=== hilo_unit ===
**config.mk**
```make
export PLATFORM = sky130hd
export DESIGN_NAME = hilo_unit
export DESIGN_NICKNAME = d
export VERILOG_FILES = /design/src/rtl/hilo_pkg.sv /design/src/rtl/hilo_half.sv /design/src/rtl/hilo_unit.sv
export SDC_FILE = /design/constraint.sdc
export NUM_CORES = 1
export LEC_CHECK = 0
export CAP_MARGIN = 20
export CORE_UTILIZATION = 43
export DETAILED_ROUTE_END_ITERATION = 16
export PLACE_DENSITY = 0.93
export SETUP_SLACK_MARGIN = 0.2
export SLEW_MARGIN = 25
export SYNTH_ARGS = -nofsm -noshare
export SYNTH_HDL_FRONTEND = slang
export SYNTH_SLANG_ARGS = --single-unit
```
**constraint.sdc**
```tcl
create_clock -name clk -period 2.8 [get_ports clk]
set_input_delay 0.56 -clock clk [delete_from_list [all_inputs] [get_ports clk]]
set_output_delay 0.56 -clock clk [all_outputs]
set_load 0.05 [all_outputs]
```
**src/rtl/hilo_pkg.sv**
```systemverilog
// Shared types for the HI/LO register block (hilo_unit and hilo_half).
package hilo_pkg;

    typedef enum logic [1:0] {
        IDLE = 2'd0,
        RUN  = 2'd1,
        DONE = 2'd2
    } state_t;

    typedef enum logic {
        MF_LO = 1'b0,
        MF_HI = 1'b1
    } mf_sel_t;

endpackage

```
**src/rtl/hilo_half.sv**
```systemverilog
// One architectural half (HI or LO): data register, MT-override flag and the
// write-priority mux (MT write beats the committed mul/div result).
module hilo_half
    import hilo_pkg::*;
#(
    parameter int N = 32
) (
    input  logic         clk_i,
    input  logic         rst_i,
    input  logic         commit_i,
    input  logic [N-1:0] res_i,
    input  logic         mt_we_i,
    input  logic [N-1:0] mt_data_i,
    input  logic         ovr_set_i,
    input  logic         ovr_clr_i,
    output logic [N-1:0] val_o,
    output logic         ovr_o
);

    logic [N-1:0] val_q, val_d;
    logic         ovr_q, ovr_d;

    always_comb begin
        val_d = val_q;
        if (mt_we_i) begin
            val_d = mt_data_i;
        end else if (commit_i && !ovr_q) begin
            val_d = res_i;
        end
    end

    // Clearing wins: a commit, flush or new op ends the override window.
    always_comb begin
        ovr_d = ovr_q;
        if (ovr_clr_i) begin
            ovr_d = 1'b0;
        end else if (ovr_set_i) begin
            ovr_d = 1'b1;
        end
    end

    always_ff @(posedge clk_i) begin
        if (rst_i) begin
            val_q <= '0;
            ovr_q <= 1'b0;
        end else begin
            val_q <= val_d;
            ovr_q <= ovr_d;
        end
    end

    assign val_o = val_q;
    assign ovr_o = ovr_q;

endmodule

```
**src/rtl/hilo_unit.sv**
```systemverilog
// Architectural HI/LO owner behind the mul/div unit: op tracking FSM, commit,
// MT writes and MF read stall. Define HILO_BYPASS_EN to forward MF read data.
module hilo_unit
    import hilo_pkg::*;
#(
    parameter int N = 32
) (
    input  logic         clk,
    input  logic         reset,
    input  logic         md_start,
    input  logic         md_write,
    input  logic [N-1:0] md_hi,
    input  logic [N-1:0] md_lo,
    input  logic         mt_hi_we,
    input  logic         mt_lo_we,
    input  logic [N-1:0] mt_data,
    input  logic         mf_req,
    input  logic         mf_sel_hi,
    input  logic         flush,
    input  logic         pipe_stall,
    output logic [N-1:0] hi,
    output logic [N-1:0] lo,
    output logic [N-1:0] mf_data,
    output logic         mf_stall,
    output logic         md_clear,
    output logic         md_hold,
    output logic         busy
);

    state_t  state_q;
    mf_sel_t sel;
    logic    active, in_run, in_done;
    logic    commit, enter_run, ovr_clr;
    logic    ovr_hi, ovr_lo;
    logic    sel_ovr, mt_match, pending, commit_win;

    assign active     = (state_q != IDLE);
    assign in_run     = (state_q == RUN);
    assign in_done    = (state_q == DONE);
    assign commit_win = in_done && !pipe_stall;
    assign commit     = commit_win && !flush;
    assign enter_run  = md_start && !flush && ((state_q == IDLE) || commit_win);
    assign ovr_clr    = commit || flush || enter_run;

    always_ff @(posedge clk) begin
        if (reset) begin
            state_q <= IDLE;
        end else begin
            case (state_q)
                IDLE: if (md_start && !flush) state_q <= RUN;
                RUN: begin
                    if (flush)         state_q <= IDLE;
                    else if (md_write) state_q <= DONE;
                end
                DONE: begin
                    if (flush)            state_q <= IDLE;
                    else if (!pipe_stall) state_q <= md_start ? RUN : IDLE;
                end
                default: state_q <= IDLE;
            endcase
        end
    end

    hilo_half #(.N(N)) u_hi (
        .clk_i     (clk),
        .rst_i     (reset),
        .commit_i  (commit),
        .res_i     (md_hi),
        .mt_we_i   (mt_hi_we),
        .mt_data_i (mt_data),
        .ovr_set_i (active && mt_hi_we),
        .ovr_clr_i (ovr_clr),
        .val_o     (hi),
        .ovr_o     (ovr_hi)
    );

    hilo_half #(.N(N)) u_lo (
        .clk_i     (clk),
        .rst_i     (reset),
        .commit_i  (commit),
        .res_i     (md_lo),
        .mt_we_i   (mt_lo_we),
        .mt_data_i (mt_data),
        .ovr_set_i (active && mt_lo_we),
        .ovr_clr_i (ovr_clr),
        .val_o     (lo),
        .ovr_o     (ovr_lo)
    );

    assign md_clear = (reset || flush) && active;
    assign md_hold  = in_done && pipe_stall;
    assign busy     = active;

    assign sel      = mf_sel_t'(mf_sel_hi);
    assign sel_ovr  = (sel == MF_HI) ? ovr_hi : ovr_lo;
    assign mt_match = (sel == MF_HI) ? mt_hi_we : mt_lo_we;
    assign pending  = in_run || (in_done && pipe_stall);

`ifdef HILO_BYPASS_EN
    assign mf_stall = mf_req && pending && !sel_ovr && !mt_match;

    always_comb begin
        mf_data = (sel == MF_HI) ? hi : lo;
        if (mt_match) begin
            mf_data = mt_data;
        end else if (commit_win && !sel_ovr) begin
            mf_data = (sel == MF_HI) ? md_hi : md_lo;
        end
    end
`else
    // Without forwarding the commit cycle and a same-cycle MT must retry.
    assign mf_stall = mf_req && ((((pending || commit_win) && !sel_ovr)) || mt_match);
    assign mf_data  = (sel == MF_HI) ? hi : lo;
`endif

endmodule

```
hilo_unit/layer_met3.png
Bar = 20 um.
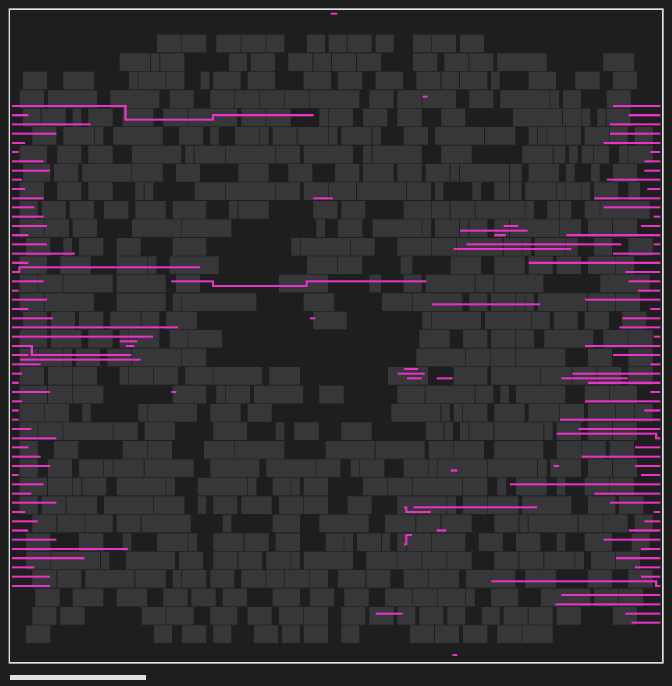
main direction = horizontal
share of all routed wire = 7.5%
wire length on this layer = 903 um
nets with wire on the layer = 127
Vias: 3582
final WL: 12.0 mm
GR met3 Demand/Resource: 0.0624

==> changes_impl.md <==
### Implementation results

* Flop pwr share at 0.340
* Top Consumer: combinational cells
* Setup crit start: state_q[0]
* Area Overhead vs Synth at 58.3%
* HP Class: flop to flop
* Number of enable flip-flop cells at 0
* Comb power at 0.00141 W
* Top cells excl fill/tap: 165 x clkdlybuf4s50_1, 70 x nor2_1, 68 x dfxtp_1
* Grt total ovfl at 0
* WHS Path Cells at 2
* DRC violations left at 0
* H-tree depth at 3
* Flop+latch power at 0.00113 W
* Total CTS buffers at 9
* CTS Sinks at 68
* Max-cap viol count at 0
* Status: finished, final reports clean
* Shortest clock period the worst path allows after layout at 2.31 ns
* Sw Pwr at 0.00127 W
* Largest net degree at the start of global routing at 65
* Top cell area share at 0.358
* Root Buffer: clkbuf_8
* Worst slack, placed at 0.321 ns
[layout make-up]
class                      instances  area share
inverter                           6     0.00374
antenna                            1    0.000415
clock buffer                      13      0.0247
sequential                        68       0.226
clock inverter                     2     0.00582
multi-input combinational        256       0.372
timing repair buffer             214       0.345
tap                              105      0.0218
[worst max-delay path, cell delays in order, from the launching register on]
cell	delay (ns)
dfxtp_1	0.37
inv_1	0.09
ha_1	0.31
nor2b_1	0.14
o31ai_1	0.24
a31oi_2	0.09
buf_12	0.17
[kinds of logic after synthesis]
group | share of synthesized area
muxes | 0.266
and+or+nand+nor | 0.0861
AOI/OAI and AO/OA | 0.216
DFF | 0.358
buffers and inverters | 0.0608
adders and majority gates | 0.0131
[routing by layer]
layer  GRT usage  share of wire
met5           0              0
met3      0.0624          0.075
met1       0.276           0.38
met2       0.478           0.52
met4       0.127          0.018
[sequential cells by signal, summed over array words and instances, names as in the netlist]
signal	count
u_lo.val_o	32
u_hi.val_o	32
state_q	2
u_lo.ovr_o	1
u_hi.ovr_o	1
[timing repair]
action | in CTS | in global routing
buffers inserted | 0 | 0
setup endpoints to repair | 0 | 1
gates resized | 0 | 1

=== ula_arbiter ===
ula_arbiter/congestion.png
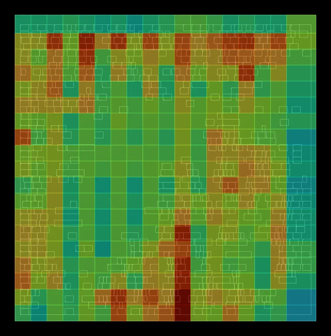
ula_arbiter/layer_met3.png
Bar = 50 um.
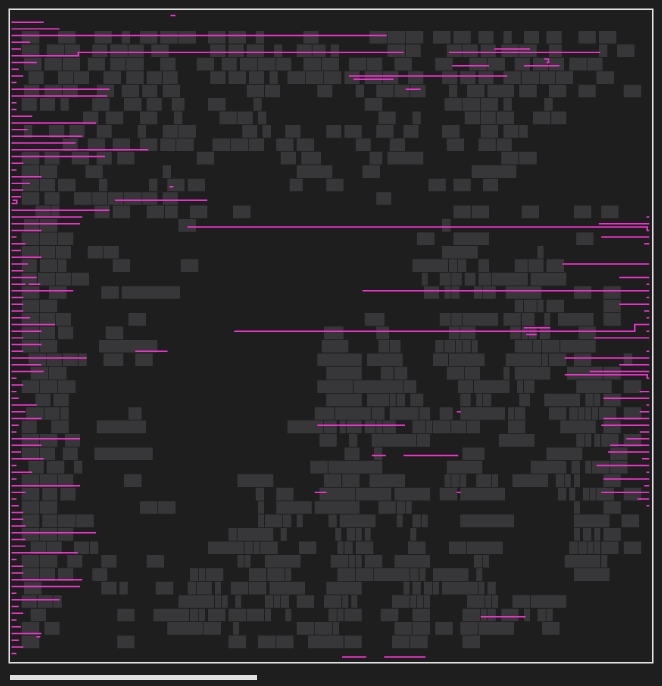
$ cat src/rtl/ula_arbiter.sv
// Round-robin sharing of one combinational RV32 ALU between two requesters,
// with a one-entry registered response buffer and an accepted-op counter.
module ula_arbiter #(
   parameter int XLEN  = 32,
   parameter int CNT_W = 16
) (
   input  logic             clk,
   input  logic             rst_n,
   input  logic             req0_valid,
   output logic             req0_ready,
   input  logic [6:0]       req0_opcode,
   input  logic [2:0]       req0_funct3,
   input  logic [6:0]       req0_funct7,
   input  logic [XLEN-1:0]  req0_data1,
   input  logic [XLEN-1:0]  req0_data2,
   input  logic             req1_valid,
   output logic             req1_ready,
   input  logic [6:0]       req1_opcode,
   input  logic [2:0]       req1_funct3,
   input  logic [6:0]       req1_funct7,
   input  logic [XLEN-1:0]  req1_data1,
   input  logic [XLEN-1:0]  req1_data2,
   output logic [6:0]       alu_opcode,
   output logic [2:0]       alu_funct3,
   output logic [6:0]       alu_funct7,
   output logic [XLEN-1:0]  alu_data1,
   output logic [XLEN-1:0]  alu_data2,
   input  logic [XLEN-1:0]  alu_result,
   output logic             rsp_valid,
   input  logic             rsp_ready,
   output logic             rsp_id,
   output logic [XLEN-1:0]  rsp_data,
   output logic [CNT_W-1:0] op_count
);

   logic             r_valid;
   logic             r_id;
   logic             r_ptr;
   logic [XLEN-1:0]  r_data;
   logic [CNT_W-1:0] r_cnt;

   logic w_can_accept;
   logic w_gnt0;
   logic w_gnt1;
   logic w_accept;

   // Nothing is accepted while reset is asserted.
   assign w_can_accept = rst_n & (~r_valid | rsp_ready);

   always_comb begin
      w_gnt0 = 1'b0;
      w_gnt1 = 1'b0;
      if (w_can_accept) begin
         if (req0_valid && req1_valid) begin
            w_gnt0 = r_ptr;
            w_gnt1 = ~r_ptr;
         end else begin
            w_gnt0 = req0_valid;
            w_gnt1 = req1_valid;
         end
      end
   end

   assign req0_ready = w_gnt0;
   assign req1_ready = w_gnt1;
   assign w_accept   = w_gnt0 | w_gnt1;

   always_comb begin
      alu_opcode = '0;
      alu_funct3 = '0;
      alu_funct7 = '0;
      alu_data1  = '0;
      alu_data2  = '0;
      unique case (1'b1)
         w_gnt0: begin
            alu_opcode = req0_opcode;
            alu_funct3 = req0_funct3;
            alu_funct7 = req0_funct7;
            alu_data1  = req0_data1;
            alu_data2  = req0_data2;
         end
         w_gnt1: begin
            alu_opcode = req1_opcode;
            alu_funct3 = req1_funct3;
            alu_funct7 = req1_funct7;
            alu_data1  = req1_data1;
            alu_data2  = req1_data2;
         end
         default: ;
      endcase
   end

   always_ff @(posedge clk) begin
      if (!rst_n) begin
         r_valid <= 1'b0;
         r_id    <= 1'b0;
         r_ptr   <= 1'b1;
         r_data  <= '0;
         r_cnt   <= '0;
      end else if (w_accept) begin
         r_valid <= 1'b1;
         r_id    <= w_gnt1;
         r_ptr   <= w_gnt1;
         r_data  <= alu_result;
         r_cnt   <= r_cnt + CNT_W'(1);
      end else if (r_valid && rsp_ready) begin
         r_valid <= 1'b0;
      end
   end

   assign rsp_valid = r_valid;
   assign rsp_id    = r_id;
   assign rsp_data  = r_data;
   assign op_count  = r_cnt;

endmodule

$ cat config.mk
export PLATFORM = sky130hd
export DESIGN_NAME = ula_arbiter
export DESIGN_NICKNAME = d
export VERILOG_FILES = /design/src/rtl/ula_arbiter.sv
export SDC_FILE = /design/constraint.sdc
export NUM_CORES = 1
export LEC_CHECK = 0
export CAP_MARGIN = 20
export CORE_AREA = 2 2 128 130
export CTS_CLUSTER_SIZE = 30
export DETAILED_ROUTE_END_ITERATION = 10
export DIE_AREA = 0 0 130 132
export GPL_ROUTABILITY_DRIVEN = 0
export SLEW_MARGIN = 0
export SYNTH_ARGS = -nofsm -noshare
export SYNTH_HDL_FRONTEND = slang
export SYNTH_SLANG_ARGS = --single-unit
$ cat constraint.sdc
create_clock -name clk -period 3.5 [get_ports clk]
set_clock_uncertainty 0.2 [all_clocks]
set_input_delay 0.875 -clock clk [delete_from_list [all_inputs] [get_ports clk]]
set_output_delay 0.875 -clock clk [all_outputs]
set_load 0.005 [all_outputs]
==> changes_impl.md <==
### Implementation results

* Comb gate area at 0.00163 mm^2
* Reg-to-Reg End: op_count[12]
* Core Area at 0.0157 mm^2
* 1st-iter DRT viols at 176
* Clock buffers at 5
* Max-cap viol count at 0
* Post-Layout Cell Count at 898
* DR WL met2 at 8.35 mm
* Initial antenna violation count at 5
* Cell-internal power at 0.00141 W
* Max reg flops at 32
* RSZ-0062 raised after global routing: no
* Clock power share at 0.345
* Most common reg cell: dfxtp_1
* Grt total ovfl at 0
* Tap cells at 216
* HP Class: flop to flop
* Placed inst area at 0.00642 mm^2
* Post-Synth Adder-Cell Area at 0.00450
* Root Buffer: clkbuf_16
* YS warnings at 0
* Height of the die at 132 um
* Leak at 2.80 nW
* Hold buffer count at cts at 0
* FILL cells at 1528
* Status: finished, final reports clean
* Final setup viols at 0
* Flop area at 0.00102 mm^2
* Initial Util at 0.177
* Final Hold Viols at 0
* Clk buf depth at 2
* Yosys cell count at 337
* Combinational power share at 0.320
* Sw Pwr at 0.000442 W
* Setup ws final at 0.0893 ns
* Max-slew violation count at 0
* Global-route wire length before repair at 23.8 mm
* FF-to-FF setup slack at 1.52 ns
About ula_arbiter/congestion.png:
met2 usage: 0.323
GR met3 Demand/Resource: 0.0519
met1 GRT Util: 0.224
grt peak-use layer: met2

About ula_arbiter/layer_met3.png:
main direction = horizontal
share of all routed wire = 7.6%
longest straight run = 92.9 um
final WL: 16.8 mm
Vias: 4001

## Yosys cell counts, drive strengths merged, types with 2 or more instances
| cell | count | share of area |
|---|---|---|
| o21ai | 2 | 0.0036 |
| nand4 | 8 | 0.018 |
| and2 | 2 | 0.0045 |
| or3 | 4 | 0.0090 |
| mux2i | 5 | 0.018 |
| a21oi | 37 | 0.067 |
| xnor2 | 2 | 0.0063 |
| clkbuf | 16 | 0.022 |
| or4 | 2 | 0.0054 |
| nor3 | 2 | 0.0054 |
| a22o | 81 | 0.26 |
| inv | 2 | 0.0027 |
| o31ai | 2 | 0.0054 |
| buf | 15 | 0.031 |
| dfxtp | 51 | 0.37 |
| o211ai | 2 | 0.0054 |
| nand3 | 6 | 0.013 |
| xor2 | 4 | 0.013 |
| nor2 | 8 | 0.011 |
| nand2 | 74 | 0.10 |
## worst max-delay path, stage by stage
cell	delay, ns
clkdlybuf4s15_1	0.17
and2b_2	0.24
a2111oi_4	0.21
buf_6	0.17
buf_8	0.14
buf_12	0.15
a22o_1	0.14
dlygate4sd2_1	0.23
## what timing repair did
action | in CTS | in global routing
setup buffers | 9 | 1
cloned | 4 | 1
endpoints found under the setup margin | 83 | 49
pin swaps | 1 | 1
gates resized | 138 | 51

=== alu_exec_stage ===
### src/rtl/alu_exec_stage_pkg.sv
// Shared ALU control codes and helpers for the execute stage.
// Codes 4'hE and 4'hF are unassigned and yield a zero result.
package alu_exec_stage_pkg;

    localparam int XLEN_DEFAULT  = 32;
    localparam int TAG_W_DEFAULT = 5;

    typedef enum logic [3:0] {
        ALU_ADD  = 4'd0,
        ALU_SUB  = 4'd1,
        ALU_SLL  = 4'd2,
        ALU_LT   = 4'd3,
        ALU_LTU  = 4'd4,
        ALU_XOR  = 4'd5,
        ALU_SRL  = 4'd6,
        ALU_SRA  = 4'd7,
        ALU_OR   = 4'd8,
        ALU_AND  = 4'd9,
        ALU_EQ   = 4'd10,
        ALU_GTE  = 4'd11,
        ALU_GTEU = 4'd12,
        ALU_NOP  = 4'd13
    } alu_ctrl_e;

    // BNE and friends reuse the compare bit with an optional inversion.
    function automatic logic branch_taken(input logic is_branch,
                                          input logic invert,
                                          input logic cmp_bit);
        return is_branch & (cmp_bit ^ invert);
    endfunction

endpackage

### src/rtl/alu_exec_stage_alu.sv
// Purely combinational ALU: control code plus two operands in, result out.
module alu_exec_stage_alu
    import alu_exec_stage_pkg::*;
#(
    parameter int XLEN = XLEN_DEFAULT
) (
    input  logic [3:0]      ctrl,
    input  logic [XLEN-1:0] a,
    input  logic [XLEN-1:0] b,
    output logic [XLEN-1:0] result
);

    logic [4:0] shamt_s;
    logic       lt_s;
    logic       ltu_s;
    logic       eq_s;

    assign shamt_s = b[4:0];
    assign lt_s    = $signed(a) < $signed(b);
    assign ltu_s   = a < b;
    assign eq_s    = a == b;

    // Result select; compares produce a single LSB so bit 0 feeds branch logic.
    always_comb begin
        result = {XLEN{1'b0}};
        case (ctrl)
            ALU_ADD:  result = a + b;
            ALU_SUB:  result = a - b;
            ALU_SLL:  result = a << shamt_s;
            ALU_SRL:  result = a >> shamt_s;
            ALU_SRA:  result = $unsigned($signed(a) >>> shamt_s);
            ALU_LT:   result = {{(XLEN-1){1'b0}}, lt_s};
            ALU_LTU:  result = {{(XLEN-1){1'b0}}, ltu_s};
            ALU_GTE:  result = {{(XLEN-1){1'b0}}, ~lt_s};
            ALU_GTEU: result = {{(XLEN-1){1'b0}}, ~ltu_s};
            ALU_EQ:   result = {{(XLEN-1){1'b0}}, eq_s};
            ALU_XOR:  result = a ^ b;
            ALU_OR:   result = a | b;
            ALU_AND:  result = a & b;
            ALU_NOP:  result = b;
            default:  result = {XLEN{1'b0}};
        endcase
    end

endmodule

### src/rtl/alu_exec_stage.sv
// Execute stage: ALU plus branch decision held in a one-entry output register
// with valid/ready handshake, backpressure and flush.
module alu_exec_stage
    import alu_exec_stage_pkg::*;
#(
    parameter int XLEN  = XLEN_DEFAULT,
    parameter int TAG_W = TAG_W_DEFAULT
) (
    input  logic             clk,
    input  logic             rst_n,
    input  logic             in_valid,
    output logic             in_ready,
    input  logic [3:0]       in_alu_ctrl,
    input  logic [XLEN-1:0]  in_op_a,
    input  logic [XLEN-1:0]  in_op_b,
    input  logic             in_is_branch,
    input  logic             in_br_invert,
    input  logic [TAG_W-1:0] in_tag,
    input  logic             flush,
    output logic             out_valid,
    input  logic             out_ready,
    output logic [XLEN-1:0]  out_result,
    output logic             out_br_taken,
    output logic [TAG_W-1:0] out_tag
);

    logic [XLEN-1:0]  alu_result_s;
    logic             accept_s;
    logic             br_taken_s;

    logic             out_valid_d,    out_valid_q;
    logic [XLEN-1:0]  out_result_d,   out_result_q;
    logic             out_br_taken_d, out_br_taken_q;
    logic [TAG_W-1:0] out_tag_d,      out_tag_q;

    alu_exec_stage_alu #(.XLEN(XLEN)) u_alu (
        .ctrl   (in_alu_ctrl),
        .a      (in_op_a),
        .b      (in_op_b),
        .result (alu_result_s)
    );

    assign in_ready   = !out_valid_q || out_ready;
    assign accept_s   = in_valid && in_ready;
    assign br_taken_s = branch_taken(in_is_branch, in_br_invert, alu_result_s[0]);

    // Next-state for the output slot; flush beats accept, accept beats drain.
    always_comb begin
        out_valid_d    = out_valid_q;
        out_result_d   = out_result_q;
        out_br_taken_d = out_br_taken_q;
        out_tag_d      = out_tag_q;
        if (accept_s) begin
            out_result_d   = alu_result_s;
            out_br_taken_d = br_taken_s;
            out_tag_d      = in_tag;
        end else begin
            out_result_d   = out_result_q;
            out_br_taken_d = out_br_taken_q;
            out_tag_d      = out_tag_q;
        end
        if (flush) begin
            out_valid_d = 1'b0;
        end else if (accept_s) begin
            out_valid_d = 1'b1;
        end else if (out_ready) begin
            out_valid_d = 1'b0;
        end else begin
            out_valid_d = out_valid_q;
        end
    end

    // Output slot registers with synchronous active-low reset.
    always_ff @(posedge clk) begin
        if (!rst_n) begin
            out_valid_q    <= 1'b0;
            out_result_q   <= {XLEN{1'b0}};
            out_br_taken_q <= 1'b0;
            out_tag_q      <= {TAG_W{1'b0}};
        end else begin
            out_valid_q    <= out_valid_d;
            out_result_q   <= out_result_d;
            out_br_taken_q <= out_br_taken_d;
            out_tag_q      <= out_tag_d;
        end
    end

    assign out_valid    = out_valid_q;
    assign out_result   = out_result_q;
    assign out_br_taken = out_br_taken_q;
    assign out_tag      = out_tag_q;

endmodule

### config.mk
export PLATFORM = sky130hd
export DESIGN_NAME = alu_exec_stage
export DESIGN_NICKNAME = d
export VERILOG_FILES = /design/src/rtl/alu_exec_stage_pkg.sv /design/src/rtl/alu_exec_stage_alu.sv /design/src/rtl/alu_exec_stage.sv
export SDC_FILE = /design/constraint.sdc
export NUM_CORES = 1
export LEC_CHECK = 0
export ABC_CLOCK_PERIOD_IN_PS = 9400
export CAP_MARGIN = 20
export CORE_MARGIN = 2
export CORE_UTILIZATION = 64
export DETAILED_ROUTE_END_ITERATION = 16
export PLACE_DENSITY_LB_ADDON = 0.15
export SYNTH_ARGS = -nofsm -noshare
export SYNTH_HDL_FRONTEND = slang
export SYNTH_SLANG_ARGS = --single-unit
### constraint.sdc
create_clock -name clk -period 9.4 [get_ports clk]
set_input_delay 2.82 -clock clk [delete_from_list [all_inputs] [get_ports clk]]
set_output_delay 2.82 -clock clk [all_outputs]
set_load 0.02 [all_outputs]
alu_exec_stage/layer_met3.png
Bar = 50 um.
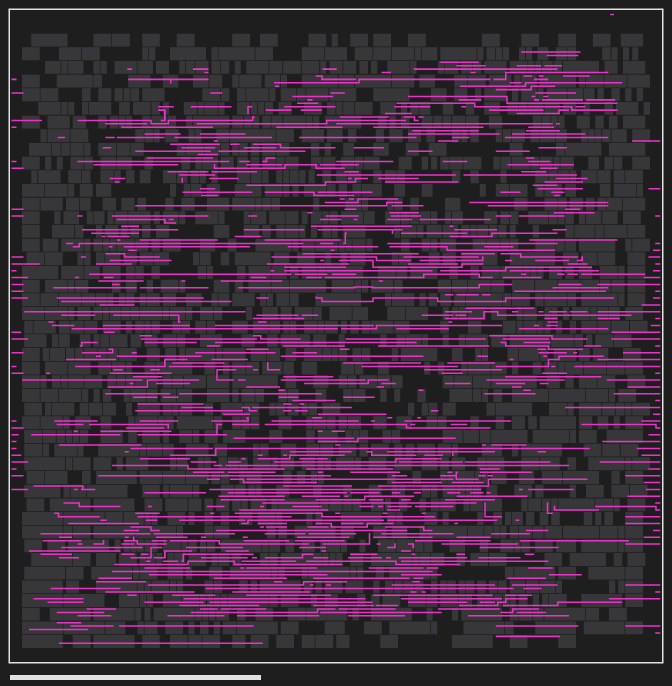
longest straight run = 74.3 um
wire length on this layer = 6960 um

tightest hold or removal path, cell delays in order, from the launching register on:
cell and delay (ns):
dfxtp_1 0.31, nand2_1 0.05, o21ai_1 0.05
worst max path at each step:
stage | start | endpoint | slack (ns) | cells past startpoint
final | out_ready | in_ready | 2.51 | 3
after global routing | in_op_b[2] | out_result[22] | 2.42 | 14
after CTS | out_ready | in_ready | 2.51 | 3
after detailed placement | in_op_b[2] | out_result[22] | 2.45 | 14
after global placement | out_ready | in_ready | 2.54 | 3
after floorplan | in_op_b[2] | out_result[22] | 3.37 | 14
cells by family (layout without fill, tap and decap cells):
logic type | after synthesis | after routing | share of synthesized area
compound gates | 531 | 531 | 0.354
flops | 39 | 39 | 0.0772
xor+xnor | 10 | 10 | 0.0100
buf+inv | 211 | 251 | 0.0851
fa+ha+maj | 99 | 99 | 0.124
mux | 108 | 108 | 0.171
simple gates | 394 | 394 | 0.178
routing by layer:
layer / GRT usage / vias up / wire, um
li1: - / 5347 / -
met2: 0.720 / 1221 / 17000
met5: 0 / - / 10
met1: 0.647 / 5626 / 15300
met4: 0.297 / 2 / 3340
met3: 0.169 / 258 / 6960
==> changes_impl.md <==
### Implementation results

* Tool warning count at 91
* Final-layout clock-cell area share at 0.0130
* Netlist Area Pre-Place at 0.0101 mm^2
* Core Area at 0.0153 mm^2
* Seq cells post-synth at 39
* Clk buf depth at 2
* Root Buffer: clkbuf_16
* FILL cells at 1230
* Area Overhead vs Synth at 13.0%
* Clock power share at 0.191
* Non-clk bufs at 143
* Logic share of the area at 0.744
* Cell-internal power at 0.000516 W
* 1st-iter DRT viols at 2366
* CP required at 6.58 ns
* HP Start: out_result[17]
* Slowest stage delay, CP at 0.63 ns
* Clk latency of the worst-skew pair at 0.31 ns
* Leak at 4.61 nW
* Final Hold Viols at 0
* Power per cell area at 87.9 mW/mm^2
* Pwr Total at 0.00101 W
* Hpwl dp at 31.4 mm
* Boundary pin count at 120
* Achievable Freq at 145 MHz
* Status: finished, final reports clean

=== calc_entry_fsm ===
calc_entry_fsm/clk_routes.png
Bar = 20 um.
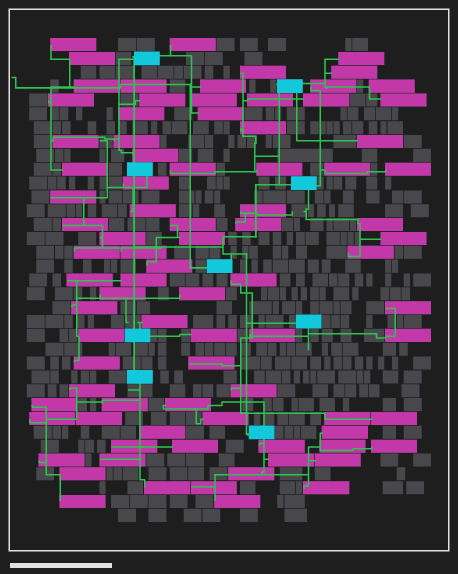
--- src/rtl/calc_entry_fsm.sv ---
// calc_entry_fsm: keypad entry and ALU sequencing controller for the NDIG-digit BCD calculator.
// Optional operator chaining in ENTER_B is built when CALC_CHAIN_EN is defined.
module calc_entry_fsm #(
    parameter int NDIG        = 4,
    parameter int TIMEOUT_CYC = 64
) (
    input  logic              clk,
    input  logic              reset,
    input  logic              key_valid,
    input  logic [3:0]        key_code,
    input  logic [4*NDIG-1:0] alu_res,
    input  logic              alu_done,
    input  logic              alu_err,
    output logic [4*NDIG-1:0] alu_a,
    output logic [4*NDIG-1:0] alu_b,
    output logic [3:0]        alu_op,
    output logic              alu_start,
    output logic [4*NDIG-1:0] display,
    output logic              err,
    output logic [2:0]        state
);
    localparam int W  = 4 * NDIG;
    localparam int CW = $clog2(NDIG + 1);
    localparam int TW = $clog2(TIMEOUT_CYC + 1);
    localparam logic [CW-1:0] CNT_MAX  = CW'(NDIG);
    localparam logic [TW-1:0] TMO_LAST = TW'(TIMEOUT_CYC - 1);

    typedef enum logic [2:0] {
        ENTER_A = 3'd0,
        ENTER_B = 3'd1,
        CALC    = 3'd2,
        SHOW    = 3'd3,
        ERROR   = 3'd4
    } state_t;

    state_t        st;
    logic [W-1:0]  r_reg;
    logic [CW-1:0] cnt_a, cnt_b;
    logic [TW-1:0] tmo_cnt;
`ifdef CALC_CHAIN_EN
    logic          pend_vld;
    logic [3:0]    pend_op;
`endif

    logic is_digit, is_eq, is_ac, is_op;
    assign is_digit = key_valid && (key_code <= 4'd9);
    assign is_eq    = key_valid && (key_code == 4'd10);
    assign is_ac    = key_valid && (key_code == 4'd11);
    assign is_op    = key_valid && (key_code >= 4'd12);
    assign state    = st;

    // Leading zeros are not counted so "0,0,1,2,3,4" still fills all digits.
    function automatic logic digit_accept(input logic [W-1:0] v, input logic [CW-1:0] c,
                                          input logic [3:0] d);
        return (c < CNT_MAX) && !((v == '0) && (d == 4'd0));
    endfunction

    function automatic logic [W-1:0] push_digit(input logic [W-1:0] v, input logic [3:0] d);
        return (v << 4) | W'(d);
    endfunction

    always_ff @(posedge clk or posedge reset) begin
        if (reset) begin
            st        <= ENTER_A;
            alu_a     <= '0;
            alu_b     <= '0;
            r_reg     <= '0;
            alu_op    <= 4'd0;
            cnt_a     <= '0;
            cnt_b     <= '0;
            tmo_cnt   <= '0;
            alu_start <= 1'b0;
            err       <= 1'b0;
            display   <= '0;
`ifdef CALC_CHAIN_EN
            pend_vld  <= 1'b0;
            pend_op   <= 4'd0;
`endif
        end else begin
            alu_start <= 1'b0;

            // Display trails the operand/result registers by one cycle.
            case (st)
                ENTER_A: display <= alu_a;
                ENTER_B: display <= (cnt_b == '0) ? alu_a : alu_b;
                SHOW:    display <= r_reg;
                ERROR:   display <= {NDIG{4'hE}};
                default: display <= display;
            endcase

            case (st)
                ENTER_A: begin
                    if (is_digit) begin
                        if (digit_accept(alu_a, cnt_a, key_code)) begin
                            alu_a <= push_digit(alu_a, key_code);
                            cnt_a <= cnt_a + 1'b1;
                        end
                    end else if (is_ac) begin
                        alu_a <= '0;
                        cnt_a <= '0;
                    end else if (is_op) begin
                        alu_op <= key_code;
                        alu_b  <= '0;
                        cnt_b  <= '0;
                        st     <= ENTER_B;
                    end
                end
                ENTER_B: begin
                    if (is_digit) begin
                        if (digit_accept(alu_b, cnt_b, key_code)) begin
                            alu_b <= push_digit(alu_b, key_code);
                            cnt_b <= cnt_b + 1'b1;
                        end
                    end else if (is_eq) begin
                        alu_start <= 1'b1;
                        tmo_cnt   <= '0;
                        st        <= CALC;
`ifdef CALC_CHAIN_EN
                        pend_vld  <= 1'b0;
`endif
                    end else if (is_ac) begin
                        alu_b <= '0;
                        cnt_b <= '0;
                        if (cnt_b == '0) begin
                            alu_a  <= '0;
                            cnt_a  <= '0;
                            alu_op <= 4'd0;
                            st     <= ENTER_A;
                        end
                    end else if (is_op) begin
`ifdef CALC_CHAIN_EN
                        if (cnt_b != '0) begin
                            alu_start <= 1'b1;
                            tmo_cnt   <= '0;
                            pend_vld  <= 1'b1;
                            pend_op   <= key_code;
                            st        <= CALC;
                        end else begin
                            alu_op <= key_code;
                        end
`else
                        alu_op <= key_code;
`endif
                    end
                end
                CALC: begin
                    tmo_cnt <= tmo_cnt + 1'b1;
                    if (alu_done && !alu_err) begin
`ifdef CALC_CHAIN_EN
                        if (pend_vld) begin
                            alu_a    <= alu_res;
                            alu_op   <= pend_op;
                            alu_b    <= '0;
                            cnt_b    <= '0;
                            pend_vld <= 1'b0;
                            st       <= ENTER_B;
                        end else begin
                            r_reg <= alu_res;
                            st    <= SHOW;
                        end
`else
                        r_reg <= alu_res;
                        st    <= SHOW;
`endif
                    end else if (alu_done || (tmo_cnt == TMO_LAST)) begin
                        err <= 1'b1;
                        st  <= ERROR;
`ifdef CALC_CHAIN_EN
                        pend_vld <= 1'b0;
`endif
                    end
                end
                SHOW: begin
                    if (is_digit) begin
                        alu_a  <= W'(key_code);
                        cnt_a  <= (key_code != 4'd0) ? CW'(1) : '0;
                        alu_b  <= '0;
                        cnt_b  <= '0;
                        alu_op <= 4'd0;
                        st     <= ENTER_A;
                    end else if (is_op) begin
                        alu_a  <= r_reg;
                        cnt_a  <= CNT_MAX;
                        alu_op <= key_code;
                        alu_b  <= '0;
                        cnt_b  <= '0;
                        st     <= ENTER_B;
                    end else if (is_eq) begin
                        alu_a     <= r_reg;
                        alu_start <= 1'b1;
                        tmo_cnt   <= '0;
                        st        <= CALC;
                    end else if (is_ac) begin
                        alu_a  <= '0;
                        alu_b  <= '0;
                        r_reg  <= '0;
                        alu_op <= 4'd0;
                        cnt_a  <= '0;
                        cnt_b  <= '0;
                        st     <= ENTER_A;
                    end
                end
                ERROR: begin
                    if (is_ac) begin
                        alu_a  <= '0;
                        alu_b  <= '0;
                        r_reg  <= '0;
                        alu_op <= 4'd0;
                        cnt_a  <= '0;
                        cnt_b  <= '0;
                        err    <= 1'b0;
                        st     <= ENTER_A;
                    end
                end
                default: st <= ENTER_A;
            endcase
        end
    end
endmodule

--- config.mk ---
export PLATFORM = sky130hd
export DESIGN_NAME = calc_entry_fsm
export DESIGN_NICKNAME = d
export VERILOG_FILES = /design/src/rtl/calc_entry_fsm.sv
export SDC_FILE = /design/constraint.sdc
export NUM_CORES = 1
export LEC_CHECK = 0
export CORE_ASPECT_RATIO = 1.25
export CORE_MARGIN = 3
export CORE_UTILIZATION = 55
export CTS_BUF_LIST = sky130_fd_sc_hd__clkbuf_4 sky130_fd_sc_hd__clkbuf_8
export CTS_CLUSTER_DIAMETER = 80
export CTS_CLUSTER_SIZE = 24
export DETAILED_ROUTE_END_ITERATION = 6
export GPL_ROUTABILITY_DRIVEN = 0
export PLACE_DENSITY = 0.83
export SLEW_MARGIN = 20
export SYNTH_ARGS = -nofsm -noshare
export SYNTH_HDL_FRONTEND = slang
export SYNTH_SLANG_ARGS = --single-unit
--- constraint.sdc ---
create_clock -name clk -period 6.5 [get_ports clk]
set_input_delay 1.3 -clock clk [delete_from_list [all_inputs] [get_ports clk]]
set_output_delay 1.3 -clock clk [all_outputs]
set_load 0.01 [all_outputs]
==> changes_impl.md <==
### Implementation results

* Status: finished, final reports clean
* HP Class: flop to flop
* Boundary pin count at 82
* Clock power share at 0.173
* Total CTS buffers at 9
* Worst VDD drop at 0.219 mV
* Slowest stage delay, CP at 0.76 ns
* Initial antenna violation count at 0
* Comb power at 0.000963 W
* Pwr Total at 0.00231 W
* Final WL at 13.1 mm
* Largest area contributor in the netlist: dfrtp_1
* GR Util All Layers at 0.300
* FILL cells at 589
* Largest net degree at the start of global routing at 87
* Global-route wire length before repair at 21.3 mm
* Worst Setup EP: alu_a[4]
* Share of cells above drive strength 1 at 0.0646
* Clk buf depth at 2
* CTS Sinks at 86
* Yosys simple share at 0.154
* Hold_ws at 0.487 ns
* Final net count at 566
* PortBufs at 81
* Core Util, Final at 0.716
* Hpwl dp at 9.22 mm
* Worst setup path class: primary input to flop
* Die width at 86.1 um
Notes on calc_entry_fsm/clk_routes.png above:
flip-flops -> magenta  # count 86
clock drivers -> cyan  # count 9
clock wires -> green  # length 1050 um
routed clock nets = 10

==> worst max-delay path, delay by kind of cell <==
family                 cells  cell delay (ns)
and+or+nand+nor            3             1.40
AOI/OAI and AO/OA          3             1.01
buffers and inverters      1             0.60
==> cell type report <==
type,instances,share of cell area
clock buffers,10,0.0254
well taps,92,0.0212
inverters,31,0.0217
flip-flops and latches,86,0.397
repair buffers,84,0.154
multi-input cells,325,0.368
clock inverters,6,0.0127
==> metal layers <==
| layer | routed length [um] | track usage |
|---|---|---|
| met1 | 4950 | 0.395 |
| met2 | 6430 | 0.479 |
| met3 | 1200 | 0.0504 |
| met4 | 490 | 0.143 |
| met5 | 0 | 0 |
==> worst min path at each step <==
stage	startpoint	endpoint	slack [ns]	cells past startpoint
floorplan	cnt_a[0]	cnt_a[0]	0.44	1
detailed placement	alu_op[2]	alu_op[2]	0.47	1
global placement	alu_op[2]	alu_op[2]	0.46	1
finish	alu_op[2]	alu_op[2]	0.49	1
global route	cnt_a[0]	cnt_a[0]	0.50	1
CTS	cnt_a[0]	cnt_a[0]	0.49	1

=== dmem_port_arbiter ===
File: config.mk
export PLATFORM = sky130hd
export DESIGN_NAME = dmem_port_arbiter
export DESIGN_NICKNAME = d
export VERILOG_FILES = /design/src/rtl/dmem_arb_pkg.sv /design/src/rtl/dmem_grant_logic.sv /design/src/rtl/dmem_port_arbiter.sv
export SDC_FILE = /design/constraint.sdc
export NUM_CORES = 1
export LEC_CHECK = 0
export CAP_MARGIN = 10
export CORE_AREA = 2 2 119 121
export DETAILED_ROUTE_END_ITERATION = 10
export DIE_AREA = 0 0 121 123
export GPL_TIMING_DRIVEN = 0
export SYNTH_ARGS = -nofsm -noshare
export SYNTH_HDL_FRONTEND = slang
export SYNTH_SLANG_ARGS = --single-unit
File: constraint.sdc
create_clock -name clock -period 2.8 [get_ports clock]
set_input_delay 0.56 -clock clock [delete_from_list [all_inputs] [get_ports clock]]
set_output_delay 0.56 -clock clock [all_outputs]
set_load 0.1 [all_outputs]
File: src/rtl/dmem_arb_pkg.sv
// Shared types and constants for the data-memory port arbiter.
package dmem_arb_pkg;

    localparam int unsigned ADDR_W = 32;
    localparam int unsigned DATA_W = 32;
    localparam int unsigned SIZE_W = 2;
    localparam int unsigned CNT_W  = 4;

    localparam logic [SIZE_W-1:0] SZ_BYTE = 2'b00;
    localparam logic [SIZE_W-1:0] SZ_HALF = 2'b01;
    localparam logic [SIZE_W-1:0] SZ_WORD = 2'b10;

    typedef enum logic {
        OWN_CPU = 1'b0,
        OWN_DBG = 1'b1
    } owner_e;

    typedef struct packed {
        logic [ADDR_W-1:0] addr;
        logic [DATA_W-1:0] wdata;
        logic [SIZE_W-1:0] size;
        logic              re;
        logic              we;
    } mem_cmd_t;

endpackage

File: src/rtl/dmem_grant_logic.sv
// Combinational winner selection between cpu and dbg for the shared memory port.
module dmem_grant_logic
    import dmem_arb_pkg::*;
#(
    parameter int unsigned CPU_PRIORITY = 1,
    parameter int unsigned STARVE_LIMIT = 4
) (
    input  logic             cpuReq,
    input  logic             dbgReq,
    input  owner_e           lastOwner,
    input  logic [CNT_W-1:0] starveCnt,
    output logic             cpuGnt,
    output logic             dbgGnt
);

    logic dbgWins;

    // Contention goes to dbg on starvation (fixed priority) or by alternation (round robin).
    always_comb begin
        dbgWins = 1'b0;
        cpuGnt  = 1'b0;
        dbgGnt  = 1'b0;
        if (cpuReq && dbgReq) begin
            if (CPU_PRIORITY != 0) begin
                dbgWins = (starveCnt == CNT_W'(STARVE_LIMIT));
            end else begin
                dbgWins = (lastOwner == OWN_CPU);
            end
            cpuGnt = ~dbgWins;
            dbgGnt = dbgWins;
        end else begin
            cpuGnt = cpuReq;
            dbgGnt = dbgReq;
        end
    end

endmodule

File: src/rtl/dmem_port_arbiter.sv
// Shares the data_memory port between the cpu MEM stage and the debug loader,
// issuing one access per cycle and routing load data back one cycle later.
module dmem_port_arbiter
    import dmem_arb_pkg::*;
#(
    parameter int unsigned CPU_PRIORITY = 1,
    parameter int unsigned STARVE_LIMIT = 4
) (
    input  logic              clock,
    input  logic              reset,
    input  logic              cpu_req,
    input  logic              cpu_we,
    input  logic [ADDR_W-1:0] cpu_addr,
    input  logic [DATA_W-1:0] cpu_wdata,
    input  logic [SIZE_W-1:0] cpu_size,
    output logic              cpu_gnt,
    output logic              cpu_stall,
    output logic              cpu_rvalid,
    output logic [DATA_W-1:0] cpu_rdata,
    input  logic              dbg_req,
    input  logic              dbg_we,
    input  logic [ADDR_W-1:0] dbg_addr,
    input  logic [DATA_W-1:0] dbg_wdata,
    input  logic [SIZE_W-1:0] dbg_size,
    output logic              dbg_gnt,
    output logic              dbg_rvalid,
    output logic [DATA_W-1:0] dbg_rdata,
    output logic [ADDR_W-1:0] mem_addr,
    output logic [DATA_W-1:0] mem_wdata,
    output logic              mem_re,
    output logic              mem_we,
    output logic [SIZE_W-1:0] mem_size,
    input  logic [DATA_W-1:0] mem_rdata
);

    owner_e           lastOwner;
    owner_e           rdOwner;
    owner_e           gntOwner;
    logic [CNT_W-1:0] starveCnt;
    logic             rdPend;
    logic             cpuReqQ;
    logic             dbgReqQ;
    logic             cpuGnt;
    logic             dbgGnt;
    mem_cmd_t         cmd;

    // Requests are ignored while reset is high so no access reaches memory.
    assign cpuReqQ = cpu_req & ~reset;
    assign dbgReqQ = dbg_req & ~reset;

    dmem_grant_logic #(
        .CPU_PRIORITY(CPU_PRIORITY),
        .STARVE_LIMIT(STARVE_LIMIT)
    ) u_grant (
        .cpuReq   (cpuReqQ),
        .dbgReq   (dbgReqQ),
        .lastOwner(lastOwner),
        .starveCnt(starveCnt),
        .cpuGnt   (cpuGnt),
        .dbgGnt   (dbgGnt)
    );

    assign gntOwner = dbgGnt ? OWN_DBG : OWN_CPU;

    // Memory command mux; idle port drives all zeros.
    always_comb begin
        cmd = '0;
        if (cpuGnt) begin
            cmd = '{addr: cpu_addr, wdata: cpu_wdata, size: cpu_size, re: ~cpu_we, we: cpu_we};
        end else if (dbgGnt) begin
            cmd = '{addr: dbg_addr, wdata: dbg_wdata, size: dbg_size, re: ~dbg_we, we: dbg_we};
        end
    end

    assign mem_addr  = cmd.addr;
    assign mem_wdata = cmd.wdata;
    assign mem_size  = cmd.size;
    assign mem_re    = cmd.re;
    assign mem_we    = cmd.we;

    always_ff @(posedge clock) begin
        if (reset) begin
            lastOwner <= OWN_CPU;
            starveCnt <= '0;
            rdPend    <= 1'b0;
            rdOwner   <= OWN_CPU;
        end else begin
            if (cpuGnt || dbgGnt) begin
                lastOwner <= gntOwner;
            end
            // Count contended cpu wins, saturating at the limit; a dbg win restarts the count.
            if (cpuReqQ && dbgReqQ) begin
                if (dbgGnt) begin
                    starveCnt <= '0;
                end else if (starveCnt < CNT_W'(STARVE_LIMIT)) begin
                    starveCnt <= starveCnt + CNT_W'(1);
                end
            end
            rdPend  <= cmd.re;
            rdOwner <= gntOwner;
        end
    end

    assign cpu_gnt    = cpuGnt;
    assign dbg_gnt    = dbgGnt;
    assign cpu_stall  = cpuReqQ & ~cpuGnt;
    assign cpu_rvalid = ~reset & rdPend & (rdOwner == OWN_CPU);
    assign dbg_rvalid = ~reset & rdPend & (rdOwner == OWN_DBG);
    assign cpu_rdata  = cpu_rvalid ? mem_rdata : '0;
    assign dbg_rdata  = dbg_rvalid ? mem_rdata : '0;

endmodule

dmem_port_arbiter/layer_met2.png
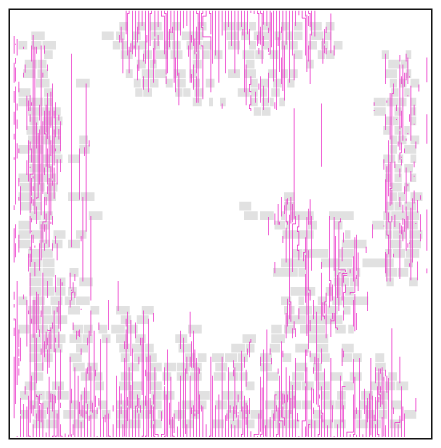
share of all routed wire = 53%
wire length on this layer = 5590 um
main direction = vertical
Vias: 2734
final WL: 10.5 mm

dmem_port_arbiter/congestion.png
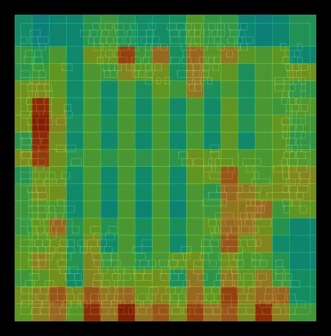
Routed WL per cell: 15.4 um
met1 GRT Util: 0.139

==> changes_impl.md <==
### Implementation results

* Cells after synthesis at 190
* Multiplexer share at 0
* CP required at 2.24 ns
* Global-route wire length before repair at 15.2 mm
* Core Area at 0.0136 mm^2
* Unique cell types at 22
* Status: finished, final reports clean
* 1st-iter DRT viols at 98
* WHS Path Cells at 1
* Met2 usage at 0.249
* Worst slack, placed at -1.13 ns
* Root Buffer: clkbuf_16
* GR Util All Layers at 0.129
* Hold buffer count at cts at 0
* Cell-internal power at 0.000650 W
* Max-slew violation count at 0
* Clock Power at 0.000229 W
* Flop pwr share at 0.065
* Clk buf depth at 2
* Combinational power share at 0.772
* HP Start: starveCnt[3]
* Worst Setup EP: mem_addr[6]
* Vias in the first global route at 2900
* Post_cts resized at 787
* CTS Sinks at 6
* CP Data Arrival Time at 2.16 ns
* Worst VDD drop at 0.183 mV
-- Yosys cell counts, drive strengths merged --
master,n,area [um^2]
dfxtp,6,120
nand4bb,1,27.5
o31ai,1,7.51
nor2,1,3.75
nor2b,2,12.5
ha,2,25.0
and2,64,400
a21oi,6,52.6
o21ai,2,10.0
nand2b,2,17.5
nand3b,1,7.51
nand2,1,3.75
or3b,1,8.76
and3b,2,17.5
a22o,69,604
inv,5,18.8
a31o,1,8.76
clkbuf,6,22.5
buf,14,158
nor3b,1,12.5
or3,2,12.5
-- final cells by class --
cell class                      count  area, um^2  area share
Timing Repair Buffer              308        2770       0.598
Sequential cell                     6         120      0.0259
Tap cell                          180         225      0.0486
Clock buffer                        3        75.1      0.0162
Inverter                            5        18.8     0.00405
Multi-Input combinational cell    159        1240       0.267
Buffer                             20         185      0.0400
-- worst max-delay path: stages --
cell and delay, ns:
dlygate4sd2_1 0.35, nand2b_2 0.27, a21oi_4 0.23, buf_12 0.16, buf_6 0.13, a22o_1 0.16
buf_4 0.29
-- sequential cells by signal, summed over array words and instances, names as in the netlist --
| name | count |
|---|---|
| rdPend | 1 |
| starveCnt | 4 |
| rdOwner | 1 |

=== execute_stage ===
<file path="src/rtl/execute_stage.sv">
`default_nettype none
// ============================================================================
// Module   : execute_stage
// Purpose  : Y86 SEQ execute stage that drives an external 64-bit ALU, owns the
//            condition codes and hands a registered result to memory.
// Revision : 1.0 - initial release
// ============================================================================
module execute_stage #(
  parameter int XLEN       = 64,
  parameter int STACK_STEP = 8
) (
  input  logic            clk,
  input  logic            rst,
  input  logic            in_valid,
  output logic            in_ready,
  input  logic [3:0]      in_icode,
  input  logic [3:0]      in_ifun,
  input  logic [XLEN-1:0] in_valA,
  input  logic [XLEN-1:0] in_valB,
  input  logic [XLEN-1:0] in_valC,
  output logic [XLEN-1:0] alu_in1,
  output logic [XLEN-1:0] alu_in2,
  output logic [1:0]      alu_ctrl,
  input  logic [XLEN-1:0] alu_out,
  input  logic            alu_ovf,
  output logic            out_valid,
  input  logic            out_ready,
  output logic [3:0]      out_icode,
  output logic [XLEN-1:0] out_valE,
  output logic [XLEN-1:0] out_valA,
  output logic            out_cnd,
  output logic [1:0]      out_stat,
  output logic [2:0]      cc
);

  localparam logic [3:0] I_HALT   = 4'h0;
  localparam logic [3:0] I_NOP    = 4'h1;
  localparam logic [3:0] I_RRMOV  = 4'h2;
  localparam logic [3:0] I_IRMOV  = 4'h3;
  localparam logic [3:0] I_RMMOV  = 4'h4;
  localparam logic [3:0] I_MRMOV  = 4'h5;
  localparam logic [3:0] I_OPQ    = 4'h6;
  localparam logic [3:0] I_JXX    = 4'h7;
  localparam logic [3:0] I_CALL   = 4'h8;
  localparam logic [3:0] I_RET    = 4'h9;
  localparam logic [3:0] I_PUSH   = 4'hA;
  localparam logic [3:0] I_POP    = 4'hB;

  localparam logic [1:0] STAT_AOK = 2'b00;
  localparam logic [1:0] STAT_HLT = 2'b01;
  localparam logic [1:0] STAT_INS = 2'b10;

  localparam logic [XLEN-1:0] STEP_POS = XLEN'(STACK_STEP);
  localparam logic [XLEN-1:0] STEP_NEG = (~STEP_POS) + XLEN'(1);

  typedef enum logic {
    ST_RUN    = 1'b0,
    ST_HALTED = 1'b1
  } state_t;

  state_t            state_q, state_d;
  logic              out_valid_q, out_valid_d;
  logic [3:0]        out_icode_q, out_icode_d;
  logic [XLEN-1:0]   out_valE_q, out_valE_d;
  logic [XLEN-1:0]   out_valA_q, out_valA_d;
  logic              out_cnd_q, out_cnd_d;
  logic [1:0]        out_stat_q, out_stat_d;
  logic [2:0]        cc_q, cc_d;

  logic              instr_invalid;
  logic              cond_true;
  logic              accept;
  logic              zf, sf, of_flag;

  assign zf      = cc_q[2];
  assign sf      = cc_q[1];
  assign of_flag = cc_q[0];

  // Instruction legality depends on icode and on the ifun range for that icode.
  always_comb begin
    instr_invalid = 1'b0;
    case (in_icode)
      I_RRMOV, I_JXX: instr_invalid = (in_ifun > 4'd6);
      I_OPQ:          instr_invalid = (in_ifun > 4'd3);
      I_HALT, I_NOP, I_IRMOV, I_RMMOV, I_MRMOV,
      I_CALL, I_RET, I_PUSH, I_POP:
                      instr_invalid = (in_ifun != 4'd0);
      default:        instr_invalid = 1'b1;
    endcase
  end

  // Condition uses the flags as they stood before any update this cycle.
  always_comb begin
    cond_true = 1'b0;
    case (in_ifun)
      4'd0:    cond_true = 1'b1;
      4'd1:    cond_true = (sf ^ of_flag) | zf;
      4'd2:    cond_true = sf ^ of_flag;
      4'd3:    cond_true = zf;
      4'd4:    cond_true = ~zf;
      4'd5:    cond_true = ~(sf ^ of_flag);
      4'd6:    cond_true = ~(sf ^ of_flag) & ~zf;
      default: cond_true = 1'b0;
    endcase
  end

  always_comb begin
    alu_in2  = '0;
    alu_in1  = '0;
    alu_ctrl = 2'b00;
    case (in_icode)
      I_RRMOV:                   alu_in2 = in_valA;
      I_OPQ:                     alu_in2 = in_valA;
      I_IRMOV, I_RMMOV, I_MRMOV: alu_in2 = in_valC;
      I_CALL, I_PUSH:            alu_in2 = STEP_NEG;
      I_RET, I_POP:              alu_in2 = STEP_POS;
      default:                   alu_in2 = '0;
    endcase
    case (in_icode)
      I_RMMOV, I_MRMOV, I_OPQ, I_CALL, I_RET, I_PUSH, I_POP:
               alu_in1 = in_valB;
      default: alu_in1 = '0;
    endcase
    if (in_icode == I_OPQ) begin
      alu_ctrl = in_ifun[1:0];
    end
  end

  always_comb begin
    in_ready    = (state_q == ST_RUN) & (~out_valid_q | out_ready);
    accept      = in_valid & in_ready;
    state_d     = state_q;
    cc_d        = cc_q;
    out_valid_d = out_valid_q;
    out_icode_d = out_icode_q;
    out_valE_d  = out_valE_q;
    out_valA_d  = out_valA_q;
    out_cnd_d   = out_cnd_q;
    out_stat_d  = out_stat_q;

    if (accept) begin
      out_valid_d = 1'b1;
      out_icode_d = in_icode;
      out_valE_d  = alu_out;
      out_valA_d  = in_valA;
      out_cnd_d   = ((in_icode == I_RRMOV) || (in_icode == I_JXX)) ? cond_true : 1'b0;
      if (instr_invalid) begin
        out_stat_d = STAT_INS;
        state_d    = ST_HALTED;
      end else if (in_icode == I_HALT) begin
        out_stat_d = STAT_HLT;
        state_d    = ST_HALTED;
      end else begin
        out_stat_d = STAT_AOK;
      end
      if (!instr_invalid && (in_icode == I_OPQ)) begin
        // Logical ops cannot overflow, whatever the ALU reports.
        cc_d = {(alu_out == '0), alu_out[XLEN-1], (in_ifun[1] ? 1'b0 : alu_ovf)};
      end
    end else if (out_ready) begin
      out_valid_d = 1'b0;
    end
  end

  always_ff @(posedge clk or posedge rst) begin
    if (rst) begin
      state_q     <= ST_RUN;
      cc_q        <= 3'b100;
      out_valid_q <= 1'b0;
      out_icode_q <= '0;
      out_valE_q  <= '0;
      out_valA_q  <= '0;
      out_cnd_q   <= 1'b0;
      out_stat_q  <= STAT_AOK;
    end else begin
      state_q     <= state_d;
      cc_q        <= cc_d;
      out_valid_q <= out_valid_d;
      out_icode_q <= out_icode_d;
      out_valE_q  <= out_valE_d;
      out_valA_q  <= out_valA_d;
      out_cnd_q   <= out_cnd_d;
      out_stat_q  <= out_stat_d;
    end
  end

  assign out_valid = out_valid_q;
  assign out_icode = out_icode_q;
  assign out_valE  = out_valE_q;
  assign out_valA  = out_valA_q;
  assign out_cnd   = out_cnd_q;
  assign out_stat  = out_stat_q;
  assign cc        = cc_q;

endmodule
`default_nettype wire

</file>
<file path="config.mk">
export PLATFORM = sky130hd
export DESIGN_NAME = execute_stage
export DESIGN_NICKNAME = d
export VERILOG_FILES = /design/src/rtl/execute_stage.sv
export SDC_FILE = /design/constraint.sdc
export NUM_CORES = 1
export LEC_CHECK = 0
export ABC_AREA = 0
export CORE_AREA = 2 2 211 213
export CTS_CLUSTER_SIZE = 24
export DETAILED_ROUTE_END_ITERATION = 7
export DIE_AREA = 0 0 213 215
export SLEW_MARGIN = 20
export SYNTH_ARGS = -nofsm -noshare
export SYNTH_HDL_FRONTEND = slang
export SYNTH_SLANG_ARGS = --single-unit
</file>
<file path="constraint.sdc">
create_clock -name clk -period 5.22 [get_ports clk]
set_clock_uncertainty 0.1 [all_clocks]
set_input_delay 1.566 -clock clk [delete_from_list [all_inputs] [get_ports clk]]
set_output_delay 1.566 -clock clk [all_outputs]
set_load 0.01 [all_outputs]
</file>
execute_stage/clk_routes.png
Bar = 50 um.
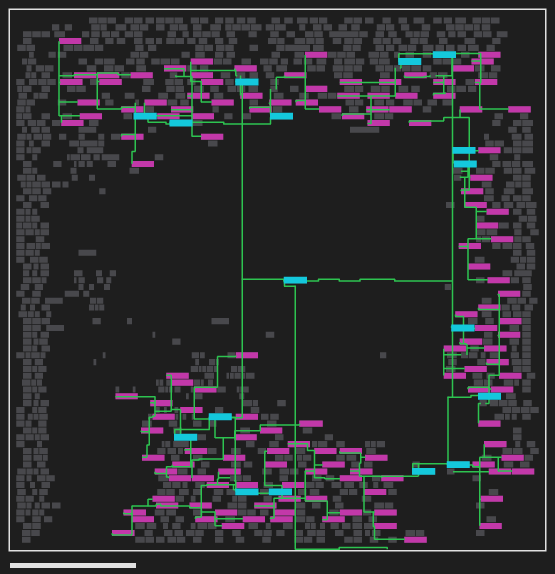
flip-flops -> magenta  # count 140
clock drivers -> cyan  # count 17
clock wires -> green  # length 2270 um
flops lie = widely spread

execute_stage/wires.png
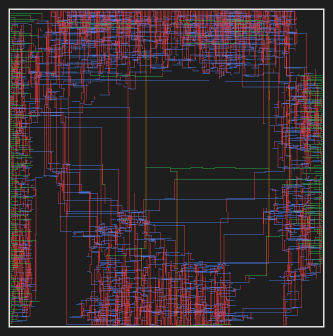
metal 4 -> orange  # wire length 522 um
metal 3 -> green  # wire length 2240 um
metal 2 -> red  # wire length 17100 um
metal 1 -> blue  # wire length 12100 um

==> changes_impl.md <==
### Implementation results

* Flops at 140
* Worst slack, placed at -0.139 ns
* Dominant logic cell type in the layout: clkdlybuf4s50_1
* Core Area at 0.0436 mm^2
* Met1 GRT Util at 0.148
* Syn_area_per_cell at 12.7 um^2
* Setup crit start: in_icode[2]
* Logic share of the area at 0.221
* Kind of cell adding the most delay to the critical path: buffers and inverters
* Number of stages on the worst setup path at 8
* Crit. End Element: primary output
* Reg-to-Reg End: cc[0]
* Status: finished, final reports clean
* Setup TNS at 0 ns
* Clk buf depth at 2
* Post-CTS Setup Repair Bufs at 4
* Ao+oa area frac at 0.112
* Sw Pwr at 0.000766 W
* Element type at the critical path start: primary input
* Met3 WL at 2.24 mm
* Initial Util at 0.154
* Final WL at 32.0 mm
==> registers in the layout, summed over array words and instances, names as in the netlist <==
register,cells
out_icode,4
out_cnd,1
out_valid,1
state_q,1
cc,3
out_stat,2
out_valE,64
out_valA,64
==> cells in the mapped netlist <==
library cell and count:
nor3_1 3, nor2_2 1, o31ai_1 1, dfrtp_1 139, nor4_1 19, a221o_1 60
nand4_1 4, o21bai_1 1, a21oi_1 3, a22oi_1 3, xnor2_1 1, inv_1 8
and3_1 3, a21o_1 1, or4_4 1, o21ai_0 6, mux2_2 129, nand2b_1 3
a31oi_1 2, clkbuf_1 21, buf_2 22, nand3_1 3, o311ai_0 1, and2_1 1
o211ai_1 1, mux2i_1 2, mux2_1 3, dfstp_2 1, a22o_1 4, and2b_1 6
nor2b_1 59, nand2_1 11, or4_1 1, xor2_1 1, nor3b_2 1, and3b_1 1
nor2_1 5
==> kinds of logic after synthesis <==
kind of cell,count (synthesis)
AND-OR/OR-AND,83
XOR/XNOR,2
buffers and inverters,51
flip-flops,140
multiplexers,134
AND/OR/NAND/NOR,122

=== data_path ===
[config.mk]
export PLATFORM = sky130hd
export DESIGN_NAME = data_path
export DESIGN_NICKNAME = d
export VERILOG_FILES = /design/src/rtl/data_path.sv
export SDC_FILE = /design/constraint.sdc
export NUM_CORES = 1
export LEC_CHECK = 0
export CAP_MARGIN = 20
export CORE_ASPECT_RATIO = 1.75
export CORE_MARGIN = 10
export CORE_UTILIZATION = 45
export DETAILED_ROUTE_END_ITERATION = 10
export GPL_TIMING_DRIVEN = 1
export PLACE_DENSITY = 0.83
export SLEW_MARGIN = 0
export SYNTH_ARGS = -nofsm -noshare
export SYNTH_HDL_FRONTEND = slang
export SYNTH_SLANG_ARGS = --single-unit
export TNS_END_PERCENT = 1
[constraint.sdc]
create_clock -name clock -period 2.4 [get_ports clock]
set_input_delay 0.24 -clock clock [delete_from_list [all_inputs] [get_ports clock]]
set_output_delay 0.24 -clock clock [all_outputs]
set_load 0.02 [all_outputs]
[src/rtl/data_path.sv]
// Datapath of the 8-bit adding machine: IR, ACC, PC, add/pass ALU and address mux.
// Optional registered carry output when DATAPATH_CARRY_EN is defined.
module data_path #(
    parameter int DATA_W = 8,
    parameter int ADR_W  = 6
) (
    input  logic              clock,
    input  logic              reset,
    input  logic [DATA_W-1:0] Data_bus_in,
    input  logic              load_IR,
    input  logic              load_acc,
    input  logic              sel_alu,
    input  logic              sel_bus,
    input  logic              pass_add,
    input  logic              ld_pc,
    input  logic              clr_pc,
    input  logic              inc_pc,
    input  logic              ir_on_adr,
    input  logic              pc_on_adr,
    output logic [DATA_W-1:0] out_acc,
    output logic [DATA_W-1:0] out_IR,
    output logic [ADR_W-1:0]  out_PC,
    output logic [DATA_W-1:0] out_ALU,
    output logic [ADR_W-1:0]  out_adr
`ifdef DATAPATH_CARRY_EN
    ,
    output logic              carry_out
`endif
);

    logic [DATA_W-1:0] ir_q;
    logic [DATA_W-1:0] acc_q;
    logic [ADR_W-1:0]  pc_q;
    logic [DATA_W-1:0] add_result;
    logic [DATA_W-1:0] acc_src;
    logic [ADR_W-1:0]  ir_adr;

    assign ir_adr = ir_q[ADR_W-1:0];

`ifdef DATAPATH_CARRY_EN
    logic add_carry;
    logic carry_q;
    assign {add_carry, add_result} = {1'b0, acc_q} + {1'b0, Data_bus_in};
`else
    assign add_result = acc_q + Data_bus_in;
`endif

    always_comb begin
        out_ALU = pass_add ? add_result : Data_bus_in;
    end

    // The bus is the fallback ACC source, so sel_bus only matters when sel_alu is low.
    always_comb begin
        acc_src = Data_bus_in;
        if (sel_alu)
            acc_src = out_ALU;
        else if (sel_bus)
            acc_src = Data_bus_in;
    end

    always_ff @(posedge clock or negedge reset) begin
        if (!reset) begin
            ir_q <= '0;
        end else if (load_IR) begin
            ir_q <= Data_bus_in;
        end
    end

    always_ff @(posedge clock or negedge reset) begin
        if (!reset) begin
            acc_q <= '0;
        end else if (load_acc) begin
            acc_q <= acc_src;
        end
    end

    // ld_pc uses the IR value from before this edge, even if load_IR is also set.
    always_ff @(posedge clock or negedge reset) begin
        if (!reset) begin
            pc_q <= '0;
        end else if (clr_pc) begin
            pc_q <= '0;
        end else if (ld_pc) begin
            pc_q <= ir_adr;
        end else if (inc_pc) begin
            pc_q <= pc_q + {{(ADR_W-1){1'b0}}, 1'b1};
        end
    end

`ifdef DATAPATH_CARRY_EN
    always_ff @(posedge clock or negedge reset) begin
        if (!reset) begin
            carry_q <= 1'b0;
        end else if (load_acc) begin
            carry_q <= sel_alu & pass_add & add_carry;
        end
    end

    assign carry_out = carry_q;
`endif

    always_comb begin
        out_adr = '0;
        if (ir_on_adr)
            out_adr = ir_adr;
        else if (pc_on_adr)
            out_adr = pc_q;
    end

    assign out_acc = acc_q;
    assign out_IR  = ir_q;
    assign out_PC  = pc_q;

endmodule

data_path/layer_met3.png
Bar = 20 um.
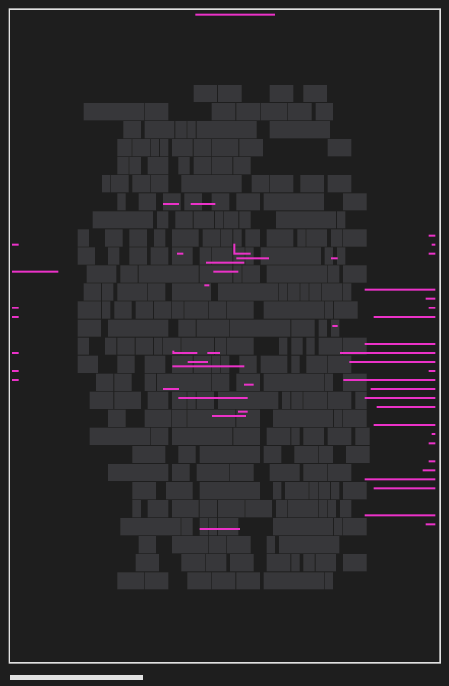
main direction = horizontal
longest straight run = 14.0 um

[stage by stage]
step           setup TNS, ns  utilization  power (W)  hold slack [ns]  cells
6_report             -0.0855        0.739    0.00158            0.323    299
5_1_grt               -0.252        0.739    0.00166            0.353    299
4_1_cts               -0.335        0.727    0.00155            0.336    299
3_5_place_dp           -3.13        0.701    0.00126            0.496    295
3_3_place_gp           -2.73        0.701    0.00124            0.491    295
2_1_floorplan              0            -   0.000873          -0.0556    172
[worst max-delay path, stage by stage]
cell and delay [ns]:
clkdlybuf4s50_1 0.53, ha_4 0.24, a21oi_1 0.14, a21boi_1 0.11, or4_1 0.49, a21oi_2 0.17, xor2_1 0.15, buf_4 0.16
[worst max-delay path by stage]
stage                       endpoint  slack [ns]  cells past startpoint
final                     out_ALU[7]       -0.05                      8
after global routing      out_ALU[6]       -0.13                      9
after CTS                 out_ALU[6]       -0.14                     10
after detailed placement  out_ALU[7]       -0.71                      8
after global placement    out_ALU[7]       -0.65                      8
after floorplan           out_ALU[7]        0.06                      7
[flip-flops by register name, summed over array words and instances, names as in the netlist]
signal   count
out_PC       6
out_IR       8
out_acc      8
[timing repair]
action,4_1_cts,5_1_grt
pin swaps,3,6
endpoints found under the setup margin,7,5
gates resized,32,9
==> changes_impl.md <==
### Implementation results

* Status: finished, violations left
* Failing checks: setup timing
* Die area at 0.00636 mm^2
* Floorplan Nets at 201
* Post-CTS Setup Repair Bufs at 0
* Total CTS buffers at 3
* Ao+oa area frac at 0.172
* Logic family by area: AND-OR/OR-AND gates
* Met3 WL at 236 um
* Largest net degree at the start of global routing at 23
* Share of cells above drive strength 1 at 0.272
* Final setup viols at 2
* Most common reg cell: dfrtp_1
* Top cell area share at 0.349
* Yosys chip area at 0.00158 mm^2
* Syn_area_per_cell at 9.16 um^2
* Comb power at 0.000837 W
* Setup ws final at -0.0549 ns
* Initial antenna violation count at 0
* Root Buffer: clkbuf_8
* Final ANT Viol Nets at 0
* Achievable Freq at 407 MHz
* Number of logic gates at 135
* Worst reg2reg path depth at 9
* 1st-pass router iterations at 4
* Logic share of the area at 0.415
* Comb gate area at 0.00103 mm^2
* Register share after synthesis at 0.349
* YS warnings at 0
* Flop pwr share at 0.296
* Worst slack, placed at -0.714 ns
* Power per cell area at 635 mW/mm^2
* Seq cells post-synth at 22
* Combinational power share at 0.530
* Area Overhead vs Synth at 57.7%
* Top cells excl fill/tap: 45 x clkdlybuf4s50_1, 33 x buf_4, 22 x dfrtp_1
* Vias at 1622
* Reg-to-Reg Start: out_acc[0]
* CTS Sinks at 22

=== fetch_stall_ctrl_flat ===
### src/rtl/riscv_pkg.sv
// Shared constants for the 5-stage core fetch path.
// Instruction width, NOP encoding and sequential PC step.
package riscv_pkg;

  localparam int INSTR_W = 32;
  localparam int PC_STEP = 4;

  localparam logic [INSTR_W-1:0] NOP_INSTR =
    32'h0000_0013;

endpackage

### src/rtl/fetch_stall_ctrl_if.sv
// Fetch/decode boundary bundle for fetch_stall_ctrl.
// FETCH_STALL_COUNT_EN adds the stall_cycles counter output.
interface fetch_stall_ctrl_if #(
  parameter int XLEN = 64
);
  import riscv_pkg::*;

  logic               stall;
  logic               branch_taken;
  logic [XLEN-1:0]    branch_target;
  logic [INSTR_W-1:0] imem_instr;
  logic [XLEN-1:0]    pc;
  logic [XLEN-1:0]    ifid_pc;
  logic [INSTR_W-1:0] ifid_instr;
  logic               ifid_valid;
  logic               idex_bubble;
`ifdef FETCH_STALL_COUNT_EN
  logic [31:0]        stall_cycles;
`endif

`ifdef FETCH_STALL_COUNT_EN
  modport master (
    input  stall, branch_taken,
    input  branch_target, imem_instr,
    output pc, ifid_pc, ifid_instr,
    output ifid_valid, idex_bubble,
    output stall_cycles
  );

  modport slave (
    output stall, branch_taken,
    output branch_target, imem_instr,
    input  pc, ifid_pc, ifid_instr,
    input  ifid_valid, idex_bubble,
    input  stall_cycles
  );
`else
  modport master (
    input  stall, branch_taken,
    input  branch_target, imem_instr,
    output pc, ifid_pc, ifid_instr,
    output ifid_valid, idex_bubble
  );

  modport slave (
    output stall, branch_taken,
    output branch_target, imem_instr,
    input  pc, ifid_pc, ifid_instr,
    input  ifid_valid, idex_bubble
  );
`endif

endinterface

### src/rtl/fetch_stall_ctrl_pc_reg.sv
// Program counter register: reset, redirect, hold or +4.
// Redirect targets are word-aligned by masking the low two bits.
module pc_reg
  import riscv_pkg::*;
#(
  parameter int              XLEN     = 64,
  parameter logic [XLEN-1:0] RESET_PC = '0
) (
  input  logic            clk,
  input  logic            reset,
  input  logic            load_en,
  input  logic            hold,
  input  logic [XLEN-1:0] next_pc,
  output logic [XLEN-1:0] pc
);

  localparam logic [XLEN-1:0] ALIGN_MASK =
    ~XLEN'(3);
  localparam logic [XLEN-1:0] STEP =
    XLEN'(PC_STEP);

  logic [XLEN-1:0] tgt_aligned;
  logic [XLEN-1:0] pc_seq;

  // Aligned redirect target and sequential successor.
  always_comb begin
    tgt_aligned = next_pc & ALIGN_MASK;
    pc_seq      = pc + STEP;
  end

  // PC update with reset > load > hold > advance.
  always_ff @(posedge clk) begin
    if (reset) begin
      pc <= RESET_PC;
    end else if (load_en) begin
      pc <= tgt_aligned;
    end else if (!hold) begin
      pc <= pc_seq;
    end
  end

endmodule

### src/rtl/fetch_stall_ctrl.sv
// Fetch-side stall/redirect control: PC, IF/ID, bubble select.
// FETCH_STALL_COUNT_EN enables the saturating stall counter.
module fetch_stall_ctrl
  import riscv_pkg::*;
#(
  parameter int              XLEN     = 64,
  parameter logic [XLEN-1:0] RESET_PC = '0
) (
  input  logic          clk,
  input  logic          reset,
  fetch_stall_ctrl_if.master bus
);

  logic [XLEN-1:0]    pc_q;
  logic [XLEN-1:0]    ifid_pc_q;
  logic [INSTR_W-1:0] ifid_instr_q;
  logic               ifid_valid_q;
  logic               redirect;
  logic               hold;

  // Branch beats stall; bubble covers both.
  always_comb begin
    redirect = bus.branch_taken;
    hold     = bus.stall & ~bus.branch_taken;
  end

  pc_reg #(
    .XLEN     (XLEN),
    .RESET_PC (RESET_PC)
  ) u_pc_reg (
    .clk     (clk),
    .reset   (reset),
    .load_en (redirect),
    .hold    (bus.stall),
    .next_pc (bus.branch_target),
    .pc      (pc_q)
  );

  // IF/ID register: flush on redirect, hold on stall.
  always_ff @(posedge clk) begin
    if (reset || redirect) begin
      ifid_pc_q    <= '0;
      ifid_instr_q <= NOP_INSTR;
      ifid_valid_q <= 1'b0;
    end else if (!hold) begin
      ifid_pc_q    <= pc_q;
      ifid_instr_q <= bus.imem_instr;
      ifid_valid_q <= 1'b1;
    end
  end

`ifdef FETCH_STALL_COUNT_EN
  logic [31:0] stall_cnt_q;

  // Saturating count of genuinely stalled edges.
  always_ff @(posedge clk) begin
    if (reset) begin
      stall_cnt_q <= '0;
    end else if (hold && (stall_cnt_q != '1)) begin
      stall_cnt_q <= stall_cnt_q + 32'd1;
    end
  end

  assign bus.stall_cycles = stall_cnt_q;
`endif

  assign bus.pc          = pc_q;
  assign bus.ifid_pc     = ifid_pc_q;
  assign bus.ifid_instr  = ifid_instr_q;
  assign bus.ifid_valid  = ifid_valid_q;
  assign bus.idex_bubble = bus.stall
                         | bus.branch_taken;

endmodule
### src/flat_wrapper.sv
// flat-port wrapper written by rule: the top's interface ports become plain ports
module fetch_stall_ctrl_flat import riscv_pkg::*;
#(
  parameter int              XLEN     = 64,
  parameter logic [XLEN-1:0] RESET_PC = '0
)
  (clk, reset, bus_stall, bus_branch_taken, bus_branch_target, bus_imem_instr, bus_pc, bus_ifid_pc, bus_ifid_instr, bus_ifid_valid, bus_idex_bubble);
  fetch_stall_ctrl_if #(.XLEN(XLEN)) bus_i ();
  input  logic clk;
  input  logic reset;
  input wire logic [$bits(bus_i.stall)-1:0] bus_stall;
  input wire logic [$bits(bus_i.branch_taken)-1:0] bus_branch_taken;
  input wire logic [$bits(bus_i.branch_target)-1:0] bus_branch_target;
  input wire logic [$bits(bus_i.imem_instr)-1:0] bus_imem_instr;
  output wire logic [$bits(bus_i.pc)-1:0] bus_pc;
  output wire logic [$bits(bus_i.ifid_pc)-1:0] bus_ifid_pc;
  output wire logic [$bits(bus_i.ifid_instr)-1:0] bus_ifid_instr;
  output wire logic [$bits(bus_i.ifid_valid)-1:0] bus_ifid_valid;
  output wire logic [$bits(bus_i.idex_bubble)-1:0] bus_idex_bubble;
  assign bus_i.stall = bus_stall;
  assign bus_i.branch_taken = bus_branch_taken;
  assign bus_i.branch_target = bus_branch_target;
  assign bus_i.imem_instr = bus_imem_instr;
  assign bus_pc = bus_i.pc;
  assign bus_ifid_pc = bus_i.ifid_pc;
  assign bus_ifid_instr = bus_i.ifid_instr;
  assign bus_ifid_valid = bus_i.ifid_valid;
  assign bus_idex_bubble = bus_i.idex_bubble;
  fetch_stall_ctrl #(.XLEN(XLEN), .RESET_PC(RESET_PC)) u_core (.clk(clk), .reset(reset), .bus(bus_i));
endmodule
### config.mk
export PLATFORM = sky130hd
export DESIGN_NAME = fetch_stall_ctrl_flat
export DESIGN_NICKNAME = d
export VERILOG_FILES = /design/src/rtl/riscv_pkg.sv /design/src/rtl/fetch_stall_ctrl_if.sv /design/src/rtl/fetch_stall_ctrl_pc_reg.sv /design/src/rtl/fetch_stall_ctrl.sv /design/src/flat_wrapper.sv
export SDC_FILE = /design/constraint.sdc
export NUM_CORES = 1
export LEC_CHECK = 0
export ABC_AREA = 0
export CORE_UTILIZATION = 45
export DETAILED_ROUTE_END_ITERATION = 7
export PLACE_DENSITY = 0.8
export SYNTH_ARGS = -nofsm -noshare
export SYNTH_HDL_FRONTEND = slang
export SYNTH_SLANG_ARGS = --single-unit
### constraint.sdc
create_clock -name clk -period 3.16 [get_ports clk]
set_clock_uncertainty 0.1 [all_clocks]
set_input_delay 0.632 -clock clk [delete_from_list [all_inputs] [get_ports clk]]
set_output_delay 0.632 -clock clk [all_outputs]
set_load 0.05 [all_outputs]
fetch_stall_ctrl_flat/clk_routes.png
Bar = 50 um.
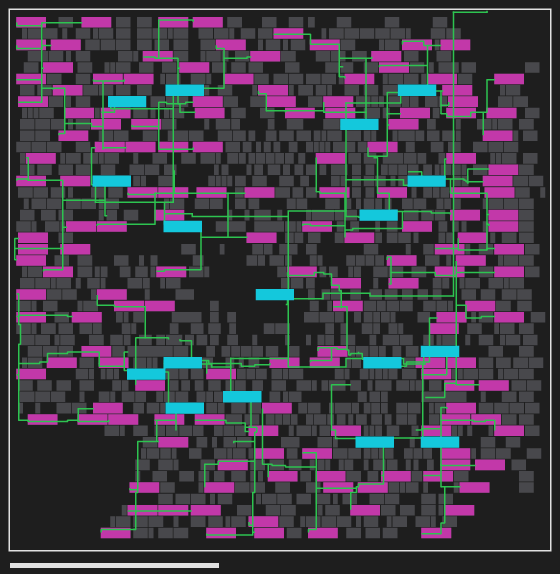
flip-flops -> magenta  # count 157
clock wires -> green  # length 2030 um
clock drivers -> cyan  # count 17
routed clock nets = 18
flops lie = widely spread

## routing by layer
layer / track usage / wire [um]
met1: 0.333 / 9470
met4: 0.111 / 700
met3: 0.0764 / 1810
met2: 0.435 / 10600
met5: 0 / 0
## cell usage after synthesis, types with 3 or more instances
master / instances / area [um^2]
dfxtp_1: 157 / 3140
nor2_1: 149 / 559
mux2i_1: 103 / 1030
clkbuf_1: 50 / 188
nand2_1: 45 / 169
nand3_1: 36 / 180
nand4_1: 30 / 188
a211oi_1: 20 / 150
nor3_1: 18 / 90.1
xnor2_1: 18 / 158
and3_1: 17 / 106
nor4_1: 16 / 100
or4_1: 15 / 113
and4_1: 14 / 123
a21oi_1: 12 / 60.1
nor2b_1: 12 / 75.1
o21ai_0: 11 / 55.1
buf_1: 10 / 37.5
or3_1: 10 / 62.6
xor2_1: 10 / 87.6
a311oi_1: 7 / 61.3
a31oi_1: 7 / 43.8
and2_1: 7 / 43.8
a2111oi_0: 6 / 52.6
inv_1: 6 / 22.5
o211ai_1: 5 / 37.5
buf_4: 4 / 30.0
o2111a_1: 4 / 45.0
or4b_2: 3 / 30.0
==> changes_impl.md <==
### Implementation results

* Status: finished, final reports clean
* 1st-pass router iterations at 5
* Final-layout clock-cell area share at 0.0555
* Number of diodes at 0
* Hold buffer count at cts at 0
* YS warnings at 0
* Row Count at 46
* Total CTS buffers at 17
* Height of the die at 129 um
* Ao+oa area frac at 0.0800
* PortBufs at 255
* Flops at 157
* Register share after synthesis at 0.430
* Placed inst area at 0.0101 mm^2
* RSZ-0062 raised after global routing: no
* Die area at 0.0167 mm^2
* XORs/XNORs by Area at 0.0336
* FILL cells at 1314
* Routability cong. at 0.878
* Vias at 7157
* Shortest clock period the worst path allows after layout at 2.77 ns
* Most common reg cell: dfxtp_1
* CTS Sinks at 157
* Flop+latch power at 0.00216 W
* Cell-internal power at 0.00365 W
* Largest class: multi-input combinational cells
* Cell-by-cell trace of the critical path: nand4_2 > or4_4 > or4_1 > or4_1 > nand3_1
* Non-clock inverter count at 6
* Final Hold Viols at 0
* Final setup viols at 0
* Flop pwr share at 0.415
* Number of enable flip-flop cells at 0
* Post_cts resized at 0

=== stopwatch_ctrl_flat ===
stopwatch_ctrl_flat/wires.png
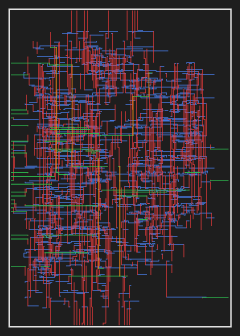
stopwatch_ctrl_flat/layer_met2.png
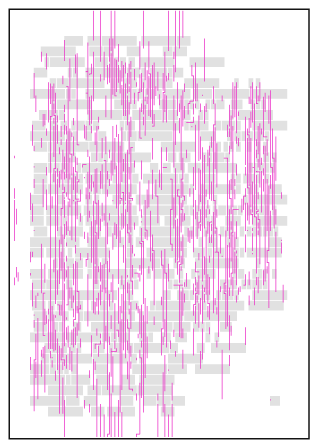
stopwatch_ctrl_flat/layer_met3.png
Bar = 20 um.
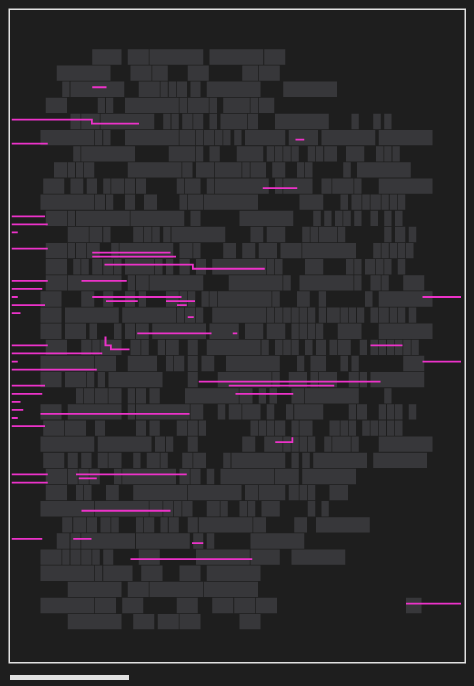
**src/rtl/stopwatch_ctrl_if.sv**
```systemverilog
// Button/time inputs and run/clear/display/LED outputs between the stopwatch
// controller and its neighbours (btn_xd, timer, seg_drive).
interface stopwatch_ctrl_if;
  logic        i_start;
  logic        i_select;
  logic        i_page;
  logic [23:0] i_time;
  logic        o_run;
  logic        o_clear;
  logic [15:0] o_data;
  logic [2:0]  o_led;

  modport master (
    output i_start, i_select, i_page, i_time,
    input  o_run, o_clear, o_data, o_led
  );

  modport slave (
    input  i_start, i_select, i_page, i_time,
    output o_run, o_clear, o_data, o_led
  );
endinterface

```
**src/rtl/stopwatch_ctrl.sv**
```systemverilog
// Stopwatch sequencer: start/pause/lap/clear FSM, lap capture, display page
// selection and status LEDs (LED0 blinks while paused).
module stopwatch_ctrl #(
  parameter int BLINK_DIV = 25_000_000
) (
  input  logic             i_clk,
  input  logic             i_rst,
  stopwatch_ctrl_if.slave  bus
);

  localparam int CNT_W = $clog2(BLINK_DIV);

  localparam logic [1:0] IDLE  = 2'd0;
  localparam logic [1:0] RUN   = 2'd1;
  localparam logic [1:0] LAP   = 2'd2;
  localparam logic [1:0] PAUSE = 2'd3;

  logic [1:0]       state, state_nxt;
  logic             armed;
  logic             start_p1, select_p1, page_p1;
  logic             start_ev, select_ev, page_ev;
  logic [23:0]      lap_reg;
  logic             page;
  logic [CNT_W-1:0] blink_cnt;
  logic             blink;
  logic [23:0]      src;
  logic             led0;

  // The first edge after reset only loads the history registers, so a button
  // held through reset is seen as already pressed and never fires.
  assign start_ev  = armed & bus.i_start & ~start_p1;
  assign select_ev = armed & bus.i_select & ~select_p1 & ~start_ev;
  assign page_ev   = armed & bus.i_page & ~page_p1;

  always_comb begin
    state_nxt = state;
    case (state)
      IDLE:    if (start_ev) state_nxt = RUN;
      RUN:     if (start_ev) state_nxt = PAUSE;
               else if (select_ev) state_nxt = LAP;
      LAP:     if (start_ev) state_nxt = PAUSE;
               else if (select_ev) state_nxt = RUN;
      PAUSE:   if (start_ev) state_nxt = RUN;
               else if (select_ev) state_nxt = IDLE;
      default: state_nxt = IDLE;
    endcase
  end

  // Stage p1: button history
  always_ff @(posedge i_clk or negedge i_rst) begin
    if (!i_rst) begin
      armed     <= 1'b0;
      start_p1  <= 1'b0;
      select_p1 <= 1'b0;
      page_p1   <= 1'b0;
    end else begin
      armed     <= 1'b1;
      start_p1  <= bus.i_start;
      select_p1 <= bus.i_select;
      page_p1   <= bus.i_page;
    end
  end

  always_ff @(posedge i_clk or negedge i_rst) begin
    if (!i_rst) begin
      state       <= IDLE;
      bus.o_run   <= 1'b0;
      bus.o_clear <= 1'b0;
      lap_reg     <= 24'h000000;
    end else begin
      state       <= state_nxt;
      bus.o_run   <= (state_nxt == RUN) || (state_nxt == LAP);
      bus.o_clear <= (state == PAUSE) && select_ev;
      if ((state == RUN) && select_ev)
        lap_reg <= bus.i_time;
      else if ((state == PAUSE) && select_ev)
        lap_reg <= 24'h000000;
    end
  end

  assign src = (state == LAP) ? lap_reg : bus.i_time;

  always_ff @(posedge i_clk or negedge i_rst) begin
    if (!i_rst) begin
      page       <= 1'b0;
      bus.o_data <= 16'h0000;
    end else begin
      page       <= page ^ page_ev;
      bus.o_data <= page ? src[23:8] : src[15:0];
    end
  end

  // Blink phase restarts high on every entry to PAUSE.
  always_ff @(posedge i_clk or negedge i_rst) begin
    if (!i_rst) begin
      blink_cnt <= '0;
      blink     <= 1'b0;
    end else if (state_nxt == PAUSE) begin
      if (state != PAUSE) begin
        blink_cnt <= '0;
        blink     <= 1'b1;
      end else if (blink_cnt == CNT_W'(BLINK_DIV - 1)) begin
        blink_cnt <= '0;
        blink     <= ~blink;
      end else begin
        blink_cnt <= blink_cnt + CNT_W'(1);
      end
    end else begin
      blink_cnt <= '0;
      blink     <= 1'b0;
    end
  end

  always_comb begin
    led0 = 1'b0;
    case (state)
      RUN, LAP: led0 = 1'b1;
      PAUSE:    led0 = blink;
      default:  led0 = 1'b0;
    endcase
  end

  assign bus.o_led = {page, (state == LAP), led0};

endmodule

```
**src/flat_wrapper.sv**
```systemverilog
// flat-port wrapper written by rule: the top's interface ports become plain ports
module stopwatch_ctrl_flat 
#(
  parameter int BLINK_DIV = 25_000_000
)
  (i_clk, i_rst, bus_i_start, bus_i_select, bus_i_page, bus_i_time, bus_o_run, bus_o_clear, bus_o_data, bus_o_led);
  stopwatch_ctrl_if bus_i ();
  input  logic i_clk;
  input  logic i_rst;
  input wire logic [$bits(bus_i.i_start)-1:0] bus_i_start;
  input wire logic [$bits(bus_i.i_select)-1:0] bus_i_select;
  input wire logic [$bits(bus_i.i_page)-1:0] bus_i_page;
  input wire logic [$bits(bus_i.i_time)-1:0] bus_i_time;
  output wire logic [$bits(bus_i.o_run)-1:0] bus_o_run;
  output wire logic [$bits(bus_i.o_clear)-1:0] bus_o_clear;
  output wire logic [$bits(bus_i.o_data)-1:0] bus_o_data;
  output wire logic [$bits(bus_i.o_led)-1:0] bus_o_led;
  assign bus_i.i_start = bus_i_start;
  assign bus_i.i_select = bus_i_select;
  assign bus_i.i_page = bus_i_page;
  assign bus_i.i_time = bus_i_time;
  assign bus_o_run = bus_i.o_run;
  assign bus_o_clear = bus_i.o_clear;
  assign bus_o_data = bus_i.o_data;
  assign bus_o_led = bus_i.o_led;
  stopwatch_ctrl #(.BLINK_DIV(BLINK_DIV)) u_core (.i_clk(i_clk), .i_rst(i_rst), .bus(bus_i));
endmodule
```
**config.mk**
```make
export PLATFORM = sky130hd
export DESIGN_NAME = stopwatch_ctrl_flat
export DESIGN_NICKNAME = d
export VERILOG_FILES = /design/src/rtl/stopwatch_ctrl_if.sv /design/src/rtl/stopwatch_ctrl.sv /design/src/flat_wrapper.sv
export SDC_FILE = /design/constraint.sdc
export NUM_CORES = 1
export LEC_CHECK = 0
export ABC_AREA = 1
export CORE_ASPECT_RATIO = 1.5
export CORE_MARGIN = 5
export CORE_UTILIZATION = 55
export DETAILED_ROUTE_END_ITERATION = 6
export PLACE_DENSITY = 0.8
export SLEW_MARGIN = 20
export SYNTH_ARGS = -nofsm -noshare
export SYNTH_HDL_FRONTEND = slang
export SYNTH_SLANG_ARGS = --single-unit
```
**constraint.sdc**
```tcl
create_clock -name i_clk -period 4.12 [get_ports i_clk]
set_input_delay 1.236 -clock i_clk [delete_from_list [all_inputs] [get_ports i_clk]]
set_output_delay 1.236 -clock i_clk [all_outputs]
set_load 0.1 [all_outputs]
```
==> changes_impl.md <==
### Implementation results

* Clk buf depth at 2
* Pwr Total at 0.00289 W
* Vias in the first global route at 2943
* Initial antenna violation count at 0
* PortBufs at 49
* Seq cells post-synth at 75
* Met2 usage at 0.357
* Worst Tran Pin Value at 0.977 ns
* Status: finished, final reports clean
* Netlist Area Pre-Place at 0.00366 mm^2
* Comb power at 0.00137 W
* Shortest clock period the worst path allows after layout at 3.08 ns
* Max reg flops at 25
* Number of enable flip-flop cells at 0
* Setup crit start: u_core.state[0]
* Synth top cells by count: 75 x dfrtp_1, 73 x inv_1, 73 x nand2_1, 51 x nor2_1, 34 x o21ai_0
* 1st-iter DRT viols at 168
* Reg-to-Reg End: u_core.blink_cnt[23]
* Leak at 1.90 nW
* Top cell area share at 0.513
* Clock Power at 0.000457 W
Notes on stopwatch_ctrl_flat/wires.png above:
metal 1 -> blue  # wire length 3040 um
metal 4 -> orange  # wire length 175 um
metal 3 -> green  # wire length 421 um
metal 2 -> red  # wire length 4260 um

Notes on stopwatch_ctrl_flat/layer_met2.png above:
main direction = vertical
wire length on this layer = 4260 um

Notes on stopwatch_ctrl_flat/layer_met3.png above:
nets with wire on the layer = 44
main direction = horizontal
longest straight run = 30.4 um
wire length on this layer = 421 um
GR met3 Demand/Resource: 0.0369
final WL: 7.89 mm
Vias: 2980

[final cells by class]
class | instances | area [um^2] | share of cell area
well taps | 76 | 95.1 | 0.0221
flip-flops and latches | 75 | 1880 | 0.436
repair buffers | 51 | 495 | 0.115
clock buffers | 14 | 143 | 0.0331
inverters | 73 | 274 | 0.0636
multi-input cells | 274 | 1430 | 0.331
[kinds of logic (layout without fill, tap and decap cells)]
group           count (synthesis)  after routing  synth area share
simple gates                  162            162             0.194
flops                          75             75             0.513
fa+ha+maj                       6              6            0.0205
other cells                     1              1           0.00102
compound gates                 90             90             0.137
xor+xnor                       15             15            0.0359
buf+inv                        88            138            0.0981
[worst max-delay path by stage]
stage / endpoint / slack (ns) / depth (start not counted)
after floorplan: u_core.blink_cnt[18] / 1.25 / 11
after global placement: u_core.blink_cnt[2] / 0.87 / 12
after detailed placement: u_core.blink_cnt[23] / 0.73 / 12
after CTS: bus_o_data[9] / 1.03 / 1
after global routing: u_core.blink_cnt[23] / 0.74 / 12
final: bus_o_led[1] / 1.04 / 3
[worst max-delay path, stage by stage, from the launching register on]
cell and delay, ns:
dfrtp_1 0.42, inv_1 0.10, ha_1 0.56, buf_4 0.41

=== seg7_scan_driver_flat ===
<file path="src/rtl/seg7_scan_driver_if.sv">
// Display-side bundle of the scan driver: word/point inputs in, anode/segment
// drive and frame strobe out.
interface seg7_scan_driver_if;
    logic        enable;
    logic [19:0] seg_data;
    logic [3:0]  dp_in;
    logic [3:0]  an;
    logic [6:0]  seg;
    logic        dp_n;
    logic        frame_tick;

    modport master (output enable, seg_data, dp_in,
                    input  an, seg, dp_n, frame_tick);
    modport slave  (input  enable, seg_data, dp_in,
                    output an, seg, dp_n, frame_tick);
endinterface

</file>
<file path="src/rtl/seg7_scan_driver.sv">
// Time-multiplexed 4-digit common-anode 7-segment driver with per-frame
// snapshot of the display word and a blanking gap at the head of each slot.
module seg7_scan_driver #(
    parameter int DIGIT_CYCLES = 100_000,
    parameter int BLANK_CYCLES = 2_000
) (
    input  logic               clk,
    input  logic               reset,
    seg7_scan_driver_if.slave  bus
);
    localparam int          CW      = (DIGIT_CYCLES > 2) ? $clog2(DIGIT_CYCLES) : 1;
    localparam logic [31:0] BLANK_U = 32'(BLANK_CYCLES);
    localparam logic [CW-1:0] CNT_LAST = CW'(DIGIT_CYCLES - 1);

    logic [CW-1:0]   cnt;
    logic [1:0]      slot;
    logic [3:0][4:0] snap;
    logic [3:0]      snap_dp;
    logic [3:0]      an_r;
    logic [6:0]      seg_r;
    logic            dp_n_r;
    logic            tick_r;
    logic            in_blank;
    logic            frame_start;
    logic [4:0]      cur_code;
    logic            cur_dp;

    function automatic logic [6:0] decode(input logic [4:0] code);
        case (code)
            5'h00: decode = 7'b1000000;
            5'h01: decode = 7'b1111001;
            5'h02: decode = 7'b0100100;
            5'h03: decode = 7'b0110000;
            5'h04: decode = 7'b0011001;
            5'h05: decode = 7'b0010010;
            5'h06: decode = 7'b0000010;
            5'h07: decode = 7'b1111000;
            5'h08: decode = 7'b0000000;
            5'h09: decode = 7'b0010000;
            5'h0A: decode = 7'b0001000;
            5'h0B: decode = 7'b0000011;
            5'h0C: decode = 7'b1000110;
            5'h0D: decode = 7'b0100001;
            5'h0E: decode = 7'b0000110;
            5'h0F: decode = 7'b0001110;
            5'h11: decode = 7'b0001001;
            5'h12: decode = 7'b1100001;
            5'h13: decode = 7'b1000111;
            5'h14: decode = 7'b0101011;
            5'h15: decode = 7'b0100011;
            5'h16: decode = 7'b0001100;
            5'h17: decode = 7'b0101111;
            5'h18: decode = 7'b1000001;
            5'h19: decode = 7'b0010001;
            5'h1A: decode = 7'b0111111;
            default: decode = 7'b1111111;
        endcase
    endfunction

    assign in_blank    = {{(32-CW){1'b0}}, cnt} < BLANK_U;
    assign frame_start = (cnt == '0) && (slot == 2'd0);
    // slot 0 is the leftmost digit, which lives in the top field of the word
    assign cur_code    = snap[~slot];
    assign cur_dp      = snap_dp[~slot];

    always_ff @(posedge clk) begin
        if (reset) begin
            cnt     <= '0;
            slot    <= 2'd0;
            snap    <= {4{5'h10}};
            snap_dp <= 4'b0000;
            an_r    <= 4'b1111;
            seg_r   <= 7'b1111111;
            dp_n_r  <= 1'b1;
            tick_r  <= 1'b0;
        end else if (!bus.enable) begin
            an_r    <= 4'b1111;
            seg_r   <= 7'b1111111;
            dp_n_r  <= 1'b1;
            tick_r  <= 1'b0;
        end else begin
            tick_r <= frame_start;
            if (frame_start) begin
                snap    <= bus.seg_data;
                snap_dp <= bus.dp_in;
            end
            if (cnt == CNT_LAST) begin
                cnt  <= '0;
                slot <= slot + 2'd1;
            end else begin
                cnt  <= cnt + 1'b1;
            end
            // outputs follow the pre-edge counters and snapshot
            if (in_blank) begin
                an_r   <= 4'b1111;
                seg_r  <= 7'b1111111;
                dp_n_r <= 1'b1;
            end else begin
                an_r   <= ~(4'b1000 >> slot);
                seg_r  <= decode(cur_code);
                dp_n_r <= ~cur_dp;
            end
        end
    end

    assign bus.an         = an_r;
    assign bus.seg        = seg_r;
    assign bus.dp_n       = dp_n_r;
    assign bus.frame_tick = tick_r;
endmodule

</file>
<file path="src/flat_wrapper.sv">
// flat-port wrapper written by rule: the top's interface ports become plain ports
module seg7_scan_driver_flat 
#(
    parameter int DIGIT_CYCLES = 100_000,
    parameter int BLANK_CYCLES = 2_000
)
  (clk, reset, bus_enable, bus_seg_data, bus_dp_in, bus_an, bus_seg, bus_dp_n, bus_frame_tick);
  seg7_scan_driver_if bus_i ();
  input  logic clk;
  input  logic reset;
  input wire logic [$bits(bus_i.enable)-1:0] bus_enable;
  input wire logic [$bits(bus_i.seg_data)-1:0] bus_seg_data;
  input wire logic [$bits(bus_i.dp_in)-1:0] bus_dp_in;
  output wire logic [$bits(bus_i.an)-1:0] bus_an;
  output wire logic [$bits(bus_i.seg)-1:0] bus_seg;
  output wire logic [$bits(bus_i.dp_n)-1:0] bus_dp_n;
  output wire logic [$bits(bus_i.frame_tick)-1:0] bus_frame_tick;
  assign bus_i.enable = bus_enable;
  assign bus_i.seg_data = bus_seg_data;
  assign bus_i.dp_in = bus_dp_in;
  assign bus_an = bus_i.an;
  assign bus_seg = bus_i.seg;
  assign bus_dp_n = bus_i.dp_n;
  assign bus_frame_tick = bus_i.frame_tick;
  seg7_scan_driver #(.DIGIT_CYCLES(DIGIT_CYCLES), .BLANK_CYCLES(BLANK_CYCLES)) u_core (.clk(clk), .reset(reset), .bus(bus_i));
endmodule
</file>
<file path="config.mk">
export PLATFORM = sky130hd
export DESIGN_NAME = seg7_scan_driver_flat
export DESIGN_NICKNAME = d
export VERILOG_FILES = /design/src/rtl/seg7_scan_driver_if.sv /design/src/rtl/seg7_scan_driver.sv /design/src/flat_wrapper.sv
export SDC_FILE = /design/constraint.sdc
export NUM_CORES = 1
export LEC_CHECK = 0
export ABC_AREA = 0
export CORE_ASPECT_RATIO = 0.6
export CORE_UTILIZATION = 55
export DETAILED_ROUTE_END_ITERATION = 16
export PLACE_DENSITY = 0.9
export SETUP_SLACK_MARGIN = 0.1
export SLEW_MARGIN = 20
export SYNTH_ARGS = -nofsm -noshare
export SYNTH_HDL_FRONTEND = slang
export SYNTH_SLANG_ARGS = --single-unit
</file>
<file path="constraint.sdc">
create_clock -name clk -period 3.3 [get_ports clk]
set_input_delay 0.33 -clock clk [delete_from_list [all_inputs] [get_ports clk]]
set_output_delay 0.33 -clock clk [all_outputs]
set_load 0.05 [all_outputs]
</file>
==> changes_impl.md <==
### Implementation results

* Post-Synth Adder-Cell Area at 0.0538
* Failing checks: DRC
* Top cells excl fill/tap: 56 x dfxtp_1, 39 x clkdlybuf4s50_1, 33 x a21oi_1
* Flop share of the area at 0.316
* Number of stages on the worst setup path at 6
* Clk latency of the worst-skew pair at 0.31 ns
* Element type at the critical path start: flop
* CP required at 3.54 ns
* Yosys cell count at 342
* Final Hold Viols at 0
* Dpl cells at 427
* Flops at 56
* DRC violations left at 8
* Grt total ovfl at 0
* Worst Setup EP: u_core.bus.seg[2]
* Register share after synthesis at 0.371
* Power per cell area at 389 mW/mm^2
* Top reg by flops: u_core.snap
* Worst VDD drop at 0.226 mV
* Initial antenna violation count at 0
* Leak at 1.27 nW
* Clock transition at path regs at 0.10 ns
* Logic share of the area at 0.495
* DR WL met2 at 3.06 mm
* Ys async rst share at 0
* Status: finished, violations left
* Initial Util at 0.584
* Clock Skew at 0.00860 ns
* CTS Sinks at 56
* Slew HR at 0.377
* CTS tree: yes
* Tool warning count at 36
* Area Overhead vs Synth at 17.3%
* Clock buffers at 6
* Dominant logic cell type in the layout: dfxtp_1
* Achievable Freq at 366 MHz
* Tap cells at 66
* GR Util All Layers at 0.254
* 1st-iter DRT viols at 245
* Cycle use final at 0.829
* Sw Pwr at 0.000349 W
* Buffer share of cell area at 0.119
* Most common reg cell: dfxtp_1
* FILL cells at 409
cells in the mapped netlist, types with 2 or more instances:
library cell | count | area share
a211o_1 | 4 | 0.012
a21oi_1 | 33 | 0.055
and3_1 | 9 | 0.019
and4_1 | 2 | 0.0058
buf_2 | 3 | 0.0050
clkbuf_1 | 20 | 0.025
dfxtp_1 | 56 | 0.37
ha_1 | 13 | 0.054
inv_1 | 15 | 0.019
mux2_2 | 4 | 0.015
mux2i_1 | 6 | 0.020
mux4_2 | 9 | 0.067
nand2_1 | 14 | 0.017
nand2b_1 | 10 | 0.021
nand3_1 | 27 | 0.045
nand4_1 | 6 | 0.012
nor2_1 | 14 | 0.017
nor2b_1 | 5 | 0.010
nor3_1 | 5 | 0.0083
nor4_1 | 2 | 0.0041
o2111ai_1 | 3 | 0.0087
o211ai_1 | 4 | 0.0099
o21a_1 | 2 | 0.0050
o21ai_0 | 30 | 0.050
o31ai_1 | 3 | 0.0074
or3_1 | 8 | 0.017
or3_2 | 2 | 0.0050
or4_1 | 5 | 0.012
xnor2_1 | 4 | 0.012
xor2_1 | 10 | 0.029
seg7_scan_driver_flat/congestion.png
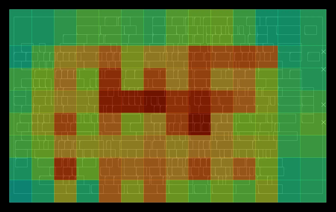
Routed WL per cell: 16.5 um
met1 GRT Util: 0.369

seg7_scan_driver_flat/layer_met3.png
Bar = 20 um.
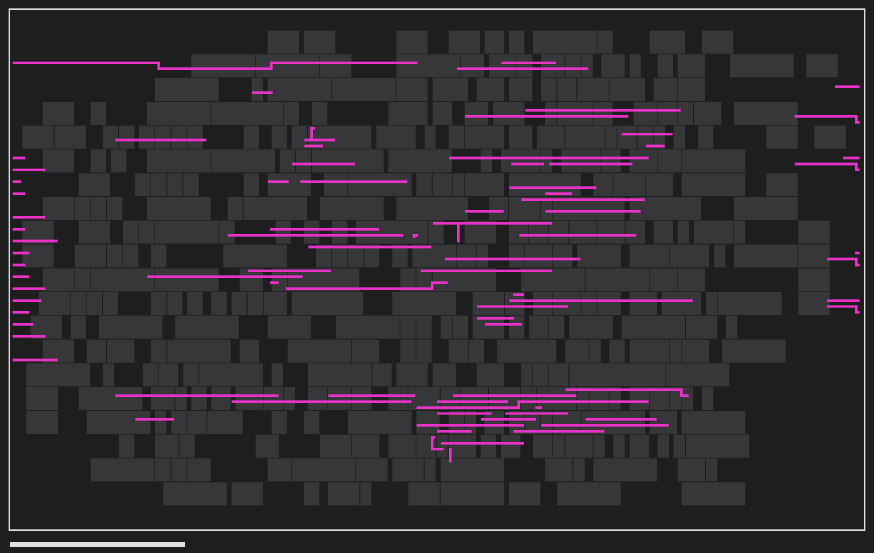
main direction = horizontal
longest straight run = 22.5 um


=== mem_test_responder_flat ===
<file path="config.mk">
export PLATFORM = sky130hd
export DESIGN_NAME = mem_test_responder_flat
export DESIGN_NICKNAME = d
export VERILOG_FILES = /design/src/rtl/mem_test_responder_if.sv /design/src/rtl/mem_test_responder.sv /design/src/flat_wrapper.sv
export SDC_FILE = /design/constraint.sdc
export NUM_CORES = 2
export LEC_CHECK = 0
export CORE_UTILIZATION = 60
export CTS_CLUSTER_DIAMETER = 60
export DETAILED_ROUTE_END_ITERATION = 8
export PLACE_DENSITY = 0.76
export RECOVER_POWER = 100
export SYNTH_ARGS = -nofsm -noshare
export SYNTH_HDL_FRONTEND = slang
export SYNTH_SLANG_ARGS = --single-unit
</file>
<file path="constraint.sdc">
create_clock -name clk -period 5.9 [get_ports clk]
set_input_delay 0.59 -clock clk [delete_from_list [all_inputs] [get_ports clk]]
set_output_delay 0.59 -clock clk [all_outputs]
set_load 0.01 [all_outputs]
</file>
<file path="src/rtl/mem_test_responder_if.sv">
// Request/response bus between the march-test controller (master) and the
// memory-test responder (slave).
interface mem_test_responder_if #(
  parameter int AW = 8,
  parameter int DW = 8
);
  logic          req;
  logic          wren;
  logic [AW-1:0] addr;
  logic [DW-1:0] wdata;
  logic [DW-1:0] rdata;
  logic          ack;
  logic          busy;

  modport master (
    output req, wren, addr, wdata,
    input  rdata, ack, busy
  );

  modport slave (
    input  req, wren, addr, wdata,
    output rdata, ack, busy
  );
endinterface

</file>
<file path="src/rtl/mem_test_responder.sv">
// Single-port synchronous RAM acting as the responder of the memory-test bus.
// One request at a time: accept in IDLE, wait WAIT cycles, access in RESP,
// then a registered one-cycle ack carrying the read data.
// Optional macro MEM_FAULT_INJECT_EN adds a stuck-at fault on the read path
// (ports fault_en, fault_addr, fault_bit, fault_val).
module mem_test_responder #(
  parameter int AW   = 8,
  parameter int DW   = 8,
  parameter int WAIT = 1
) (
  input logic                 clk,
  input logic                 rst,
  mem_test_responder_if.slave bus
`ifdef MEM_FAULT_INJECT_EN
  ,
  input logic                 fault_en,
  input logic [AW-1:0]        fault_addr,
  input logic [$clog2(DW)-1:0] fault_bit,
  input logic                 fault_val
`endif
);

  typedef enum logic [1:0] {
    S_IDLE = 2'd0,
    S_WAIT = 2'd1,
    S_RESP = 2'd2
  } state_t;

  state_t        state;
  state_t        state_nxt;
  logic          accept;
  logic          resp;
  logic [3:0]    cnt;
  logic          wren_l;
  logic [AW-1:0] addr_l;
  logic [DW-1:0] wdata_l;
  logic [DW-1:0] rdata_q;
  logic [DW-1:0] rd_word;
  logic          ack_q;
  logic          busy_q;

  logic [DW-1:0] mem [2**AW];

  assign bus.rdata = rdata_q;
  assign bus.ack   = ack_q;
  assign bus.busy  = busy_q;

  // State register; reset aborts any transaction in flight.
  always_ff @(posedge clk or negedge rst) begin
    if (!rst) state <= S_IDLE;
    else      state <= state_nxt;
  end

  // Next-state decode plus the accept/respond strobes that steer the datapath.
  always_comb begin
    state_nxt = state;
    accept    = 1'b0;
    resp      = 1'b0;
    case (state)
      S_IDLE: begin
        if (bus.req) begin
          accept    = 1'b1;
          state_nxt = (WAIT > 0) ? S_WAIT : S_RESP;
        end
      end
      S_WAIT: begin
        if (cnt == 4'd1) state_nxt = S_RESP;
      end
      S_RESP: begin
        resp      = 1'b1;
        state_nxt = S_IDLE;
      end
      default: state_nxt = S_IDLE;
    endcase
  end

  // Read word as seen by the requester, optionally with one stuck-at bit.
  always_comb begin
    rd_word = mem[addr_l];
`ifdef MEM_FAULT_INJECT_EN
    if (fault_en && (addr_l == fault_addr)) rd_word[fault_bit] = fault_val;
`endif
  end

  // Request latches, wait counter and the registered ack/busy/rdata outputs.
  always_ff @(posedge clk or negedge rst) begin
    if (!rst) begin
      cnt     <= 4'd0;
      wren_l  <= 1'b0;
      addr_l  <= '0;
      wdata_l <= '0;
      rdata_q <= '0;
      ack_q   <= 1'b0;
      busy_q  <= 1'b0;
    end else begin
      ack_q <= resp;
      if (accept) begin
        wren_l  <= bus.wren;
        addr_l  <= bus.addr;
        wdata_l <= bus.wdata;
        cnt     <= 4'(WAIT);
        busy_q  <= 1'b1;
      end else begin
        if (state == S_WAIT) cnt <= cnt - 4'd1;
        // busy spans the ack cycle and drops on the edge that ends it
        if (ack_q) busy_q <= 1'b0;
      end
      if (resp && !wren_l) rdata_q <= rd_word;
    end
  end

  // Storage array: never reset, written only on the RESP edge of a write.
  always_ff @(posedge clk) begin
    if (resp && wren_l) mem[addr_l] <= wdata_l;
  end

endmodule
</file>
<file path="src/flat_wrapper.sv">
// flat-port wrapper written by rule: the top's interface ports become plain ports
module mem_test_responder_flat 
#(
  parameter int AW   = 8,
  parameter int DW   = 8,
  parameter int WAIT = 1
)
  (clk, rst, bus_req, bus_wren, bus_addr, bus_wdata, bus_rdata, bus_ack, bus_busy);
  mem_test_responder_if #(.AW(AW), .DW(DW)) bus_i ();
  input logic clk;
  input logic rst;
  input wire logic [$bits(bus_i.req)-1:0] bus_req;
  input wire logic [$bits(bus_i.wren)-1:0] bus_wren;
  input wire logic [$bits(bus_i.addr)-1:0] bus_addr;
  input wire logic [$bits(bus_i.wdata)-1:0] bus_wdata;
  output wire logic [$bits(bus_i.rdata)-1:0] bus_rdata;
  output wire logic [$bits(bus_i.ack)-1:0] bus_ack;
  output wire logic [$bits(bus_i.busy)-1:0] bus_busy;
  assign bus_i.req = bus_req;
  assign bus_i.wren = bus_wren;
  assign bus_i.addr = bus_addr;
  assign bus_i.wdata = bus_wdata;
  assign bus_rdata = bus_i.rdata;
  assign bus_ack = bus_i.ack;
  assign bus_busy = bus_i.busy;
  mem_test_responder #(.AW(AW), .DW(DW), .WAIT(WAIT)) u_core (.clk(clk), .rst(rst), .bus(bus_i));
endmodule
</file>
mem_test_responder_flat/clk_routes.png
Bar = 100 um.
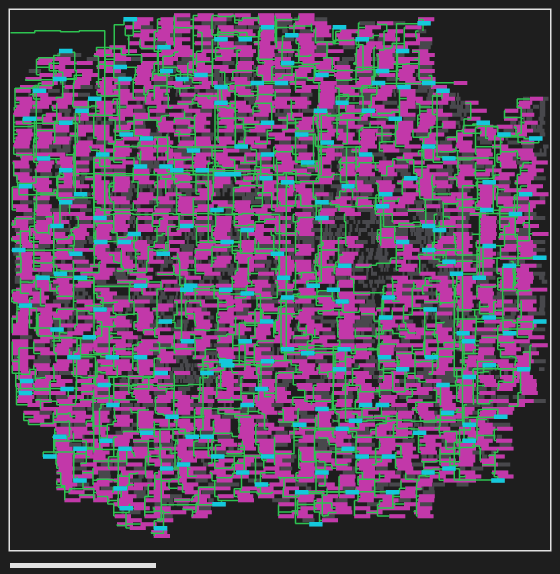
clock wires -> green  # length 21.5 mm
flip-flops -> magenta  # count 2081
clock drivers -> cyan  # count 197
routed clock nets = 198
Clock Skew: 0.0266 ns
clock power share: 0.274
clk latency of the worst-skew pair: 0.83 ns

==> changes_impl.md <==
### Implementation results

* Hold_ws at 0.388 ns
* Max-slew violation count at 2078
* Cell-by-cell trace of the critical path: buf_4 > nor2_1 > nand3_1 > clkbuf_1 > nor2_1
* Total CTS buffers at 197
* Tool warning count at 49
* Status: finished, violations left
* CP Data Arrival Time at 5.38 ns
* Routability cong. at 0.913
* Final Hold Viols at 0
* Number of enable flip-flop cells at 2048
* Failing checks: DRC, capacitance limit, slew limit
* Max stage delay cell, worst path: clkbuf_1
* Hold buffer count at cts at 1
* Met1 WL at 71.0 mm
* DRC violations left at 10
* GR met3 Demand/Resource at 0.0680
* YS warnings at 0
* Setup ws final at 0.884 ns
* Flop area at 0.0623 mm^2
* Max-cap viol count at 37
* Design area at 0.0892 mm^2
* Combinational power share at 0.281
* Post_cts resized at 0
* Vias per cell at 6.93
* Row Count at 134
* Grt total ovfl at 0
* Non-clock inverter count at 7
* Worst Tran Pin Value at 3.08 ns
* Met2 usage at 0.445
* Final net count at 3947
## power by group through the flow
stage	clock [W]	combinational [W]	sequential (W)
3_3_place_gp	0	0.0122	0.0198
3_5_place_dp	0	0.0124	0.0199
4_1_cts	0.0123	0.0124	0.0196
5_1_grt	0.0128	0.0130	0.0198
6_report	0.0122	0.0125	0.0198
2_1_floorplan	0	0.00761	0.0205
## placed cells by master, fill, tap and decap left out, types with 34 or more instances in the layout
| cell | synthesis | layout |
|---|---|---|
| edfxtp_1 | 2048 | 2048 |
| o22ai_1 | 59 | 59 |
| buf_4 | 56 | 35 |
| clkbuf_16 | 0 | 199 |
| nor2_1 | 299 | 298 |
| nand2_1 | 96 | 96 |
| clkinv_2 | 0 | 34 |
| mux4_2 | 474 | 474 |
| clkinv_1 | 0 | 45 |
| mux2i_1 | 214 | 214 |
| nand3_1 | 40 | 40 |
| clkbuf_1 | 67 | 77 |
| a22oi_1 | 52 | 52 |
## sequential cells by signal, summed over array words and instances, names as in the netlist
name              count
u_core.addr_l         8
u_core.bus.ack        1
u_core.bus.busy       1
u_core.bus.rdata      8
u_core.cnt            4
u_core.mem         2048
u_core.state          2
u_core.wdata_l        8
u_core.wren_l         1

=== pipeline_hazard_ctrl ===
pipeline_hazard_ctrl/wires.png
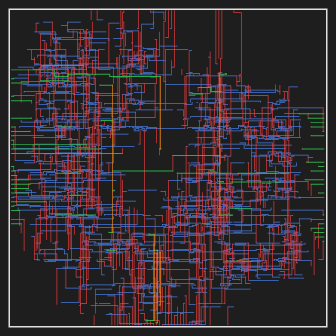
### src/rtl/pipeline_hazard_ctrl.sv
// Pipeline hazard controller for the 5-stage RV32I core.
// Generates per-stage write enables and flush controls from load-use hazards,
// EX-stage redirects and data-memory wait states. It also runs a memory-wait
// watchdog and keeps saturating stall/flush event counters.
module pipeline_hazard_ctrl #(
  parameter int MEM_TIMEOUT = 16,
  parameter int CNT_W       = 32
) (
  input  logic             clk,
  input  logic             rst_n,
  input  logic [4:0]       id_rs1,
  input  logic [4:0]       id_rs2,
  input  logic             id_uses_rs1,
  input  logic             id_uses_rs2,
  input  logic [4:0]       ex_rd,
  input  logic             ex_mem_read,
  input  logic             ex_redirect,
  input  logic             mem_req,
  input  logic             mem_ready,
  output logic             pc_write,
  output logic             if_id_write,
  output logic             if_id_flush,
  output logic             id_ex_write,
  output logic             id_ex_flush,
  output logic             ex_mem_write,
  output logic             mem_wb_flush,
  output logic             mem_busy,
  output logic             mem_timeout_err,
  output logic [CNT_W-1:0] stall_cycles,
  output logic [CNT_W-1:0] flush_count
);

  // The wait counter only has to reach MEM_TIMEOUT-1.
  localparam int WAIT_W = $clog2(MEM_TIMEOUT + 1);
  localparam logic [WAIT_W-1:0] WAIT_LAST = WAIT_W'(MEM_TIMEOUT - 1);
  localparam logic [WAIT_W-1:0] WAIT_ONE  = WAIT_W'(1);
  localparam logic [WAIT_W-1:0] WAIT_ZERO = WAIT_W'(0);
  localparam logic [CNT_W-1:0]  CNT_ONE   = CNT_W'(1);
  localparam logic [CNT_W-1:0]  CNT_MAX   = {CNT_W{1'b1}};

  localparam logic [0:0] ST_RUN      = 1'b0;
  localparam logic [0:0] ST_MEM_WAIT = 1'b1;

  logic [0:0]        state_r;
  logic [WAIT_W-1:0] wait_cnt_r;
  logic              timeout_err_r;
  logic [CNT_W-1:0]  stall_cnt_r;
  logic [CNT_W-1:0]  flush_cnt_r;

  logic load_use_s;
  logic timeout_now_s;
  logic mem_stall_s;
  logic redirect_act_s;
  logic stall_evt_s;

  // Hazard detection terms.
  always_comb begin
    load_use_s = ex_mem_read && (ex_rd != 5'd0) &&
                 ((id_uses_rs1 && (ex_rd == id_rs1)) ||
                  (id_uses_rs2 && (ex_rd == id_rs2)));
    timeout_now_s  = (state_r == ST_MEM_WAIT) && (wait_cnt_r == WAIT_LAST);
    mem_stall_s    = mem_req && !mem_ready && !timeout_now_s;
    // A redirect that meets a memory freeze stays in EX and acts after release.
    redirect_act_s = ex_redirect && !mem_stall_s;
    // A redirect squashes the dependent ID instruction, so load-use is moot then.
    stall_evt_s    = mem_stall_s || (load_use_s && !ex_redirect);
  end

  // Pipeline register controls, by priority: reset, memory freeze, redirect, load-use.
  always_comb begin
    pc_write     = 1'b1;
    if_id_write  = 1'b1;
    if_id_flush  = 1'b0;
    id_ex_write  = 1'b1;
    id_ex_flush  = 1'b0;
    ex_mem_write = 1'b1;
    mem_wb_flush = 1'b0;
    if (!rst_n) begin
      pc_write     = 1'b0;
      if_id_write  = 1'b0;
      if_id_flush  = 1'b1;
      id_ex_write  = 1'b0;
      id_ex_flush  = 1'b1;
      ex_mem_write = 1'b0;
      mem_wb_flush = 1'b1;
    end else if (mem_stall_s) begin
      pc_write     = 1'b0;
      if_id_write  = 1'b0;
      id_ex_write  = 1'b0;
      ex_mem_write = 1'b0;
      mem_wb_flush = 1'b1;
    end else if (ex_redirect) begin
      if_id_flush  = 1'b1;
      id_ex_flush  = 1'b1;
    end else if (load_use_s) begin
      pc_write     = 1'b0;
      if_id_write  = 1'b0;
      id_ex_flush  = 1'b1;
    end else begin
      pc_write     = 1'b1;
    end
  end

  // Memory-wait FSM with watchdog; a reset during a wait simply abandons it.
  always_ff @(posedge clk) begin
    if (!rst_n) begin
      state_r       <= ST_RUN;
      wait_cnt_r    <= WAIT_ZERO;
      timeout_err_r <= 1'b0;
    end else begin
      case (state_r)
        ST_RUN: begin
          if (mem_stall_s) begin
            state_r    <= ST_MEM_WAIT;
            wait_cnt_r <= WAIT_ONE;
          end else begin
            state_r    <= ST_RUN;
            wait_cnt_r <= WAIT_ZERO;
          end
        end
        ST_MEM_WAIT: begin
          if (!mem_req || mem_ready) begin
            state_r    <= ST_RUN;
            wait_cnt_r <= WAIT_ZERO;
          end else if (timeout_now_s) begin
            state_r       <= ST_RUN;
            wait_cnt_r    <= WAIT_ZERO;
            timeout_err_r <= 1'b1;
          end else begin
            state_r    <= ST_MEM_WAIT;
            wait_cnt_r <= wait_cnt_r + WAIT_ONE;
          end
        end
        default: begin
          state_r    <= ST_RUN;
          wait_cnt_r <= WAIT_ZERO;
        end
      endcase
    end
  end

  // Saturating performance counters for stall cycles and redirect flushes.
  always_ff @(posedge clk) begin
    if (!rst_n) begin
      stall_cnt_r <= {CNT_W{1'b0}};
      flush_cnt_r <= {CNT_W{1'b0}};
    end else begin
      if (stall_evt_s && (stall_cnt_r != CNT_MAX)) begin
        stall_cnt_r <= stall_cnt_r + CNT_ONE;
      end else begin
        stall_cnt_r <= stall_cnt_r;
      end
      if (redirect_act_s && (flush_cnt_r != CNT_MAX)) begin
        flush_cnt_r <= flush_cnt_r + CNT_ONE;
      end else begin
        flush_cnt_r <= flush_cnt_r;
      end
    end
  end

  assign mem_busy        = (state_r == ST_MEM_WAIT);
  assign mem_timeout_err = timeout_err_r;
  assign stall_cycles    = stall_cnt_r;
  assign flush_count     = flush_cnt_r;

endmodule

### config.mk
export PLATFORM = sky130hd
export DESIGN_NAME = pipeline_hazard_ctrl
export DESIGN_NICKNAME = d
export VERILOG_FILES = /design/src/rtl/pipeline_hazard_ctrl.sv
export SDC_FILE = /design/constraint.sdc
export NUM_CORES = 1
export LEC_CHECK = 0
export CORE_MARGIN = 2
export CORE_UTILIZATION = 40
export DETAILED_ROUTE_END_ITERATION = 10
export PLACE_DENSITY = 0.76
export SLEW_MARGIN = 20
export SYNTH_ARGS = -nofsm -noshare
export SYNTH_HDL_FRONTEND = slang
export SYNTH_SLANG_ARGS = --single-unit
### constraint.sdc
create_clock -name clk -period 4.1 [get_ports clk]
set_input_delay 0.615 -clock clk [delete_from_list [all_inputs] [get_ports clk]]
set_output_delay 0.615 -clock clk [all_outputs]
set_load 0.02 [all_outputs]
==> changes_impl.md <==
### Implementation results

* Final Hold Viols at 0
* Worst Setup EP: if_id_write
* Logic share of the area at 0.414
* Height of the die at 97.7 um
* Core Area at 0.00864 mm^2
* Multiplexer share at 0.0114
* Top cells excl fill/tap: 95 x clkdlybuf4s50_1, 71 x dfxtp_1, 47 x nor2_1
* Row Count at 34
* Routability cong. at 0.880
* Hpwl dp at 6.55 mm
* Yosys chip area at 0.00351 mm^2
* Vias per cell at 5.52
* Cells after synthesis at 423
* WHS Path Cells at 2
* Element type at the critical path start: primary input
* Boundary pin count at 96
* Final WL at 9.11 mm
* Die width at 97.7 um
* Synth top cells by count: 71 x dfxtp_1, 47 x nor2_1, 29 x a21oi_1, 29 x nand2_1, 26 x nand3_1
* Setup TNS at 0 ns
* Top cells by area, synth: dfxtp_1 40%, xor2_1 6.2%, nor2_1 5.0%, nand4_1 4.4%, xnor2_1 4.2%
* Clock Skew at 0.0113 ns
* Worst Tran Pin Value at 0.910 ns
* Largest net degree at the start of global routing at 61
* Syn_area_per_cell at 8.31 um^2
* Die area at 0.00955 mm^2
* Number of diodes at 0
* Register share after synthesis at 0.404
* Ao+oa area frac at 0.113
* Unique cell types at 38
* 1st-iter DRT viols at 123
* Number of enable flip-flop cells at 0
* Hold Crit Endpoint: mem_timeout_err
* Status: finished, final reports clean
* Grt total ovfl at 0
* Largest class: multi-input combinational cells
## Picture notes: pipeline_hazard_ctrl/wires.png
metal 1 -> blue  # wire length 4070 um
metal 3 -> green  # wire length 471 um
metal 4 -> orange  # wire length 177 um
metal 2 -> red  # wire length 4390 um

[through the flow]
step                setup slack [ns]   util  hold WS (ns)  std cells  area, um^2
floorplan                       1.31      -         0.446        423        3510
global placement               0.579  0.525         0.457        611        4540
detailed placement             0.526  0.525         0.483        611        4540
CTS                            0.522  0.551         0.496        627        4760
global route                   0.376  0.551         0.527        627        4760
finish                         0.512  0.551         0.486        627        4760
[worst max-delay path, cell delays in order]
cell and delay [ns]:
clkdlybuf4s50_1 0.47, or4_1 0.56, o21a_1 0.20, o21a_1 0.26, a21oi_1 0.23, clkdlybuf4s50_1 0.64
[metal layers]
layer	vias to the layer above	wire length [um]	track usage
met3	18	470	0.0387
li1	1724	-	-
met4	0	176	0.0694
met1	1621	4070	0.234
met2	96	4390	0.333
met5	-	0	0
[power by group]
| part | internal [W] | switching (W) |
|---|---|---|
| sequential | 0.000693 | 0.00000421 |
| clock | 0.000343 | 0.000278 |
| combinational | 0.0000490 | 0.0000538 |
[state kept, by name, indices dropped and copies added (netlist names)]
| signal | count |
|---|---|
| flush_count | 32 |
| stall_cycles | 32 |
| wait_cnt_r | 5 |
| mem_busy | 1 |
| mem_timeout_err | 1 |


==> gallery <==
Routed metal, one colour a layer.
panel A
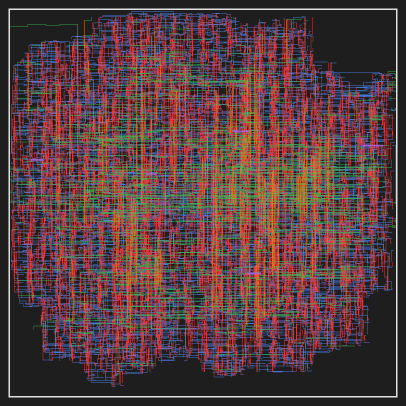
panel B
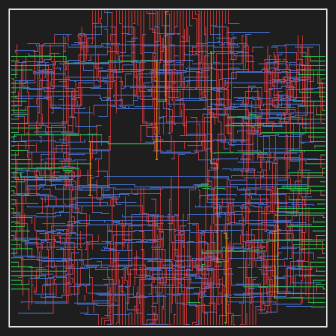
panel C
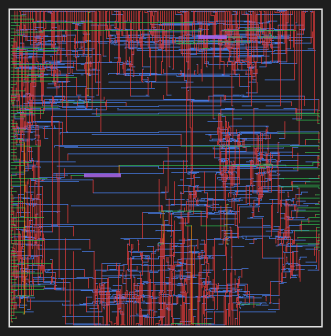
panel D
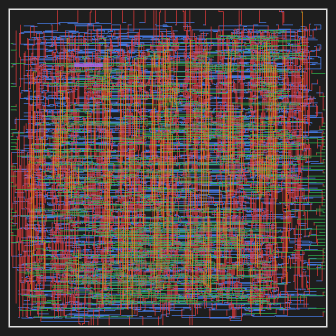
panel E
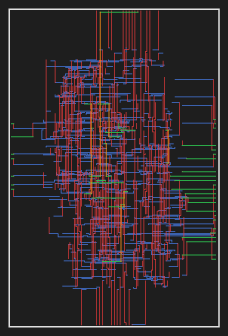
panel F
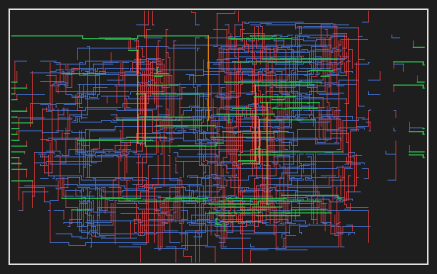
- mem_test_responder_flat = panel A
- alu_exec_stage = panel D
- seg7_scan_driver_flat = panel F
- ula_arbiter = panel C
- hilo_unit = panel B
- data_path = panel E

Key to panel D:
metal 5 -> purple  # wire length 10.1 um
metal 4 -> orange  # wire length 3340 um
metal 2 -> red  # wire length 17000 um
metal 3 -> green  # wire length 6960 um
metal 1 -> blue  # wire length 15300 um


## Gallery

Metal 3.
Plate I
Bar = 50 um.
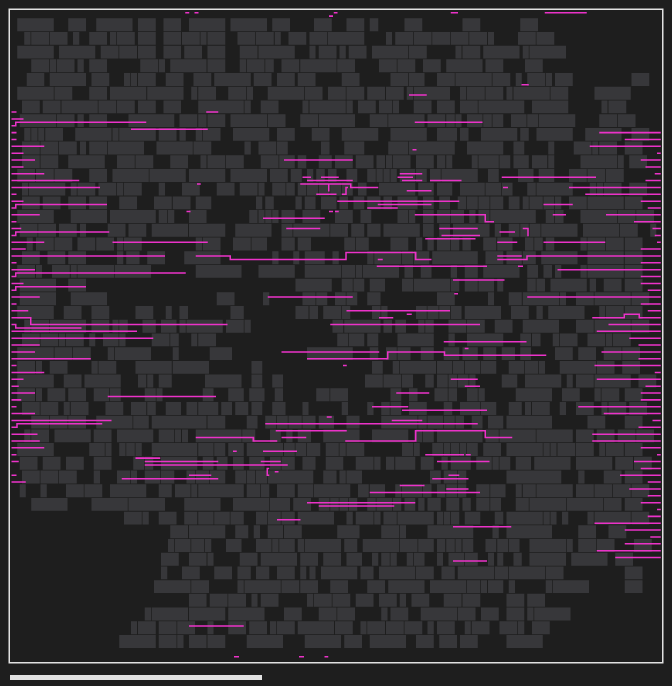
Plate II
Bar = 20 um.
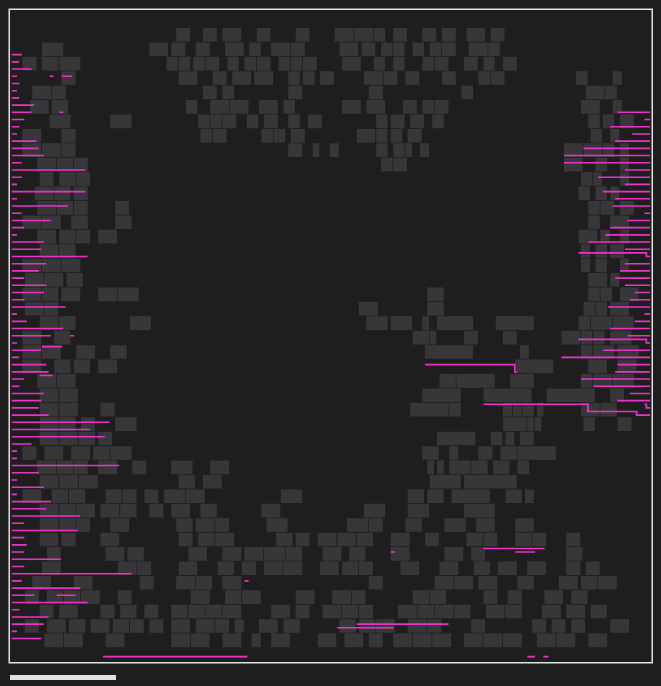
Plate III
Bar = 100 um.
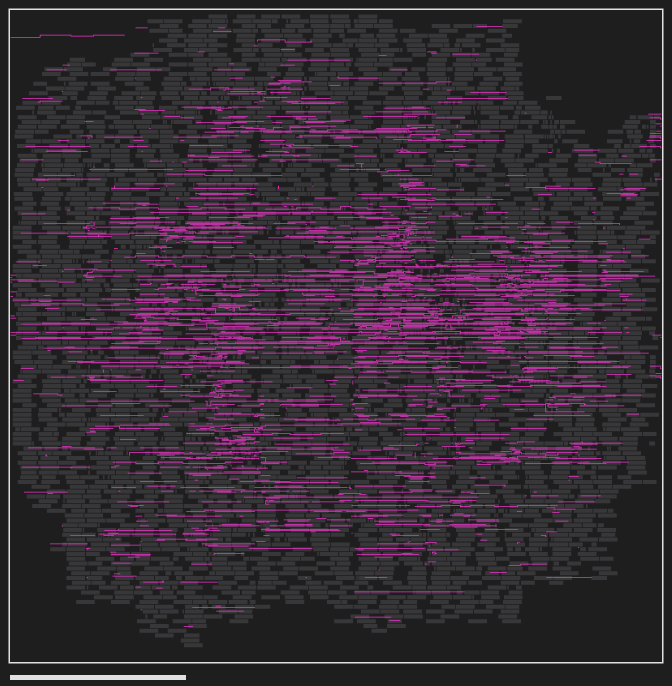
Plate IV
Bar = 20 um.
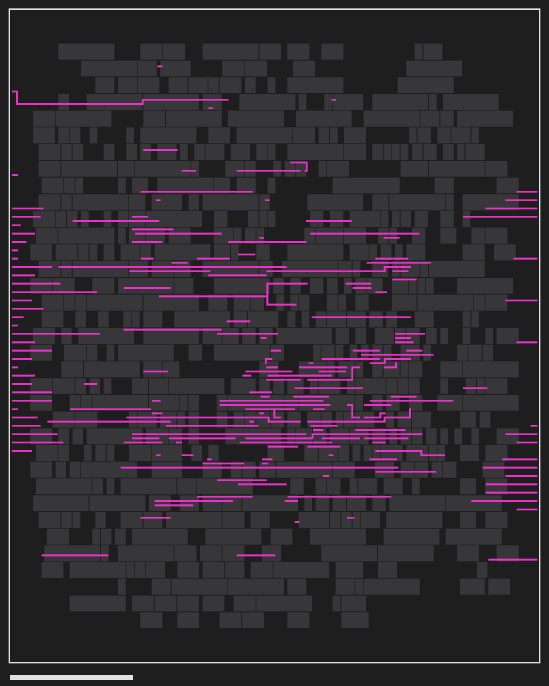
Plate V
Bar = 50 um.
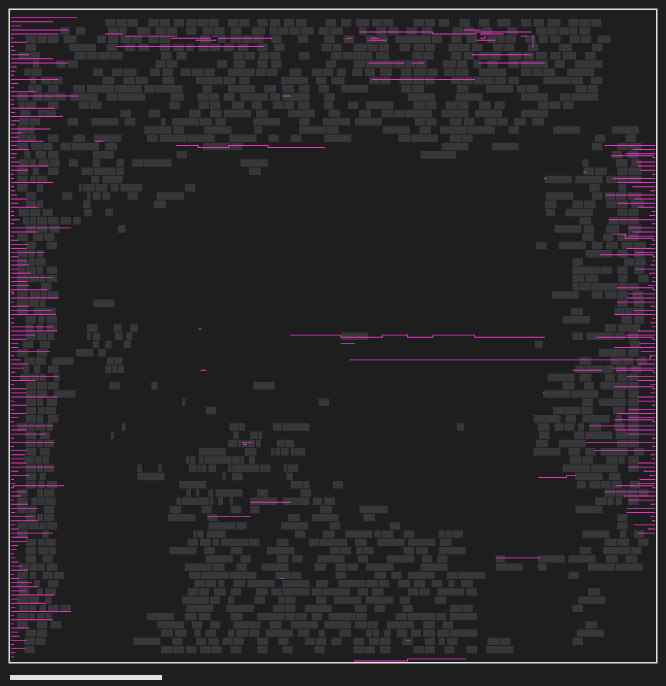
Plate VI
Bar = 20 um.
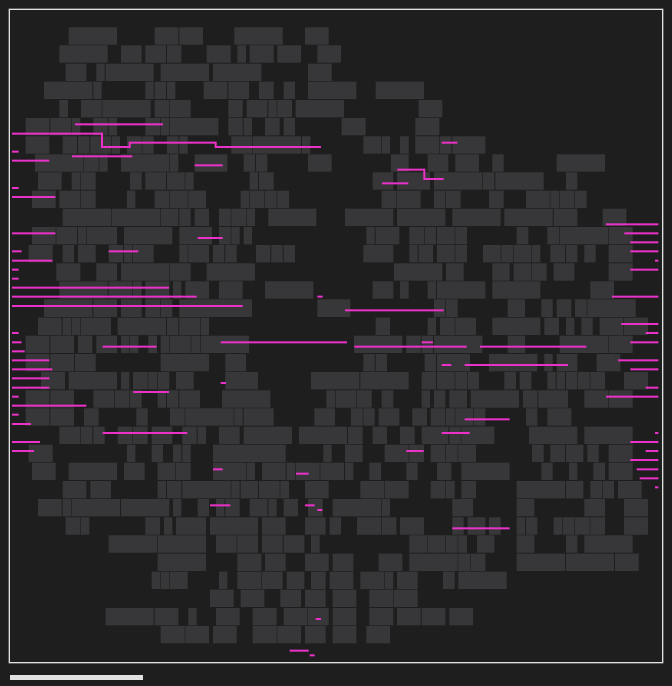
- largest die: Plate III
For calc_entry_fsm, see Plate IV.
For dmem_port_arbiter, see Plate II.
For mem_test_responder_flat, see Plate III.
For fetch_stall_ctrl_flat, see Plate I.
For execute_stage, see Plate V.
For pipeline_hazard_ctrl, see Plate VI.

Key to Plate II:
longest straight run = 26.9 um
share of all routed wire = 8.2%

No activity file was given, so power comes from the tool's default toggle rates.
